# block 1

Block 1, pin placement:
Scale bar: 10 um. Pins as bars across the die edge, other pins in gray.
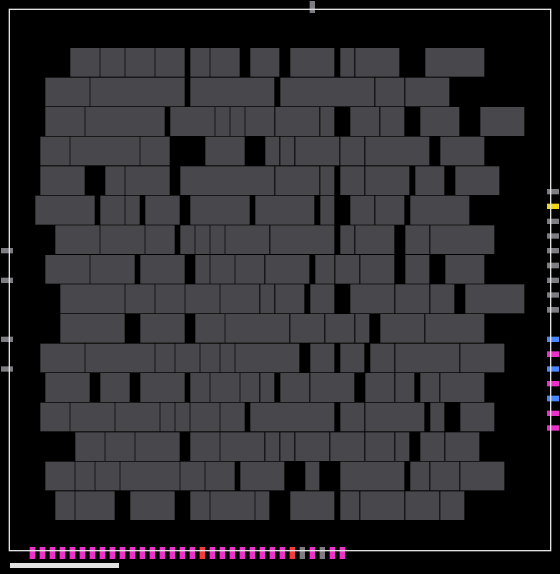

### src/rtl/multicycle_control_if.sv
// Control bundle between the multicycle sequencer (master) and the RV32 datapath (slave).
// The master drives the strobes and selects; the slave returns the IR contents and status.
interface multicycle_control_if;
  logic [31:0] Instr;
  logic        Zero;
  logic        MemReady;
  logic        PCWrite;
  logic        AdrSrc;
  logic        MemWrite;
  logic        IRWrite;
  logic        RegWrite;
  logic [1:0]  ResultSrc;
  logic [1:0]  ALUSrcA;
  logic [1:0]  ALUSrcB;
  logic [2:0]  ALUControl;
  logic [1:0]  ImmControl;
  logic        Illegal;

  modport master (
    input  Instr, Zero, MemReady,
    output PCWrite, AdrSrc, MemWrite, IRWrite, RegWrite,
           ResultSrc, ALUSrcA, ALUSrcB, ALUControl, ImmControl, Illegal
  );

  modport slave (
    output Instr, Zero, MemReady,
    input  PCWrite, AdrSrc, MemWrite, IRWrite, RegWrite,
           ResultSrc, ALUSrcA, ALUSrcB, ALUControl, ImmControl, Illegal
  );
endinterface

### src/rtl/multicycle_control.sv
// Moore sequencer for the RV32 multicycle datapath (lw, sw, R/I ALU ops, beq, optional jal).
// Define RV_JAL_EN to build the JAL state; otherwise opcode 1101111 is reported as illegal.
module multicycle_control (
  input logic                  clk,
  input logic                  reset,
  multicycle_control_if.master bus
);

  typedef enum logic [3:0] {
    FETCH, DECODE, MEMADR, MEMREAD, MEMWB, MEMWRITE,
    EXECR, EXECI, ALUWB, BEQ
`ifdef RV_JAL_EN
    , JAL
`endif
  } state_t;

  localparam logic [6:0] OP_LW  = 7'b0000011;
  localparam logic [6:0] OP_SW  = 7'b0100011;
  localparam logic [6:0] OP_R   = 7'b0110011;
  localparam logic [6:0] OP_I   = 7'b0010011;
  localparam logic [6:0] OP_BEQ = 7'b1100011;
  localparam logic [6:0] OP_JAL = 7'b1101111;

  state_t      state, next;
  logic [6:0]  opcode;
  logic [2:0]  funct3;
  logic        funct3_ok;
  logic        unused_instr;

  assign opcode    = bus.Instr[6:0];
  assign funct3    = bus.Instr[14:12];
  assign funct3_ok = (funct3 == 3'b000) || (funct3 == 3'b010) ||
                     (funct3 == 3'b110) || (funct3 == 3'b111);
  assign unused_instr = ^{bus.Instr[31], bus.Instr[29:15], bus.Instr[11:7]};

  // Only bit 30 of funct7 matters: it splits add from sub for register-register ops.
  function automatic logic [2:0] alu_decode(input logic [2:0] f3, input logic is_r,
                                            input logic b30);
    case (f3)
      3'b000:  alu_decode = (is_r && b30) ? 3'b001 : 3'b000;
      3'b010:  alu_decode = 3'b101;
      3'b110:  alu_decode = 3'b011;
      3'b111:  alu_decode = 3'b010;
      default: alu_decode = 3'b000;
    endcase
  endfunction

  always_ff @(posedge clk) begin
    if (reset) state <= FETCH;
    else       state <= next;
  end

  always_comb begin
    case (opcode)
      OP_SW:   bus.ImmControl = 2'd1;
      OP_BEQ:  bus.ImmControl = 2'd2;
`ifdef RV_JAL_EN
      OP_JAL:  bus.ImmControl = 2'd3;
`endif
      default: bus.ImmControl = 2'd0;
    endcase
  end

  always_comb begin
    next           = state;
    bus.PCWrite    = 1'b0;
    bus.AdrSrc     = 1'b0;
    bus.MemWrite   = 1'b0;
    bus.IRWrite    = 1'b0;
    bus.RegWrite   = 1'b0;
    bus.ResultSrc  = 2'b00;
    bus.ALUSrcA    = 2'b00;
    bus.ALUSrcB    = 2'b00;
    bus.ALUControl = 3'b000;
    bus.Illegal    = 1'b0;

    case (state)
      FETCH: begin
        bus.ALUSrcB   = 2'b10;
        bus.ResultSrc = 2'b10;
        bus.IRWrite   = bus.MemReady;
        bus.PCWrite   = bus.MemReady;
        if (bus.MemReady) next = DECODE;
      end
      DECODE: begin
        bus.ALUSrcA = 2'b01;
        bus.ALUSrcB = 2'b01;
        case (opcode)
          OP_LW, OP_SW: next = MEMADR;
          OP_R:         next = funct3_ok ? EXECR : FETCH;
          OP_I:         next = funct3_ok ? EXECI : FETCH;
          OP_BEQ:       next = BEQ;
`ifdef RV_JAL_EN
          OP_JAL:       next = JAL;
`endif
          default:      next = FETCH;
        endcase
        bus.Illegal = (next == FETCH);
      end
      MEMADR: begin
        bus.ALUSrcA = 2'b10;
        bus.ALUSrcB = 2'b01;
        next = (opcode == OP_SW) ? MEMWRITE : MEMREAD;
      end
      MEMREAD: begin
        bus.AdrSrc = 1'b1;
        if (bus.MemReady) next = MEMWB;
      end
      MEMWB: begin
        bus.ResultSrc = 2'b01;
        bus.RegWrite  = 1'b1;
        next = FETCH;
      end
      MEMWRITE: begin
        bus.AdrSrc   = 1'b1;
        bus.MemWrite = 1'b1;
        if (bus.MemReady) next = FETCH;
      end
      EXECR: begin
        bus.ALUSrcA    = 2'b10;
        bus.ALUControl = alu_decode(funct3, 1'b1, bus.Instr[30]);
        next = ALUWB;
      end
      EXECI: begin
        bus.ALUSrcA    = 2'b10;
        bus.ALUSrcB    = 2'b01;
        bus.ALUControl = alu_decode(funct3, 1'b0, bus.Instr[30]);
        next = ALUWB;
      end
      ALUWB: begin
        bus.RegWrite = 1'b1;
        next = FETCH;
      end
      BEQ: begin
        bus.ALUSrcA    = 2'b10;
        bus.ALUControl = 3'b001;
        bus.PCWrite    = bus.Zero;
        next = FETCH;
      end
`ifdef RV_JAL_EN
      JAL: begin
        bus.ALUSrcA = 2'b01;
        bus.ALUSrcB = 2'b10;
        bus.PCWrite = 1'b1;
        next = ALUWB;
      end
`endif
      default: next = FETCH;
    endcase

    // Reset suppresses every write immediately and parks the selects at their fetch values.
    if (reset) begin
      bus.PCWrite    = 1'b0;
      bus.AdrSrc     = 1'b0;
      bus.MemWrite   = 1'b0;
      bus.IRWrite    = 1'b0;
      bus.RegWrite   = 1'b0;
      bus.ResultSrc  = 2'b10;
      bus.ALUSrcA    = 2'b00;
      bus.ALUSrcB    = 2'b10;
      bus.ALUControl = 3'b000;
      bus.Illegal    = 1'b0;
    end
  end

endmodule

### src/flat_wrapper.sv
// flat-port wrapper written by rule: the top's interface ports become plain ports
module multicycle_control_flat 
  (clk, reset, bus_Instr, bus_Zero, bus_MemReady, bus_PCWrite, bus_AdrSrc, bus_MemWrite, bus_IRWrite, bus_RegWrite, bus_ResultSrc, bus_ALUSrcA, bus_ALUSrcB, bus_ALUControl, bus_ImmControl, bus_Illegal);
  multicycle_control_if bus_i ();
  input logic clk;
  input logic reset;
  input wire logic [$bits(bus_i.Instr)-1:0] bus_Instr;
  input wire logic [$bits(bus_i.Zero)-1:0] bus_Zero;
  input wire logic [$bits(bus_i.MemReady)-1:0] bus_MemReady;
  output wire logic [$bits(bus_i.PCWrite)-1:0] bus_PCWrite;
  output wire logic [$bits(bus_i.AdrSrc)-1:0] bus_AdrSrc;
  output wire logic [$bits(bus_i.MemWrite)-1:0] bus_MemWrite;
  output wire logic [$bits(bus_i.IRWrite)-1:0] bus_IRWrite;
  output wire logic [$bits(bus_i.RegWrite)-1:0] bus_RegWrite;
  output wire logic [$bits(bus_i.ResultSrc)-1:0] bus_ResultSrc;
  output wire logic [$bits(bus_i.ALUSrcA)-1:0] bus_ALUSrcA;
  output wire logic [$bits(bus_i.ALUSrcB)-1:0] bus_ALUSrcB;
  output wire logic [$bits(bus_i.ALUControl)-1:0] bus_ALUControl;
  output wire logic [$bits(bus_i.ImmControl)-1:0] bus_ImmControl;
  output wire logic [$bits(bus_i.Illegal)-1:0] bus_Illegal;
  assign bus_i.Instr = bus_Instr;
  assign bus_i.Zero = bus_Zero;
  assign bus_i.MemReady = bus_MemReady;
  assign bus_PCWrite = bus_i.PCWrite;
  assign bus_AdrSrc = bus_i.AdrSrc;
  assign bus_MemWrite = bus_i.MemWrite;
  assign bus_IRWrite = bus_i.IRWrite;
  assign bus_RegWrite = bus_i.RegWrite;
  assign bus_ResultSrc = bus_i.ResultSrc;
  assign bus_ALUSrcA = bus_i.ALUSrcA;
  assign bus_ALUSrcB = bus_i.ALUSrcB;
  assign bus_ALUControl = bus_i.ALUControl;
  assign bus_ImmControl = bus_i.ImmControl;
  assign bus_Illegal = bus_i.Illegal;
  multicycle_control u_core (.clk(clk), .reset(reset), .bus(bus_i));
endmodule
### config.mk
export PLATFORM = sky130hd
export DESIGN_NAME = multicycle_control_flat
export DESIGN_NICKNAME = d
export VERILOG_FILES = /design/src/rtl/multicycle_control_if.sv /design/src/rtl/multicycle_control.sv /design/src/flat_wrapper.sv
export SDC_FILE = /design/constraint.sdc
export NUM_CORES = 1
export LEC_CHECK = 0
export ABC_AREA = 1
export CAP_MARGIN = 0
export CORE_MARGIN = 2
export CORE_UTILIZATION = 26
export CTS_CLUSTER_SIZE = 8
export DETAILED_ROUTE_END_ITERATION = 10
export GPL_TIMING_DRIVEN = 0
export PLACE_DENSITY = 0.81
export SYNTH_ARGS = -nofsm -noshare
export SYNTH_HDL_FRONTEND = slang
export SYNTH_SLANG_ARGS = --single-unit
### constraint.sdc
create_clock -name clk -period 1.2 [get_ports clk]
set_input_delay 0.24 -clock clk [delete_from_list [all_inputs] [get_ports clk]]
set_output_delay 0.24 -clock clk [all_outputs]
set_load 0.05 [all_outputs]
# block 2

**src/rtl/mux_arb_reg_if.sv**
```systemverilog
//------------------------------------------------------------------------------
// mux_arb_reg_if : producer/consumer bundle for the registered N:1 selector
// Revision: 1.0
//------------------------------------------------------------------------------
`default_nettype none

interface mux_arb_reg_if #(
  parameter int WIDTH = 32,
  parameter int N     = 4,
  parameter int SELW  = $clog2(N)
);
  logic               mode;
  logic [SELW-1:0]    sel;
  logic [N-1:0]       in_valid;
  logic [N*WIDTH-1:0] in_data;
  logic [N-1:0]       in_ready;
  logic               out_valid;
  logic [WIDTH-1:0]   out_data;
  logic [SELW-1:0]    out_chan;
  logic               out_ready;

  modport slave (
    input  mode, sel, in_valid, in_data, out_ready,
    output in_ready, out_valid, out_data, out_chan
  );

  modport master (
    output mode, sel, in_valid, in_data, out_ready,
    input  in_ready, out_valid, out_data, out_chan
  );
endinterface

`default_nettype wire

```
**src/rtl/mux_arb_reg.sv**
```systemverilog
//------------------------------------------------------------------------------
// mux_arb_reg : registered N:1 selector, explicit select or round-robin grant
// Revision: 1.0
//------------------------------------------------------------------------------
`default_nettype none

module mux_arb_reg #(
  parameter int WIDTH = 32,
  parameter int N     = 4,
  parameter int SELW  = $clog2(N)
) (
  input  wire logic         clk,
  input  wire logic         rst,
  mux_arb_reg_if.slave      bus
);

  logic                r_out_valid;
  logic [WIDTH-1:0]    r_out_data;
  logic [SELW-1:0]     r_out_chan;
  logic [SELW-1:0]     r_ptr;

  logic                w_load_en;
  logic                w_grant;
  logic [SELW-1:0]     w_cand;
  logic [WIDTH-1:0]    w_cand_data;
  logic [N-1:0]        w_in_ready;
  logic [SELW-1:0]     w_ptr_next;

  assign w_load_en = !r_out_valid || bus.out_ready;

  always_comb begin
    int idx;
    w_grant = 1'b0;
    w_cand  = '0;
    idx     = 0;
    if (!bus.mode) begin
      w_cand = bus.sel;
      if (int'(bus.sel) < N) begin
        w_grant = bus.in_valid[bus.sel];
      end
    end else begin
      // Scan starting at the pointer, wrapping; first valid channel wins
      for (int k = 0; k < N; k++) begin
        idx = int'(r_ptr) + k;
        if (idx >= N) begin
          idx = idx - N;
        end
        if (!w_grant && bus.in_valid[idx]) begin
          w_grant = 1'b1;
          w_cand  = SELW'(idx);
        end
      end
    end
  end

  always_comb begin
    w_cand_data = '0;
    w_in_ready  = '0;
    for (int i = 0; i < N; i++) begin
      if (SELW'(i) == w_cand) begin
        w_cand_data = bus.in_data[i*WIDTH +: WIDTH];
        w_in_ready[i] = w_load_en && w_grant && !rst;
      end
    end
  end

  assign w_ptr_next = (int'(w_cand) == N - 1) ? '0 : w_cand + SELW'(1);

  always_ff @(posedge clk) begin
    if (rst) begin
      r_out_valid <= 1'b0;
      r_out_data  <= '0;
      r_out_chan  <= '0;
      r_ptr       <= '0;
    end else if (w_load_en) begin
      if (w_grant) begin
        r_out_valid <= 1'b1;
        r_out_data  <= w_cand_data;
        r_out_chan  <= w_cand;
        if (bus.mode) begin
          r_ptr <= w_ptr_next;
        end
      end else begin
        r_out_valid <= 1'b0;
      end
    end
  end

  assign bus.in_ready  = w_in_ready;
  assign bus.out_valid = r_out_valid;
  assign bus.out_data  = r_out_data;
  assign bus.out_chan  = r_out_chan;

endmodule

`default_nettype wire

```
**src/flat_wrapper.sv**
```systemverilog
// flat-port wrapper written by rule: the top's interface ports become plain ports
module mux_arb_reg_flat 
#(
  parameter int WIDTH = 32,
  parameter int N     = 4,
  parameter int SELW  = $clog2(N)
)
  (clk, rst, bus_mode, bus_sel, bus_in_valid, bus_in_data, bus_out_ready, bus_in_ready, bus_out_valid, bus_out_data, bus_out_chan);
  mux_arb_reg_if #(.WIDTH(WIDTH), .N(N), .SELW(SELW)) bus_i ();
  input  wire logic clk;
  input  wire logic rst;
  input wire logic [$bits(bus_i.mode)-1:0] bus_mode;
  input wire logic [$bits(bus_i.sel)-1:0] bus_sel;
  input wire logic [$bits(bus_i.in_valid)-1:0] bus_in_valid;
  input wire logic [$bits(bus_i.in_data)-1:0] bus_in_data;
  input wire logic [$bits(bus_i.out_ready)-1:0] bus_out_ready;
  output wire logic [$bits(bus_i.in_ready)-1:0] bus_in_ready;
  output wire logic [$bits(bus_i.out_valid)-1:0] bus_out_valid;
  output wire logic [$bits(bus_i.out_data)-1:0] bus_out_data;
  output wire logic [$bits(bus_i.out_chan)-1:0] bus_out_chan;
  assign bus_i.mode = bus_mode;
  assign bus_i.sel = bus_sel;
  assign bus_i.in_valid = bus_in_valid;
  assign bus_i.in_data = bus_in_data;
  assign bus_i.out_ready = bus_out_ready;
  assign bus_in_ready = bus_i.in_ready;
  assign bus_out_valid = bus_i.out_valid;
  assign bus_out_data = bus_i.out_data;
  assign bus_out_chan = bus_i.out_chan;
  mux_arb_reg #(.WIDTH(WIDTH), .N(N), .SELW(SELW)) u_core (.clk(clk), .rst(rst), .bus(bus_i));
endmodule
```
**config.mk**
```make
export PLATFORM = sky130hd
export DESIGN_NAME = mux_arb_reg_flat
export DESIGN_NICKNAME = d
export VERILOG_FILES = /design/src/rtl/mux_arb_reg_if.sv /design/src/rtl/mux_arb_reg.sv /design/src/flat_wrapper.sv
export SDC_FILE = /design/constraint.sdc
export NUM_CORES = 1
export LEC_CHECK = 0
export ABC_AREA = 1
export CAP_MARGIN = 20
export CORE_UTILIZATION = 30
export DETAILED_ROUTE_END_ITERATION = 10
export MAX_ROUTING_LAYER = met4
export PLACE_DENSITY = 0.67
export SLEW_MARGIN = 25
export SYNTH_ARGS = -nofsm -noshare
export SYNTH_HDL_FRONTEND = slang
export SYNTH_SLANG_ARGS = --single-unit
```
**constraint.sdc**
```tcl
create_clock -name clk -period 3 [get_ports clk]
set_input_delay 0.6 -clock clk [delete_from_list [all_inputs] [get_ports clk]]
set_output_delay 0.6 -clock clk [all_outputs]
set_load 0.005 [all_outputs]
```
Block 2, the metal 1 layer:
Scale bar: 20 um.
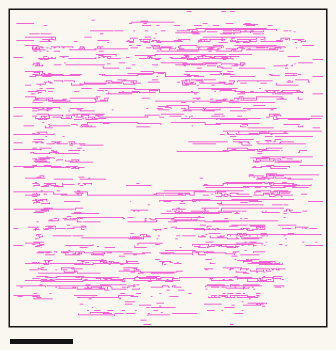
680 nets have wire on it. The layer carries 4350 um of wire. The longest straight run is 26.7 um. The layer holds 44% of the routed length.

==> flow_metrics.tcl, block 2 <==
# metrics dict for downstream scripts
set metrics [dict create \
    tool_warnings 29 \
    wire_per_inst_um 12.9 \
    drt_iter0_drc 55 \
    largest_reg_flops 32 \
    inverters 27 \
    outcome "complete, no violations" \
    pg_seq_uw 635 \
    synth_seq_share 0.254 \
    area_share_nonclk_buffers 0.388 \
    p_total_uw 2380 \
    setup_tns_ns 0 \
    area_share_clock_buf_inv 0.0175 \
    dp_slack_ns -0.473 \
    synthDistinctLibCells 27 \
    die_h_um 101 \
    flop_cell "dfxtp_1" \
    reg2reg_to "u_core.bus.out_data[23]" \
    slew_headroom 0.614 \
    placed_area_mm2 0.00479 \
    tightest_slew_ns 0.578 \
    grtUsageMet1 0.229 \
    crit_family "buffers and inverters" \
    synthAdderAreaFrac 0.0172 \
]
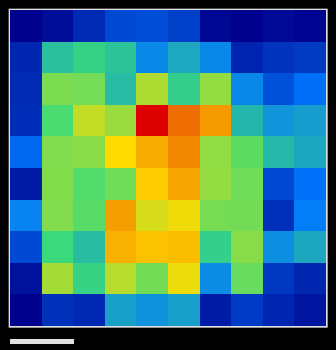
Block 1: signal metal coverage by tile
Scale bar: 10 um. The die is cut into 10 by 10 equal tiles; dark blue is low, red is high, scaled to the fullest tile. Values are wire area over tile area, all layers added.
40% of the tiles are over half the peak. The densest ninth of the die: middle. 5.0% of the tiles are nearly empty.

Notes on 'pin placement' of block 1 above:
Key: bus_RegWrite = yellow [pins 1, direction output, edge right]; bus_ALUControl = blue [pins 3, direction output, edge right]; bus_Instr = magenta [pins 32, direction input, edge 28 bottom, 4 right]; bus_ImmControl = red [pins 2, direction output, edge bottom]

==> flow_metrics.tcl, block 1 <==
# metrics dict for downstream scripts
set metrics [dict create \
    outcome "finished, violations left" \
    violations "setup timing" \
    grt-ovfl-total 0 \
    combAreaFraction 0.425 \
    yosys_area_um2 543 \
    regToRegSetupSlack_ns -0.28 \
    setup_violations 21 \
    hold_buffers 0 \
    r2r_cells 9 \
    nWellTaps 27 \
    final_cell_mix "buf_4 (27), buf_6 (25), nand2_2 (15), nor2_4 (10)" \
    worstPathArrival_ns 1.43 \
    worst_slack_ns -0.473 \
    tightest_slew_ns 0.288 \
    min_period_ns 1.67 \
    comb_area_um2 696 \
    power_per_cell_area_mw_per_mm2 457 \
    wl_met2_um 1950 \
    criticalPathCategory "flop to output port" \
    dpl.hpwl_um 1560 \
    ir_drop_v 0.000470 \
    area_delta_synth_final_pct 202 \
    flops 4 \
    slew_headroom 0.807 \
    area_share_nonclk_buffers 0.433 \
    clk_pin_slew_ns 0.06 \
    totalWireLength_um 3640 \
    worst-path-buf-inv 2 \
    floorplan.nets 138 \
    holdPathStages 7 \
]

==> gallery <==
Clock routing.
Plate I
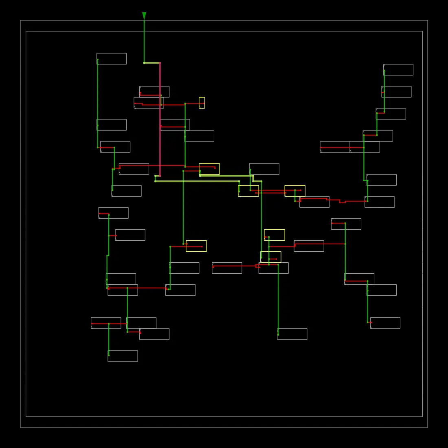
Plate II
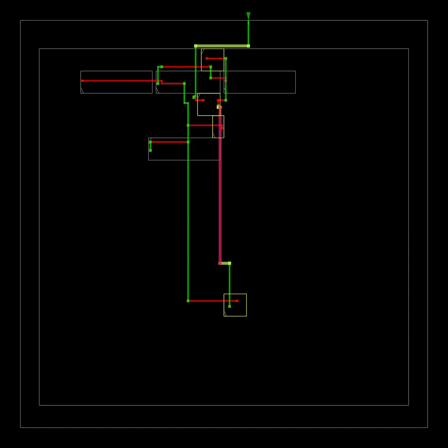
Of these, most clock buffers: Plate I
Of these, most sequential cells: Plate I
block 1 -> Plate II
block 2 -> Plate I


# block 3

## config.mk

```make
export PLATFORM = sky130hd
export DESIGN_NAME = logic_op_rmw_ctrl_flat
export DESIGN_NICKNAME = d
export VERILOG_FILES = /design/src/rtl/logic_op_rmw_ctrl_pkg.sv /design/src/rtl/logic_op_rmw_ctrl_if.sv /design/src/rtl/logic_op_rmw_ctrl_logic_op.sv /design/src/rtl/logic_op_rmw_ctrl.sv /design/src/flat_wrapper.sv
export SDC_FILE = /design/constraint.sdc
export NUM_CORES = 1
export LEC_CHECK = 0
export ABC_AREA = 1
export CORE_ASPECT_RATIO = 0.9
export CORE_MARGIN = 2
export CORE_UTILIZATION = 60
export CTS_CLUSTER_DIAMETER = 50
export CTS_CLUSTER_SIZE = 8
export DETAILED_ROUTE_END_ITERATION = 6
export GPL_TIMING_DRIVEN = 0
export PLACE_DENSITY = 0.87
export SLEW_MARGIN = 20
export SYNTH_ARGS = -nofsm -noshare
export SYNTH_HDL_FRONTEND = slang
export SYNTH_SLANG_ARGS = --single-unit
export TNS_END_PERCENT = 50
```

## constraint.sdc

```tcl
create_clock -name aclk -period 4.1 [get_ports aclk]
set_input_delay 1.23 -clock aclk [delete_from_list [all_inputs] [get_ports aclk]]
set_output_delay 1.23 -clock aclk [all_outputs]
set_load 0.01 [all_outputs]
```

## src/rtl/logic_op_rmw_ctrl_pkg.sv

```systemverilog
// ---------------------------------------------------------------------------
// logic_op_rmw_ctrl_pkg
//   Shared definitions for the LogicOp read-modify-write sequencer:
//   - 4-bit logic-op codes, CLEAR (0) through OR_INVERTED (15)
//   - FSM state encoding
//   - a helper that decides whether an op needs the destination pixel
// ---------------------------------------------------------------------------
package logic_op_rmw_ctrl_pkg;

  // Logic-op codes. The four ops that ignore the destination occupy
  // codes 0..3, so "needs dest" reduces to a simple compare.
  localparam logic [3:0] OP_CLEAR         = 4'd0;
  localparam logic [3:0] OP_SET           = 4'd1;
  localparam logic [3:0] OP_COPY          = 4'd2;
  localparam logic [3:0] OP_COPY_INVERTED = 4'd3;
  localparam logic [3:0] OP_NOOP          = 4'd4;
  localparam logic [3:0] OP_INVERT        = 4'd5;
  localparam logic [3:0] OP_AND           = 4'd6;
  localparam logic [3:0] OP_NAND          = 4'd7;
  localparam logic [3:0] OP_OR            = 4'd8;
  localparam logic [3:0] OP_NOR           = 4'd9;
  localparam logic [3:0] OP_XOR           = 4'd10;
  localparam logic [3:0] OP_EQUIV         = 4'd11;
  localparam logic [3:0] OP_AND_REVERSE   = 4'd12; // s & ~d
  localparam logic [3:0] OP_AND_INVERTED  = 4'd13; // ~s & d
  localparam logic [3:0] OP_OR_REVERSE    = 4'd14; // s | ~d
  localparam logic [3:0] OP_OR_INVERTED   = 4'd15; // ~s | d

  // FSM state encoding
  localparam logic [2:0] ST_IDLE     = 3'd0;
  localparam logic [2:0] ST_READ_REQ = 3'd1;
  localparam logic [2:0] ST_WAIT_RSP = 3'd2;
  localparam logic [2:0] ST_EXEC     = 3'd3;
  localparam logic [2:0] ST_WRITE    = 3'd4;

  // With the op disabled the source passes straight through, so no read.
  function automatic logic op_needs_dest(input logic [3:0] op, input logic enable);
    return enable && (op > OP_COPY_INVERTED);
  endfunction

endpackage

```

## src/rtl/logic_op_rmw_ctrl_if.sv

```systemverilog
// ---------------------------------------------------------------------------
// logic_op_rmw_ctrl_if
//   Bundles the three handshake buses of the sequencer:
//   - s_*      fragment input       (valid/ready)
//   - rd_req_* dest read request    (valid/ready)
//   - rd_rsp_* dest read response   (valid only, no backpressure)
//   - m_*      colour-buffer write  (valid/ready)
//   Handshake rule: a transfer happens on a rising edge where valid and ready
//   are both high; once valid is raised, the payload is held stable until
//   that transfer.
//   Modports: slave = the sequencer, master = the surrounding system.
// ---------------------------------------------------------------------------
interface logic_op_rmw_ctrl_if #(
  parameter int PIXEL_WIDTH = 32,
  parameter int ADDR_WIDTH  = 16
);
  logic                   s_valid;
  logic                   s_ready;
  logic [ADDR_WIDTH-1:0]  s_addr;
  logic [PIXEL_WIDTH-1:0] s_pixel;

  logic                   rd_req_valid;
  logic                   rd_req_ready;
  logic [ADDR_WIDTH-1:0]  rd_req_addr;

  logic                   rd_rsp_valid;
  logic [PIXEL_WIDTH-1:0] rd_rsp_data;

  logic                   m_valid;
  logic                   m_ready;
  logic [ADDR_WIDTH-1:0]  m_addr;
  logic [PIXEL_WIDTH-1:0] m_data;

  modport slave (
    input  s_valid, s_addr, s_pixel, rd_req_ready, rd_rsp_valid, rd_rsp_data, m_ready,
    output s_ready, rd_req_valid, rd_req_addr, m_valid, m_addr, m_data
  );

  modport master (
    output s_valid, s_addr, s_pixel, rd_req_ready, rd_rsp_valid, rd_rsp_data, m_ready,
    input  s_ready, rd_req_valid, rd_req_addr, m_valid, m_addr, m_data
  );
endinterface

```

## src/rtl/logic_op_rmw_ctrl_logic_op.sv

```systemverilog
// ---------------------------------------------------------------------------
// logic_op_rmw_ctrl_logic_op
//   LogicOp pixel stage. Combines source and destination with the selected
//   op and registers the result on a clock-enable cycle.
//   Ports:
//     aclk, reset  clock, synchronous active-high reset
//     i_ce         register the result this cycle
//     i_enable     0: result = source (op bypassed)
//     i_op         4-bit op code
//     i_src/i_dst  source / destination pixels
//     o_result     registered result
// ---------------------------------------------------------------------------
module logic_op_rmw_ctrl_logic_op
  import logic_op_rmw_ctrl_pkg::*;
#(
  parameter int PIXEL_WIDTH = 32
) (
  input  logic                   aclk,
  input  logic                   reset,
  input  logic                   i_ce,
  input  logic                   i_enable,
  input  logic [3:0]             i_op,
  input  logic [PIXEL_WIDTH-1:0] i_src,
  input  logic [PIXEL_WIDTH-1:0] i_dst,
  output logic [PIXEL_WIDTH-1:0] o_result
);
  logic [PIXEL_WIDTH-1:0] w_op_out;
  logic [PIXEL_WIDTH-1:0] r_result;

  always_comb begin
    w_op_out = '0;
    case (i_op)
      OP_CLEAR:         w_op_out = '0;
      OP_SET:           w_op_out = '1;
      OP_COPY:          w_op_out = i_src;
      OP_COPY_INVERTED: w_op_out = ~i_src;
      OP_NOOP:          w_op_out = i_dst;
      OP_INVERT:        w_op_out = ~i_dst;
      OP_AND:           w_op_out = i_src & i_dst;
      OP_NAND:          w_op_out = ~(i_src & i_dst);
      OP_OR:            w_op_out = i_src | i_dst;
      OP_NOR:           w_op_out = ~(i_src | i_dst);
      OP_XOR:           w_op_out = i_src ^ i_dst;
      OP_EQUIV:         w_op_out = ~(i_src ^ i_dst);
      OP_AND_REVERSE:   w_op_out = i_src & ~i_dst;
      OP_AND_INVERTED:  w_op_out = ~i_src & i_dst;
      OP_OR_REVERSE:    w_op_out = i_src | ~i_dst;
      OP_OR_INVERTED:   w_op_out = ~i_src | i_dst;
      default:          w_op_out = '0;
    endcase
  end

  always_ff @(posedge aclk) begin
    if (reset) begin
      r_result <= '0;
    end else if (i_ce) begin
      r_result <= i_enable ? w_op_out : i_src;
    end
  end

  assign o_result = r_result;
endmodule

```

## src/rtl/logic_op_rmw_ctrl.sv

```systemverilog
// ---------------------------------------------------------------------------
// logic_op_rmw_ctrl
//   Read-modify-write sequencer around the LogicOp stage. Takes one fragment
//   at a time, reads the destination pixel only when the op needs it, runs
//   LogicOp for one clock-enable cycle and writes the result back.
//   Ports:
//     aclk, reset          clock, synchronous active-high reset
//     conf_op, conf_enable op config, sampled when a fragment is accepted
//     bus                  fragment / dest-read / write handshakes (slave)
//     busy                 high whenever the FSM is not idle
//     err_rsp              sticky: read response seen outside WAIT_RSP
//     frag_count           completed writes, wraps at 2^32
//     o_dbg_state          current FSM state
// ---------------------------------------------------------------------------
module logic_op_rmw_ctrl
  import logic_op_rmw_ctrl_pkg::*;
#(
  parameter int PIXEL_WIDTH = 32,
  parameter int ADDR_WIDTH  = 16
) (
  input  logic        aclk,
  input  logic        reset,
  input  logic [3:0]  conf_op,
  input  logic        conf_enable,
  logic_op_rmw_ctrl_if.slave bus,
  output logic        busy,
  output logic        err_rsp,
  output logic [31:0] frag_count,
  output logic [2:0]  o_dbg_state
);
  logic [2:0]             r_state;
  logic [ADDR_WIDTH-1:0]  r_addr;
  logic [PIXEL_WIDTH-1:0] r_src;
  logic [PIXEL_WIDTH-1:0] r_dest;
  logic [3:0]             r_op;
  logic                   r_en;
  logic                   r_err;
  logic [31:0]            r_count;
  logic                   w_ce;
  logic [PIXEL_WIDTH-1:0] w_result;

  always_ff @(posedge aclk) begin
    if (reset) begin
      r_state <= ST_IDLE;
      r_addr  <= '0;
      r_src   <= '0;
      r_dest  <= '0;
      r_op    <= '0;
      r_en    <= 1'b0;
      r_err   <= 1'b0;
      r_count <= '0;
    end else begin
      // Any response outside WAIT_RSP is dropped and flagged.
      if (bus.rd_rsp_valid && (r_state != ST_WAIT_RSP)) r_err <= 1'b1;

      case (r_state)
        ST_IDLE: begin
          if (bus.s_valid) begin
            r_addr  <= bus.s_addr;
            r_src   <= bus.s_pixel;
            r_op    <= conf_op;
            r_en    <= conf_enable;
            r_dest  <= '0;  // skip path: dest unused by these ops
            r_state <= op_needs_dest(conf_op, conf_enable) ? ST_READ_REQ : ST_EXEC;
          end
        end
        ST_READ_REQ: begin
          if (bus.rd_req_ready) r_state <= ST_WAIT_RSP;
        end
        ST_WAIT_RSP: begin
          if (bus.rd_rsp_valid) begin
            r_dest  <= bus.rd_rsp_data;
            r_state <= ST_EXEC;
          end
        end
        ST_EXEC: begin
          r_state <= ST_WRITE;
        end
        ST_WRITE: begin
          if (bus.m_ready) begin
            r_count <= r_count + 32'd1;
            r_state <= ST_IDLE;
          end
        end
        default: r_state <= ST_IDLE;
      endcase
    end
  end

  assign w_ce = (r_state == ST_EXEC);

  logic_op_rmw_ctrl_logic_op #(
    .PIXEL_WIDTH(PIXEL_WIDTH)
  ) u_logic_op (
    .aclk     (aclk),
    .reset    (reset),
    .i_ce     (w_ce),
    .i_enable (r_en),
    .i_op     (r_op),
    .i_src    (r_src),
    .i_dst    (r_dest),
    .o_result (w_result)
  );

  assign bus.s_ready      = (r_state == ST_IDLE);
  assign bus.rd_req_valid = (r_state == ST_READ_REQ);
  assign bus.rd_req_addr  = r_addr;
  assign bus.m_valid      = (r_state == ST_WRITE);
  assign bus.m_addr       = r_addr;
  assign bus.m_data       = w_result;
  assign busy             = (r_state != ST_IDLE);
  assign err_rsp          = r_err;
  assign frag_count       = r_count;
  assign o_dbg_state      = r_state;
endmodule

```

## src/flat_wrapper.sv

```systemverilog
// flat-port wrapper written by rule: the top's interface ports become plain ports
module logic_op_rmw_ctrl_flat import logic_op_rmw_ctrl_pkg::*;
#(
  parameter int PIXEL_WIDTH = 32,
  parameter int ADDR_WIDTH  = 16
)
  (aclk, reset, conf_op, conf_enable, busy, err_rsp, frag_count, o_dbg_state, bus_s_valid, bus_s_addr, bus_s_pixel, bus_rd_req_ready, bus_rd_rsp_valid, bus_rd_rsp_data, bus_m_ready, bus_s_ready, bus_rd_req_valid, bus_rd_req_addr, bus_m_valid, bus_m_addr, bus_m_data);
  logic_op_rmw_ctrl_if #(.PIXEL_WIDTH(PIXEL_WIDTH), .ADDR_WIDTH(ADDR_WIDTH)) bus_i ();
  input  logic aclk;
  input  logic reset;
  input  logic [3:0] conf_op;
  input  logic conf_enable;
  output logic busy;
  output logic err_rsp;
  output logic [31:0] frag_count;
  output logic [2:0] o_dbg_state;
  input wire logic [$bits(bus_i.s_valid)-1:0] bus_s_valid;
  input wire logic [$bits(bus_i.s_addr)-1:0] bus_s_addr;
  input wire logic [$bits(bus_i.s_pixel)-1:0] bus_s_pixel;
  input wire logic [$bits(bus_i.rd_req_ready)-1:0] bus_rd_req_ready;
  input wire logic [$bits(bus_i.rd_rsp_valid)-1:0] bus_rd_rsp_valid;
  input wire logic [$bits(bus_i.rd_rsp_data)-1:0] bus_rd_rsp_data;
  input wire logic [$bits(bus_i.m_ready)-1:0] bus_m_ready;
  output wire logic [$bits(bus_i.s_ready)-1:0] bus_s_ready;
  output wire logic [$bits(bus_i.rd_req_valid)-1:0] bus_rd_req_valid;
  output wire logic [$bits(bus_i.rd_req_addr)-1:0] bus_rd_req_addr;
  output wire logic [$bits(bus_i.m_valid)-1:0] bus_m_valid;
  output wire logic [$bits(bus_i.m_addr)-1:0] bus_m_addr;
  output wire logic [$bits(bus_i.m_data)-1:0] bus_m_data;
  assign bus_i.s_valid = bus_s_valid;
  assign bus_i.s_addr = bus_s_addr;
  assign bus_i.s_pixel = bus_s_pixel;
  assign bus_i.rd_req_ready = bus_rd_req_ready;
  assign bus_i.rd_rsp_valid = bus_rd_rsp_valid;
  assign bus_i.rd_rsp_data = bus_rd_rsp_data;
  assign bus_i.m_ready = bus_m_ready;
  assign bus_s_ready = bus_i.s_ready;
  assign bus_rd_req_valid = bus_i.rd_req_valid;
  assign bus_rd_req_addr = bus_i.rd_req_addr;
  assign bus_m_valid = bus_i.m_valid;
  assign bus_m_addr = bus_i.m_addr;
  assign bus_m_data = bus_i.m_data;
  logic_op_rmw_ctrl #(.PIXEL_WIDTH(PIXEL_WIDTH), .ADDR_WIDTH(ADDR_WIDTH)) u_core (.aclk(aclk), .reset(reset), .conf_op(conf_op), .conf_enable(conf_enable), .bus(bus_i), .busy(busy), .err_rsp(err_rsp), .frag_count(frag_count), .o_dbg_state(o_dbg_state));
endmodule
```

# block 4

`src/rtl/rx_lane_align_pkg.sv`:
```
// Shared types for the RX word-alignment controller: lane state encoding,
// per-lane status bundle and a constant clog2 helper for counter sizing.
package rx_lane_align_pkg;

    typedef enum logic [2:0] {
        ST_IDLE  = 3'd0,
        ST_CHECK = 3'd1,
        ST_SLIP  = 3'd2,
        ST_WAIT  = 3'd3,
        ST_LOCK  = 3'd4,
        ST_FAIL  = 3'd5
    } lane_state_e;

    typedef struct packed {
        logic bitslip;
        logic lock;
        logic err;
    } lane_stat_t;

    // Never returns less than 1 so every counter has at least one bit.
    function automatic int clog2(input int v);
        int r;
        r = 0;
        while ((1 << r) < v) r++;
        return (r < 1) ? 1 : r;
    endfunction

endpackage

```
`src/rtl/rx_lane_align_fsm.sv`:
```
// One lane's alignment FSM: pattern check, bounded bitslip search with
// post-slip settle time, lock declaration and loss-of-lock monitoring.
module rx_lane_align_fsm
    import rx_lane_align_pkg::*;
#(
    parameter int            W          = 8,
    parameter logic [W-1:0]  PAT        = 8'hA5,
    parameter int            CNT_WAIT_W = 2,
    parameter int            WAIT_MAX   = 0,
    parameter int            TEST       = 4,
    parameter int            LOSS_MAX   = 4
) (
    input  logic         clk,
    input  logic         rst,
    input  logic         recal,
    input  logic         train,
    input  logic [W-1:0] word,
    output lane_stat_t   stat
);
    localparam int SLIP_W  = clog2(W + 1);
    localparam int MATCH_W = clog2(TEST + 1);
    localparam int MISS_W  = clog2(LOSS_MAX + 1);

    lane_state_e             state, state_nx;
    logic [SLIP_W-1:0]       slip_cnt, slip_cnt_nx;
    logic [MATCH_W-1:0]      match_cnt, match_cnt_nx;
    logic [MISS_W-1:0]       miss_cnt, miss_cnt_nx;
    logic [CNT_WAIT_W-1:0]   wait_cnt, wait_cnt_nx;
    lane_stat_t              stat_nx;
    logic                    hit;

    assign hit = (word == PAT);

    // State register; status is registered from the next state so every
    // flag changes on the same edge as the transition that causes it.
    always_ff @(posedge clk) begin
        if (rst || recal) begin
            state     <= ST_IDLE;
            slip_cnt  <= '0;
            match_cnt <= '0;
            miss_cnt  <= '0;
            wait_cnt  <= '0;
            stat      <= '0;
        end else begin
            state     <= state_nx;
            slip_cnt  <= slip_cnt_nx;
            match_cnt <= match_cnt_nx;
            miss_cnt  <= miss_cnt_nx;
            wait_cnt  <= wait_cnt_nx;
            stat      <= stat_nx;
        end
    end

    always_comb begin
        state_nx     = state;
        slip_cnt_nx  = slip_cnt;
        match_cnt_nx = match_cnt;
        miss_cnt_nx  = miss_cnt;
        wait_cnt_nx  = wait_cnt;
        case (state)
            ST_IDLE: begin
                slip_cnt_nx  = '0;
                match_cnt_nx = '0;
                miss_cnt_nx  = '0;
                wait_cnt_nx  = '0;
                state_nx     = ST_CHECK;
            end
            ST_CHECK: begin
                if (hit) begin
                    match_cnt_nx = match_cnt + 1'b1;
                    if (match_cnt == MATCH_W'(TEST - 1)) state_nx = ST_LOCK;
                end else if (slip_cnt < SLIP_W'(W)) begin
                    match_cnt_nx = '0;
                    state_nx     = ST_SLIP;
                end else begin
                    state_nx = ST_FAIL;
                end
            end
            ST_SLIP: begin
                slip_cnt_nx = slip_cnt + 1'b1;
                wait_cnt_nx = '0;
                state_nx    = ST_WAIT;
            end
            ST_WAIT: begin
                if (wait_cnt == CNT_WAIT_W'(WAIT_MAX)) state_nx = ST_CHECK;
                else wait_cnt_nx = wait_cnt + 1'b1;
            end
            ST_LOCK: begin
                if (!train || hit) begin
                    miss_cnt_nx = '0;
                end else if (miss_cnt == MISS_W'(LOSS_MAX - 1)) begin
                    // Lost alignment: restart a full search from scratch.
                    miss_cnt_nx  = '0;
                    slip_cnt_nx  = '0;
                    match_cnt_nx = '0;
                    state_nx     = ST_CHECK;
                end else begin
                    miss_cnt_nx = miss_cnt + 1'b1;
                end
            end
            ST_FAIL: state_nx = ST_FAIL;
            default: state_nx = ST_IDLE;
        endcase
    end

    always_comb begin
        stat_nx         = '0;
        stat_nx.bitslip = (state_nx == ST_SLIP);
        stat_nx.lock    = (state_nx == ST_LOCK);
        stat_nx.err     = (state_nx == ST_FAIL);
    end

endmodule

```
`src/rtl/rx_lane_align.sv`:
```
// Multi-lane RX word-alignment controller: one alignment FSM per lane,
// a registered copy of the lane words and an all-lanes-locked flag.
module rx_lane_align
    import rx_lane_align_pkg::*;
#(
    parameter int            LANES      = 2,
    parameter int            W          = 8,
    parameter logic [W-1:0]  PAT        = 8'hA5,
    parameter int            CNT_WAIT_W = 2,
    parameter int            WAIT_MAX   = 0,
    parameter int            TEST       = 4,
    parameter int            LOSS_MAX   = 4
) (
    input  logic               pclk,
    input  logic               Rs,
    input  logic               recal,
    input  logic               train,
    input  logic [LANES*W-1:0] din,
    output logic [LANES*W-1:0] dout,
    output logic [LANES-1:0]   bitslip,
    output logic [LANES-1:0]   lane_lock,
    output logic [LANES-1:0]   slip_err,
    output logic               cal
);
    logic [LANES-1:0][W-1:0]   din_lane;
    lane_stat_t [LANES-1:0]    stat;

    assign din_lane = din;

    for (genvar i = 0; i < LANES; i++) begin : g_lane
        rx_lane_align_fsm #(
            .W          (W),
            .PAT        (PAT),
            .CNT_WAIT_W (CNT_WAIT_W),
            .WAIT_MAX   (WAIT_MAX),
            .TEST       (TEST),
            .LOSS_MAX   (LOSS_MAX)
        ) u_fsm (
            .clk   (pclk),
            .rst   (Rs),
            .recal (recal),
            .train (train),
            .word  (din_lane[i]),
            .stat  (stat[i])
        );

        assign bitslip[i]   = stat[i].bitslip;
        assign lane_lock[i] = stat[i].lock;
        assign slip_err[i]  = stat[i].err;
    end

    // dout is a plain data stage: recal restarts alignment but keeps data flowing.
    always_ff @(posedge pclk) begin
        if (Rs) dout <= '0;
        else    dout <= din;
    end

    always_ff @(posedge pclk) begin
        if (Rs || recal) cal <= 1'b0;
        else             cal <= &lane_lock;
    end

endmodule

```
`config.mk`:
```
export PLATFORM = sky130hd
export DESIGN_NAME = rx_lane_align
export DESIGN_NICKNAME = d
export VERILOG_FILES = /design/src/rtl/rx_lane_align_pkg.sv /design/src/rtl/rx_lane_align_fsm.sv /design/src/rtl/rx_lane_align.sv
export SDC_FILE = /design/constraint.sdc
export NUM_CORES = 1
export LEC_CHECK = 0
export ABC_AREA = 1
export CAP_MARGIN = 10
export CELL_PAD_IN_SITES_DETAIL_PLACEMENT = 1
export CELL_PAD_IN_SITES_GLOBAL_PLACEMENT = 1
export CORE_UTILIZATION = 40
export DETAILED_ROUTE_END_ITERATION = 8
export PLACE_DENSITY = 0.82
export RECOVER_POWER = 25
export SYNTH_ARGS = -nofsm -noshare
export SYNTH_HDL_FRONTEND = slang
export SYNTH_SLANG_ARGS = --single-unit
export TNS_END_PERCENT = 20
```
`constraint.sdc`:
```
create_clock -name pclk -period 2.6 [get_ports pclk]
set_clock_uncertainty 0.1 [all_clocks]
set_input_delay 0.26 -clock pclk [delete_from_list [all_inputs] [get_ports pclk]]
set_output_delay 0.26 -clock pclk [all_outputs]
set_load 0.05 [all_outputs]
```
Block 3, pin placement:
Scale bar: 50 um. Pins as bars across the die edge, other pins in gray.
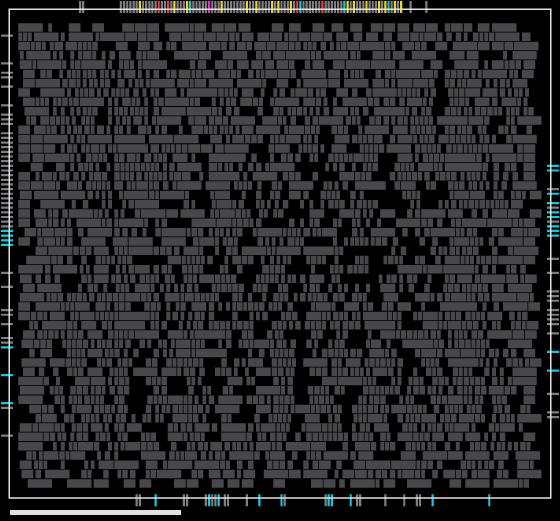
Key: conf_op = red [pins 4, direction input, edge top]; err_rsp = magenta [pins 1, direction output, edge top]; bus_m_addr = yellow [pins 16, direction output, edge top]; bus_m_data = cyan [pins 32, direction output, edge 11 right, 10 bottom, 7 left, 4 top]
All pins by edge: 94 top, 46 left, 28 bottom, 27 right.

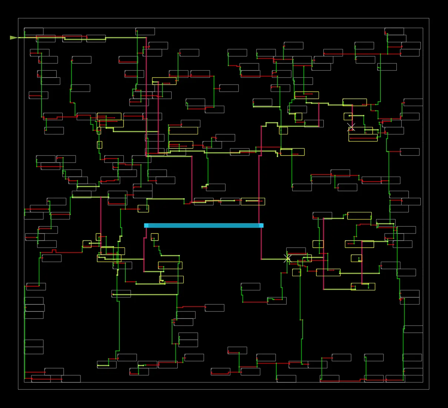
Block 3: clock routing
Clk power: 1750 uW
clock skew: 0.0115 ns

==> flow_metrics.tcl, block 3 <==
# metrics dict for downstream scripts
set metrics [dict create \
    violations "DRC" \
    instances_no_fill 2680 \
    r2r_cells 6 \
    startpoint "u_core.o_dbg_state[2]" \
    regToRegSetupSlack_ns 1.70 \
    largest_class "logic gates" \
    setup_tns_ns 0 \
    met3_usage 0.111 \
    layout_top_cell "nand2_1" \
    tool_warnings 122 \
    outcome "finished, violations left" \
    cts.path.max_buffers 2 \
    drc 4 \
    placed_area_mm2 0.0151 \
    netlist.area_leader.share 0.240 \
]
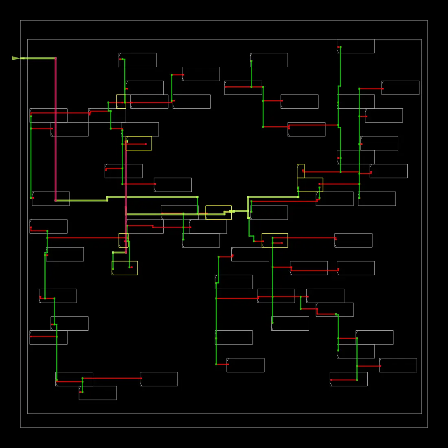
Block 4: clock routing
seq_cells: 53
clock buffers: 6

==> flow_metrics.tcl, block 4 <==
# metrics dict for downstream scripts
set metrics [dict create \
    outcome "complete, no violations" \
    post-synth-top-count-cell "nand2_1" \
    xor_area_frac 0.00722 \
    startpoint "g_lane[1].u_fsm.stat[1]" \
    synth_area_mm2 0.00242 \
    dp_slack_ns 0.756 \
    multiInputCombCellCount 209 \
    ys.flops 53 \
    regToRegSetupSlack_ns 1.05 \
    p_total_uw 1500 \
    flop_cell "dfxtp_1" \
    post-route-util 0.529 \
    yosys_area_mm2 0.00242 \
    drt-pass1-iter-count 4 \
    crit_fanout 2 \
    busiest_layer "met2" \
    mux_share 0 \
    htree_num_levels 2 \
    swShare 0.270 \
    largestRegisters "dout (16), g_lane.u_fsm.slip_cnt (8)" \
    route.antenna.remaining_nets 0 \
]

==> notes/layouts.md <==
Pictures saved along the way, in no particular order.

Sequential cells colored by netlist name.
picture 1
Scale bar: 20 um. Other sequential cells in the stronger gray, the rest of the logic in the fainter gray.
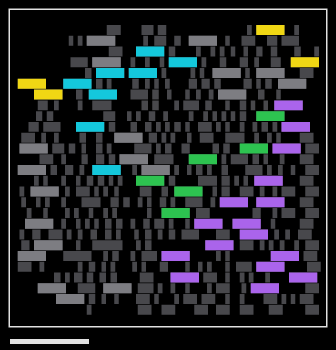
picture 2
Scale bar: 50 um. Other sequential cells in the stronger gray, the rest of the logic in the fainter gray.
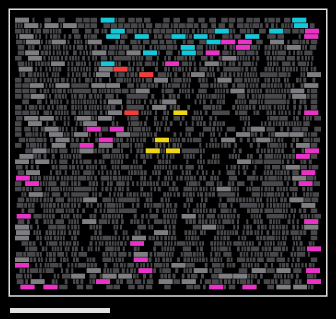
The one with the most sequential cells is picture 2.
The one with the most cells is picture 2.
For block 3, see picture 2.
For block 4, see picture 1.


# block 5

Block 5, pin placement:
Scale bar: 100 um. Pins as bars across the die edge, other pins in gray.
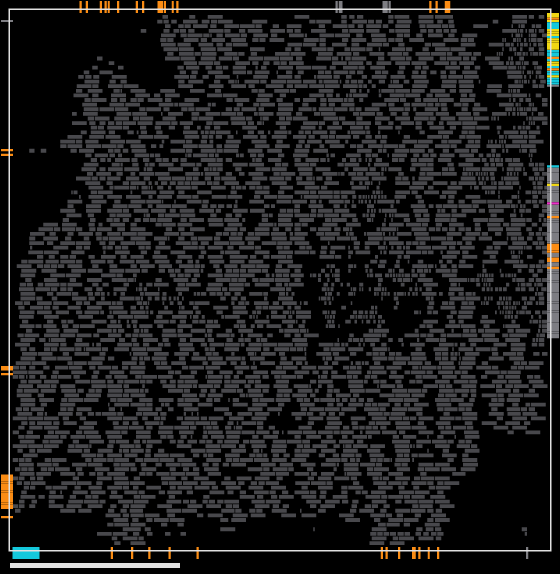

File: src/rtl/mvu_result_reader.sv
`default_nettype none
// ============================================================================
// Module   : mvu_result_reader
// Brief    : Reads MSB-first bit-plane lines from the MVU RAM and streams one
//            re-assembled XLEN-bit word per lane over valid/ready.
// Revision : 1.0
// ============================================================================
module mvu_result_reader #(
  parameter int NUM_WORDS     = 64,
  parameter int XLEN          = 32,
  parameter int MVU_ADDR_LEN  = 15,
  parameter int MVU_DATA_LEN  = 64,
  parameter int MAX_DATA_PREC = 16,
  parameter int RD_LAT        = 2
) (
  input  logic                    clk,
  input  logic                    rst,
  input  logic                    start,
  input  logic [31:0]             prec,
  input  logic [31:0]             baddr,
  input  logic                    signed_en,
  output logic                    busy,
  output logic                    done,
  output logic                    err,
  output logic                    mvu_rd_en,
  output logic [MVU_ADDR_LEN-1:0] mvu_rd_addr,
  input  logic [MVU_DATA_LEN-1:0] mvu_rd_word,
  output logic [XLEN-1:0]         oword,
  output logic                    ovalid,
  input  logic                    oready,
  output logic                    olast
);

  localparam int c_prec_w = $clog2(MAX_DATA_PREC + 1);
  localparam int c_idx_w  = $clog2(NUM_WORDS);

  typedef enum logic [1:0] {
    S_IDLE  = 2'd0,
    S_READ  = 2'd1,
    S_DRAIN = 2'd2,
    S_EMIT  = 2'd3
  } state_t;

  state_t                    r_state;
  state_t                    w_state_nxt;
  logic [c_prec_w-1:0]       r_prec;
  logic [MVU_ADDR_LEN-1:0]   r_base;
  logic                      r_signed;
  logic [c_prec_w-1:0]       r_rd_cnt;
  logic [c_prec_w-1:0]       r_ret_cnt;
  logic [RD_LAT-1:0]         r_vld;
  logic [c_idx_w-1:0]        r_idx;
  logic                      r_done;
  logic                      r_err;
  logic [MAX_DATA_PREC-1:0]  w_acc [NUM_WORDS];

  logic                      w_prec_ok;
  logic                      w_accept;
  logic                      w_capture;
  logic                      w_last_rd;
  logic                      w_last_ret;
  logic                      w_last_word;
  logic                      w_hs;
  logic [MAX_DATA_PREC-1:0]  w_sel;
  logic [MAX_DATA_PREC-1:0]  w_sign_sel;
  logic [XLEN-1:0]           w_mask;
  logic [XLEN-1:0]           w_val;
  logic                      w_neg;
  logic                      w_unused;

  assign w_unused    = ^baddr[31:MVU_ADDR_LEN];
  assign w_prec_ok   = (prec != 32'd0) && (prec <= 32'(MAX_DATA_PREC));
  assign w_accept    = (r_state == S_IDLE) && start && w_prec_ok;
  assign w_capture   = r_vld[RD_LAT-1];
  assign w_last_rd   = (r_rd_cnt == r_prec - c_prec_w'(1));
  assign w_last_ret  = w_capture && (r_ret_cnt == r_prec - c_prec_w'(1));
  assign w_last_word = (r_idx == c_idx_w'(NUM_WORDS - 1));
  assign w_hs        = ovalid && oready;

  always_ff @(posedge clk or posedge rst) begin
    if (rst) begin
      r_state <= S_IDLE;
    end else begin
      r_state <= w_state_nxt;
    end
  end

  always_comb begin
    w_state_nxt = r_state;
    busy        = 1'b0;
    mvu_rd_en   = 1'b0;
    ovalid      = 1'b0;
    olast       = 1'b0;
    case (r_state)
      S_IDLE: begin
        if (w_accept) w_state_nxt = S_READ;
      end
      S_READ: begin
        busy      = 1'b1;
        mvu_rd_en = 1'b1;
        if (w_last_rd) w_state_nxt = S_DRAIN;
      end
      S_DRAIN: begin
        busy = 1'b1;
        if (w_last_ret) w_state_nxt = S_EMIT;
      end
      S_EMIT: begin
        busy   = 1'b1;
        ovalid = 1'b1;
        olast  = w_last_word;
        if (oready && w_last_word) w_state_nxt = S_IDLE;
      end
      default: w_state_nxt = S_IDLE;
    endcase
  end

  always_ff @(posedge clk or posedge rst) begin
    if (rst) begin
      r_prec    <= '0;
      r_base    <= '0;
      r_signed  <= 1'b0;
      r_rd_cnt  <= '0;
      r_ret_cnt <= '0;
      r_idx     <= '0;
      r_done    <= 1'b0;
      r_err     <= 1'b0;
    end else begin
      r_done <= w_hs && w_last_word;
      r_err  <= (r_state == S_IDLE) && start && !w_prec_ok;
      if (w_accept) begin
        r_prec    <= prec[c_prec_w-1:0];
        r_base    <= baddr[MVU_ADDR_LEN-1:0];
        r_signed  <= signed_en;
        r_rd_cnt  <= '0;
        r_ret_cnt <= '0;
        r_idx     <= '0;
      end
      if (mvu_rd_en) r_rd_cnt  <= r_rd_cnt + c_prec_w'(1);
      if (w_capture) r_ret_cnt <= r_ret_cnt + c_prec_w'(1);
      if (w_hs)      r_idx     <= r_idx + c_idx_w'(1);
    end
  end

  // Each bit marks a read still in flight; the top bit lines up with returning data.
  if (RD_LAT == 1) begin : g_vld_single
    always_ff @(posedge clk or posedge rst) begin
      if (rst) r_vld <= '0;
      else     r_vld <= mvu_rd_en;
    end
  end else begin : g_vld_shift
    always_ff @(posedge clk or posedge rst) begin
      if (rst) r_vld <= '0;
      else     r_vld <= {r_vld[RD_LAT-2:0], mvu_rd_en};
    end
  end

  for (genvar g = 0; g < NUM_WORDS; g++) begin : g_lane
    logic [MAX_DATA_PREC-1:0] r_acc;
    always_ff @(posedge clk or posedge rst) begin
      if (rst)            r_acc <= '0;
      else if (w_capture) r_acc <= {r_acc[MAX_DATA_PREC-2:0], mvu_rd_word[g]};
    end
    assign w_acc[g] = r_acc;
  end

  assign mvu_rd_addr = mvu_rd_en ? (r_base + MVU_ADDR_LEN'(r_rd_cnt)) : '0;

  // Stale bits above P remain in the accumulator; masking keeps only the job's planes.
  assign w_sel      = w_acc[r_idx];
  assign w_mask     = ~({XLEN{1'b1}} << r_prec);
  assign w_val      = XLEN'(w_sel) & w_mask;
  assign w_sign_sel = MAX_DATA_PREC'(1) << (r_prec - c_prec_w'(1));
  assign w_neg      = r_signed && (|(w_sel & w_sign_sel));
  assign oword      = ovalid ? (w_neg ? (w_val | ~w_mask) : w_val) : '0;

  assign done = r_done;
  assign err  = r_err;

endmodule
`default_nettype wire

File: config.mk
export PLATFORM = sky130hd
export DESIGN_NAME = mvu_result_reader
export DESIGN_NICKNAME = d
export VERILOG_FILES = /design/src/rtl/mvu_result_reader.sv
export SDC_FILE = /design/constraint.sdc
export NUM_CORES = 2
export LEC_CHECK = 0
export CORE_UTILIZATION = 50
export DETAILED_ROUTE_END_ITERATION = 6
export PLACE_DENSITY = 0.67
export RECOVER_POWER = 100
export SYNTH_ARGS = -nofsm -noshare
export SYNTH_HDL_FRONTEND = slang
export SYNTH_SLANG_ARGS = --single-unit
File: constraint.sdc
create_clock -name clk -period 47.2 [get_ports clk]
set_input_delay 9.44 -clock clk [delete_from_list [all_inputs] [get_ports clk]]
set_output_delay 9.44 -clock clk [all_outputs]
set_load 0.005 [all_outputs]
# block 6

<file path="src/rtl/debounce_pulse_gen.sv">
// debounce_pulse_gen
//   Turns a raw, possibly bouncing 1-bit input into a clean debounced level
//   with single-cycle rising/falling edge pulses, and keeps a wrapping count
//   of accepted rising edges. Intended to feed a downstream flop with
//   en = rise_o and d = level_o, so the flop only ever captures qualified
//   0->1 transitions.
//
// Parameters
//   STABLE_CYCLES : cycles the synchronized input must hold a new value
//                   before it is accepted (2..65535)
//   RESET_LEVEL   : level_o and synchronizer value after reset
//   CNT_W         : width of rise_cnt_o
//
// Ports
//   clk_i      in   1      clock, rising edge
//   rst_i      in   1      synchronous active-high reset
//   btn_i      in   1      raw asynchronous input
//   level_o    out  1      debounced level (registered)
//   rise_o     out  1      one-cycle pulse on accepted 0->1 (registered)
//   fall_o     out  1      one-cycle pulse on accepted 1->0 (registered)
//   rise_cnt_o out  CNT_W  accepted rising edges, wraps modulo 2^CNT_W
module debounce_pulse_gen #(
    parameter int unsigned STABLE_CYCLES = 4,
    parameter bit          RESET_LEVEL   = 1'b0,
    parameter int unsigned CNT_W         = 8
) (
    input  logic             clk_i,
    input  logic             rst_i,
    input  logic             btn_i,
    output logic             level_o,
    output logic             rise_o,
    output logic             fall_o,
    output logic [CNT_W-1:0] rise_cnt_o
);

    localparam int unsigned    CW   = $clog2(STABLE_CYCLES) + 1;
    // The cycle that enters a WAIT state already counts as the first
    // stable sample, so acceptance happens when cnt reaches STABLE_CYCLES-1.
    localparam logic [CW-1:0]  LAST = CW'(STABLE_CYCLES - 1);

    typedef enum logic [1:0] {
        STABLE_LO,
        WAIT_HI,
        STABLE_HI,
        WAIT_LO
    } state_t;

    state_t        state;
    logic          s1;
    logic          s2;
    logic [CW-1:0] cnt;

    always_ff @(posedge clk_i) begin
        if (rst_i) begin
            s1         <= RESET_LEVEL;
            s2         <= RESET_LEVEL;
            state      <= RESET_LEVEL ? STABLE_HI : STABLE_LO;
            cnt        <= '0;
            level_o    <= RESET_LEVEL;
            rise_o     <= 1'b0;
            fall_o     <= 1'b0;
            rise_cnt_o <= '0;
        end else begin
            // Two-flop synchronizer; only s2 is seen by the FSM.
            s1     <= btn_i;
            s2     <= s1;
            // Pulses default low so each lasts exactly one cycle.
            rise_o <= 1'b0;
            fall_o <= 1'b0;

            case (state)
                STABLE_LO: begin
                    if (s2) begin
                        state <= WAIT_HI;
                        cnt   <= CW'(1);
                    end else begin
                        cnt   <= '0;
                    end
                end

                WAIT_HI: begin
                    if (!s2) begin
                        // Bounce back to the current level: restart from zero.
                        state <= STABLE_LO;
                        cnt   <= '0;
                    end else if (cnt == LAST) begin
                        level_o    <= 1'b1;
                        rise_o     <= 1'b1;
                        rise_cnt_o <= rise_cnt_o + CNT_W'(1);
                        state      <= STABLE_HI;
                        cnt        <= '0;
                    end else begin
                        cnt <= cnt + CW'(1);
                    end
                end

                STABLE_HI: begin
                    if (!s2) begin
                        state <= WAIT_LO;
                        cnt   <= CW'(1);
                    end else begin
                        cnt   <= '0;
                    end
                end

                WAIT_LO: begin
                    if (s2) begin
                        state <= STABLE_HI;
                        cnt   <= '0;
                    end else if (cnt == LAST) begin
                        level_o <= 1'b0;
                        fall_o  <= 1'b1;
                        state   <= STABLE_LO;
                        cnt     <= '0;
                    end else begin
                        cnt <= cnt + CW'(1);
                    end
                end

                default: begin
                    state <= STABLE_LO;
                    cnt   <= '0;
                end
            endcase
        end
    end

endmodule

</file>
<file path="config.mk">
export PLATFORM = sky130hd
export DESIGN_NAME = debounce_pulse_gen
export DESIGN_NICKNAME = d
export VERILOG_FILES = /design/src/rtl/debounce_pulse_gen.sv
export SDC_FILE = /design/constraint.sdc
export NUM_CORES = 1
export LEC_CHECK = 0
export CAP_MARGIN = 10
export CORE_ASPECT_RATIO = 1.2
export CORE_MARGIN = 4
export CORE_UTILIZATION = 44
export DETAILED_ROUTE_END_ITERATION = 6
export MAX_ROUTING_LAYER = met4
export PLACE_DENSITY = 0.72
export SYNTH_ARGS = -nofsm -noshare
export SYNTH_HDL_FRONTEND = slang
export SYNTH_SLANG_ARGS = --single-unit
</file>
<file path="constraint.sdc">
create_clock -name clk_i -period 1.3 [get_ports clk_i]
set_input_delay 0.195 -clock clk_i [delete_from_list [all_inputs] [get_ports clk_i]]
set_output_delay 0.195 -clock clk_i [all_outputs]
set_load 0.02 [all_outputs]
</file>

==> notes/layouts.md <==
Pictures saved along the way, in no particular order.

Sequential cells colored by netlist name.
image #1
Scale bar: 10 um. Other sequential cells in the stronger gray, the rest of the logic in the fainter gray.
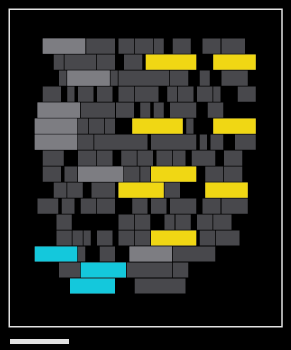
image #2
Scale bar: 100 um. Other sequential cells in the stronger gray, the rest of the logic in the fainter gray.
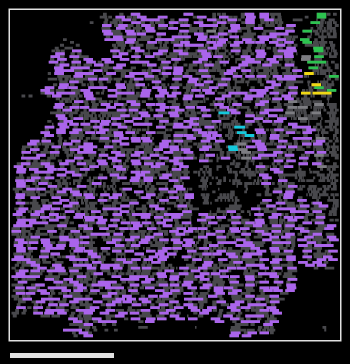
block 6: image #1
block 5: image #2

Key to image #2:
Key: r_rd_cnt = yellow [flops 5, where top right]; r_idx = cyan [flops 6]; g_lane.r_acc = purple [flops 1024, where spread over the die]; r_base = green [flops 15, where top right]
Another 17 sequential cells are not colored.

Block 6, the metal 1 layer:
Scale bar: 10 um.
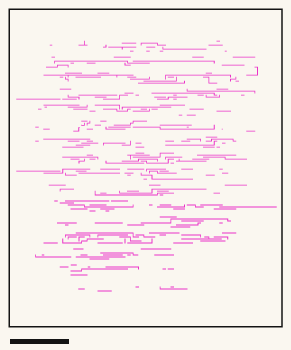
102 nets have wire on it. The layer holds 38% of the routed length.

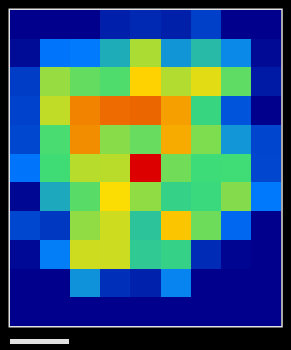
Block 6: signal metal coverage by tile
Scale bar: 10 um. The die is cut into 9 by 11 equal tiles; dark blue is low, red is high, scaled to the fullest tile. Values are wire area over tile area, all layers added.
The fullest tile reaches 0.39. 25% of the tiles are nearly empty. The emptiest ninth of the die: bottom right.

==> flow_metrics.tcl, block 6 <==
# metrics dict for downstream scripts
set metrics [dict create \
    ios 14 \
    synth-async-reset-ratio 0 \
    post-synth-top-count-cell "dfxtp_1" \
    worst-path-buf-inv 2 \
    stdcell_area_mm2 0.00122 \
    num-fill-cells 124 \
    largestRegisters "rise_cnt_o (8), cnt (3)" \
    synthAdderAreaFrac 0.0326 \
    dpl.hpwl_um 1430 \
    power_frac_comb 0.070 \
    nClkBuffers 4 \
    grt_util_met2 0.344 \
    antenna_found_initial 0 \
    fp_util 0.467 \
    tool_warnings 28 \
    combAreaFraction 0.402 \
    ys.flops 18 \
    pwr.group.clock_uw 291 \
    r2r_cells 6 \
    hold_slack_ns 0.442 \
    clkLatencyLatePin_ns 0.30 \
    violations "setup timing" \
    drt_iter0_drc 12 \
    r2r-start "cnt[0]" \
    placed_area_mm2 0.00107 \
    met3_usage 0.0201 \
    setup_violations 11 \
    power.group.top "registers" \
    wire_per_inst_um 16.0 \
    outcome "finished, violations left" \
    grt-ovfl-total 0 \
    synthDistinctLibCells 27 \
    common_cells "dfxtp_1 (18), a21oi_1 (10), o31ai_1 (7), or4_1 (6)" \
    totalWireLength_um 2080 \
    largest_reg_flops 8 \
    hold_buffers 0 \
    crit_family "flip-flops" \
    grt_use_total 0.194 \
    top_layer "met4" \
    worst_slack_ns -0.139 \
]
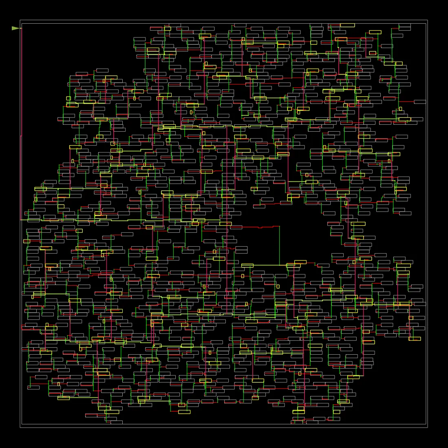
Block 5: clock routing
Late-Pin Clk Latency: 0.71 ns
cts bufs inserted: 110
clock skew: 0.0204 ns
Clk power: 909 uW
clock buffers: 162

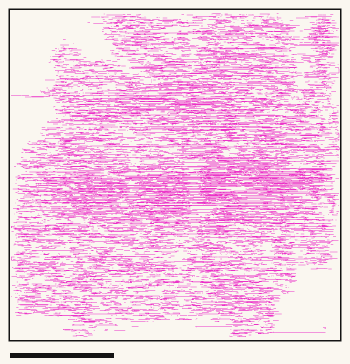
Block 5: the metal 1 layer
Scale bar: 100 um.
The layer holds 43% of the routed length. The wires run mostly horizontal. The longest straight run is 94.8 um. 3370 nets have wire on it.

About 'pin placement' of block 5:
Key: baddr = cyan [pins 32, direction input, edge 17 bottom, 15 right]; mvu_rd_addr = yellow [pins 15, direction output, edge right]; mvu_rd_word = orange [pins 64, direction input, edge 21 left, 19 top, 13 bottom, 11 right]; ovalid = magenta [pins 1, direction output, edge right]
All pins by edge: 107 right, 31 bottom, 26 top, 22 left.

==> flow_metrics.tcl, block 5 <==
# metrics dict for downstream scripts
set metrics [dict create \
    grt_pass1_wl_um 196000 \
    edf_count 0 \
    grt_util_met2 0.406 \
    die_x_um 318 \
    final-seq-area_mm2 0.0267 \
    pwr-share-clk 0.329 \
    violations "capacitance limit, slew limit" \
    pg_seq_uw 1150 \
    met3_usage 0.0445 \
    cts.path.max_buffers 3 \
    synth_seq_share 0.534 \
    tool_warnings 69 \
    grt_setup_unrepaired "no" \
    hold_path.class "flop to flop" \
    dp_slack_ns 30.98 \
    largestRegisters "g_lane.r_acc (1024), r_base (15), r_idx (6)" \
    area_share_nonclk_buffers 0.0363 \
    synthDistinctLibCells 80 \
    mux_share 0.353 \
    pg_comb_uw 710 \
    outcome "finished, violations left" \
    num_rows 115 \
    slew_headroom -5.71 \
    drv_cap 27 \
    slew_violations 2351 \
    grt_max_degree 197 \
    clk_pin_slew_ns 0.06 \
    worstPathArrival_ns 26.09 \
    wl_met3_um 6680 \
    placed_area_mm2 0.0526 \
    post-route-util 0.570 \
    grt-ovfl-total 0 \
    flop_cell "dfrtp_1" \
]

# block 7

**src/rtl/bcd_conv_arbiter.sv**
```systemverilog
// bcd_conv_arbiter: round-robin arbiter sharing one binary-to-BCD converter among N_REQ
// requesters. Sequences the converter start/done handshake, aborts with an error after
// TIMEOUT cycles without completion, and returns the result with a one-cycle ack.
// Optional feature: define BCD_ARB_CLAMP_EN to clamp operands above 999999 and flag them
// through rsp_err.
module bcd_conv_arbiter #(
    parameter int unsigned N_REQ   = 4,
    parameter int unsigned TIMEOUT = 64,
    localparam int unsigned IDW    = $clog2(N_REQ)
) (
    input  logic                  sys_clk,
    input  logic                  sys_rst,
    input  logic [N_REQ-1:0]      req,
    input  logic [N_REQ*20-1:0]   req_data,
    output logic [N_REQ-1:0]      ack,
    output logic [23:0]           rsp_bcd,
    output logic [IDW-1:0]        rsp_id,
    output logic                  rsp_err,
    output logic                  cv_start,
    output logic [19:0]           cv_data,
    input  logic                  cv_done,
    input  logic [23:0]           cv_bcd
);

    localparam int unsigned TW = $clog2(TIMEOUT);
    localparam logic [TW-1:0] TimerMax = TW'(TIMEOUT - 1);
    localparam logic [IDW-1:0] LastId = IDW'(N_REQ - 1);

    typedef enum logic [1:0] {StIdle, StStart, StWait, StResp} state_e;

    state_e state_q, state_d;

    logic [N_REQ-1:0] ack_q, ack_d;
    logic [23:0]      rsp_bcd_q, rsp_bcd_d;
    logic [IDW-1:0]   rsp_id_q, rsp_id_d;
    logic             rsp_err_q, rsp_err_d;
    logic             cv_start_q, cv_start_d;
    logic [19:0]      cv_data_q, cv_data_d;
    logic [IDW-1:0]   ptr_q, ptr_d;
    logic [TW-1:0]    timer_q, timer_d;
    // Remembers that the current operand was clamped, so the ack reports it as an error.
    logic             clamp_q, clamp_d;

    logic             grant_vld;
    logic [IDW-1:0]   grant_idx;
    logic [IDW:0]     scan;
    logic [19:0]      grant_op;
    logic             timeout_hit;

    // Round-robin scan: first set request starting at ptr_q, wrapping modulo N_REQ.
    always_comb begin
        grant_vld = 1'b0;
        grant_idx = '0;
        scan      = '0;
        for (int unsigned i = 0; i < N_REQ; i++) begin
            scan = {1'b0, ptr_q} + (IDW+1)'(i);
            if (scan >= (IDW+1)'(N_REQ)) begin
                scan = scan - (IDW+1)'(N_REQ);
            end
            if (!grant_vld && req[scan[IDW-1:0]]) begin
                grant_vld = 1'b1;
                grant_idx = scan[IDW-1:0];
            end
        end
    end

    // Operand of the winning requester, clamped when the option is built in.
    always_comb begin
        grant_op = req_data[32'(grant_idx) * 20 +: 20];
        clamp_d  = clamp_q;
        if (state_q == StIdle && grant_vld) begin
`ifdef BCD_ARB_CLAMP_EN
            clamp_d = (grant_op > 20'hF423F);
            if (grant_op > 20'hF423F) begin
                grant_op = 20'hF423F;
            end
`else
            clamp_d = 1'b0;
`endif
        end
    end

    assign timeout_hit = (timer_q == TimerMax);

    // State register.
    always_ff @(posedge sys_clk or posedge sys_rst) begin
        if (sys_rst) begin
            state_q <= StIdle;
        end else begin
            state_q <= state_d;
        end
    end

    // Next-state logic; cv_done takes precedence over timer expiry.
    always_comb begin
        state_d = state_q;
        unique case (state_q)
            StIdle:  if (grant_vld) state_d = StStart;
            StStart: state_d = StWait;
            StWait:  if (cv_done || timeout_hit) state_d = StResp;
            StResp:  state_d = StIdle;
            default: state_d = StIdle;
        endcase
    end

    // Registered outputs and datapath, computed one cycle ahead of the state they belong to.
    always_comb begin
        ack_d      = '0;
        cv_start_d = 1'b0;
        rsp_bcd_d  = rsp_bcd_q;
        rsp_id_d   = rsp_id_q;
        rsp_err_d  = rsp_err_q;
        cv_data_d  = cv_data_q;
        ptr_d      = ptr_q;
        timer_d    = timer_q;
        unique case (state_q)
            StIdle: begin
                if (grant_vld) begin
                    rsp_id_d   = grant_idx;
                    cv_data_d  = grant_op;
                    cv_start_d = 1'b1;
                end
            end
            StStart: begin
                timer_d = '0;
            end
            StWait: begin
                if (cv_done) begin
                    rsp_bcd_d       = cv_bcd;
                    rsp_err_d       = clamp_q;
                    ack_d[rsp_id_q] = 1'b1;
                end else if (timeout_hit) begin
                    rsp_bcd_d       = 24'h0;
                    rsp_err_d       = 1'b1;
                    ack_d[rsp_id_q] = 1'b1;
                end else begin
                    timer_d = timer_q + 1'b1;
                end
            end
            StResp: begin
                ptr_d = (rsp_id_q == LastId) ? '0 : rsp_id_q + 1'b1;
            end
            default: ;
        endcase
    end

    // Datapath and output registers.
    always_ff @(posedge sys_clk or posedge sys_rst) begin
        if (sys_rst) begin
            ack_q      <= '0;
            rsp_bcd_q  <= '0;
            rsp_id_q   <= '0;
            rsp_err_q  <= 1'b0;
            cv_start_q <= 1'b0;
            cv_data_q  <= '0;
            ptr_q      <= '0;
            timer_q    <= '0;
            clamp_q    <= 1'b0;
        end else begin
            ack_q      <= ack_d;
            rsp_bcd_q  <= rsp_bcd_d;
            rsp_id_q   <= rsp_id_d;
            rsp_err_q  <= rsp_err_d;
            cv_start_q <= cv_start_d;
            cv_data_q  <= cv_data_d;
            ptr_q      <= ptr_d;
            timer_q    <= timer_d;
            clamp_q    <= clamp_d;
        end
    end

    assign ack      = ack_q;
    assign rsp_bcd  = rsp_bcd_q;
    assign rsp_id   = rsp_id_q;
    assign rsp_err  = rsp_err_q;
    assign cv_start = cv_start_q;
    assign cv_data  = cv_data_q;

endmodule
```
**config.mk**
```make
export PLATFORM = sky130hd
export DESIGN_NAME = bcd_conv_arbiter
export DESIGN_NICKNAME = d
export VERILOG_FILES = /design/src/rtl/bcd_conv_arbiter.sv
export SDC_FILE = /design/constraint.sdc
export NUM_CORES = 1
export LEC_CHECK = 0
export CORE_MARGIN = 3
export CORE_UTILIZATION = 39
export DETAILED_ROUTE_END_ITERATION = 7
export PLACE_DENSITY_LB_ADDON = 0.25
export SLEW_MARGIN = 20
export SYNTH_ARGS = -nofsm -noshare
export SYNTH_HDL_FRONTEND = slang
export SYNTH_SLANG_ARGS = --single-unit
```
**constraint.sdc**
```tcl
create_clock -name sys_clk -period 2.7 [get_ports sys_clk]
set_input_delay 0.54 -clock sys_clk [delete_from_list [all_inputs] [get_ports sys_clk]]
set_output_delay 0.54 -clock sys_clk [all_outputs]
set_load 0.01 [all_outputs]
```
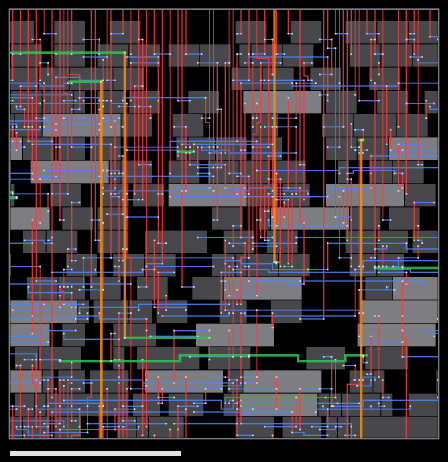
Block 7: zoomed window
Scale bar: 20 um. Window x 22 to 72, y 41 to 91 um. Cells in gray, sequential cells in the stronger gray; small squares are vias.
Key: metal 3 = green; metal 2 = red; metal 4 = orange; metal 1 = blue
Most frequent: clkdlybuf4s50_1 (55), mux2i_1 (21), dfrtp_1 (18). Netlist names of flops here include cv_data (12), ack (2), rsp_id (2). Sequential cells in the window: 18. 159 logic cells have their middle in the window.

==> flow_metrics.tcl <==
# metrics dict for downstream scripts
set metrics [dict create \
    antenna_found_initial 0 \
    m1WireLength_um 3390 \
    num_rows 31 \
    core_mm2 0.00741 \
    worst-path-stages 7 \
    io_buffers 162 \
    post-route-util 0.677 \
    worst_slack_ns 0.615 \
    dpl.hpwl_um 6600 \
    finalCritPeriodShare 0.772 \
    die_h_um 94.4 \
    reg2reg_to "cv_data[1]" \
    die_x_um 94.4 \
    syn_avg_cell_area_um2 11.6 \
    max_freq_mhz 480 \
    mux_share 0.139 \
    top_layer "met4" \
    grt_pass1_wl_um 13800 \
    synthAdderAreaFrac 0.0410 \
    common_cells "dfrtp_1 (62), mux2i_1 (40), nand2_1 (27), a22o_1 (24), o221ai_1 (20)" \
    grt-ovfl-total 0 \
    holdPathEnd "cv_data[5]" \
    hold_violations 0 \
    finClkSkew_ns 0.00929 \
    htree_num_levels 3 \
    top_cells_by_area "dfrtp_1 (51%), mux2i_1 (13%), a22o_1 (6.9%)" \
    nClkBuffers 9 \
    power_frac_comb 0.505 \
    comb_area_mm2 0.00135 \
    grtUsageMet1 0.245 \
    topCombFamilyByArea "AND-OR/OR-AND gates" \
    outcome "complete, no violations" \
    ys_cells 262 \
    critPathSlowestCell "clkdlybuf4s50_1" \
    netlist.area_leader.share 0.509 \
    tool_warnings 33 \
    clk_pin_slew_ns 0.08 \
    slew_violations 0 \
    multiInputCombCellCount 173 \
]
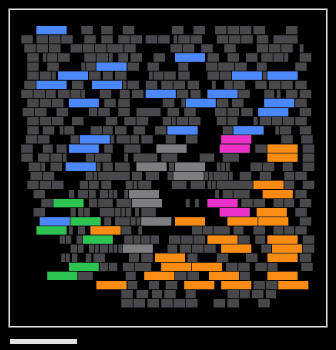
Block 7: sequential cells colored by netlist name
Scale bar: 20 um. Other sequential cells in the stronger gray, the rest of the logic in the fainter gray.
Key: ack = magenta [flops 4]; cv_data = blue [flops 20]; rsp_bcd = orange [flops 24]; timer_q = green [flops 6]
Another 8 sequential cells are not colored.



==> gallery <==
Zoomed window.
shot_01.png
Scale bar: 20 um. Window x 134 to 184, y 198 to 248 um. Cells in gray, sequential cells in the stronger gray; small squares are vias.
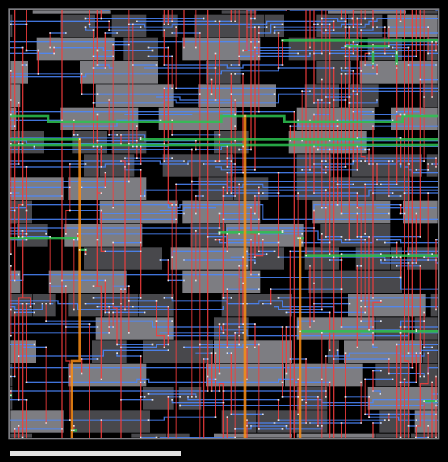
shot_02.png
Scale bar: 20 um. Window x 54 to 104, y 75 to 125 um. Cells in gray, sequential cells in the stronger gray; small squares are vias.
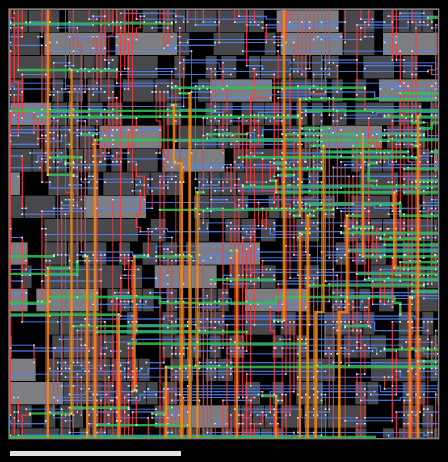
shot_03.png
Scale bar: 20 um. Window x 25 to 75, y 45 to 95 um. Cells in gray, sequential cells in the stronger gray; small squares are vias.
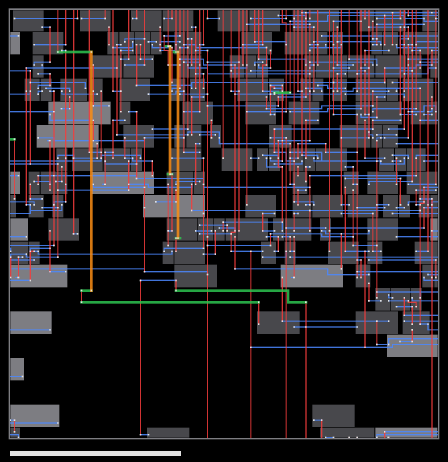
shot_04.png
Scale bar: 20 um. Window x 15 to 65, y 30 to 80 um. Cells in gray, sequential cells in the stronger gray; small squares are vias.
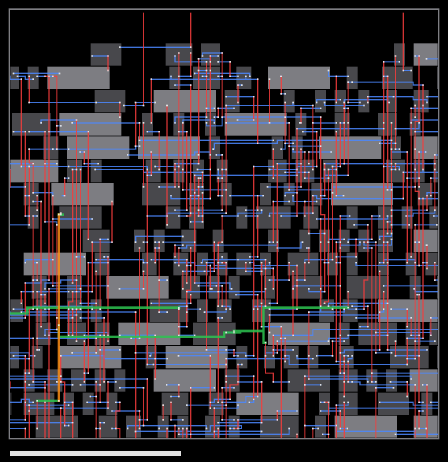
shot_03.png comes from block 2.
shot_01.png comes from block 5.
shot_04.png comes from block 4.
shot_02.png comes from block 3.

Key to shot_01.png:
Key: metal 3 = green; metal 2 = red; metal 4 = orange; metal 1 = blue
Sequential cells in the window: 32. Netlist names of flops here include g_lane.r_acc (32). 93 logic cells have their middle in the window. Most frequent: mux2_2 (32), dfrtp_1 (32).


==> screenshots <==
Pin placement.
(a)
Scale bar: 20 um. Pins as bars across the die edge, other pins in gray.
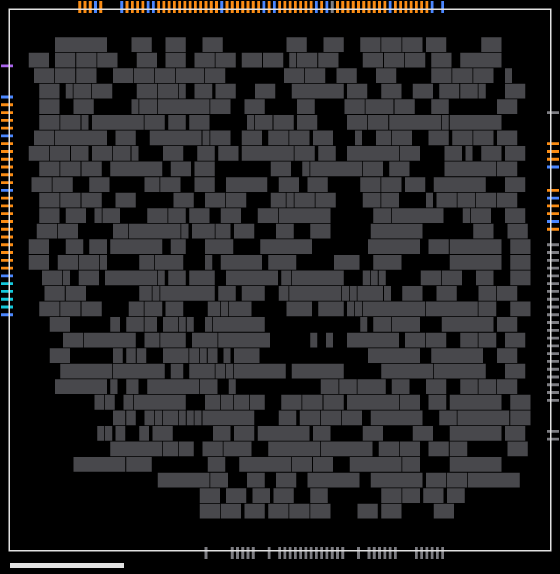
(b)
Scale bar: 10 um. Pins as bars across the die edge, other pins in gray.
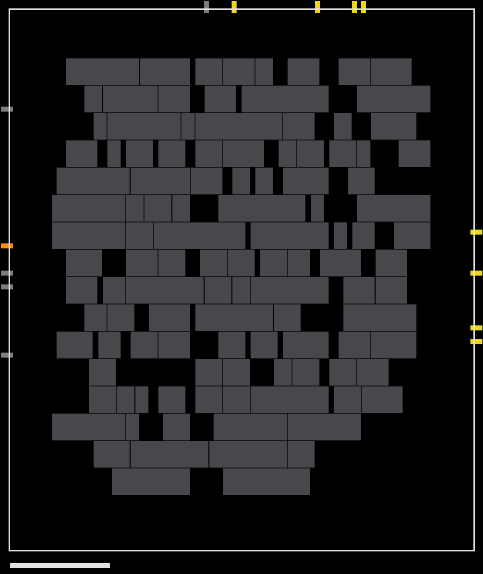
(c)
Scale bar: 20 um. Pins as bars across the die edge, other pins in gray.
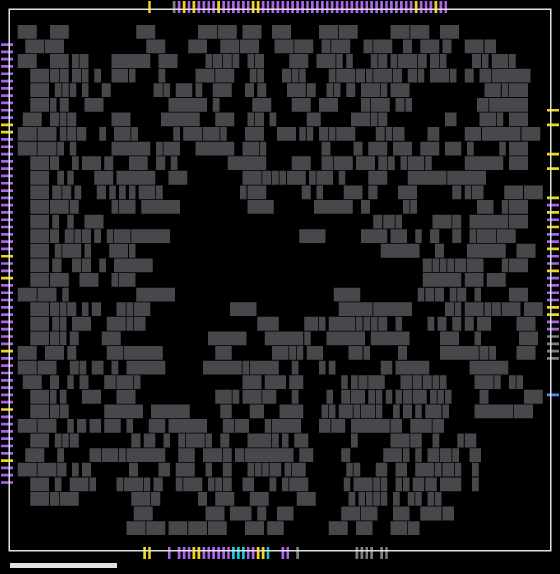
(d)
Scale bar: 20 um. Pins as bars across the die edge, other pins in gray.
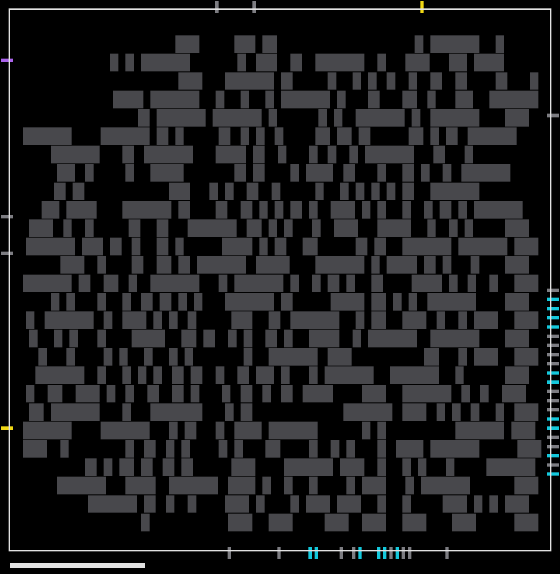
The one with the smallest die is (b).
The one with the fewest pins is (b).
| picture | from |
|---|---|
| (b) | block 6 |
| (a) | block 7 |
| (d) | block 4 |
| (c) | block 2 |

Key to (c):
Key: bus_in_ready = cyan [pins 4, direction output, edge bottom]; bus_mode = blue [pins 1, direction input, edge right]; bus_in_data = purple [pins 128, direction input, edge 54 left, 48 top, 14 bottom, 12 right]; bus_out_data = yellow [pins 32, direction output, edge 11 right, 8 top, 7 left, 6 bottom]
All pins by edge: 61 left, 57 top, 31 bottom, 28 right.

Power figures rest on the tool's default switching activity, not on a simulated workload.
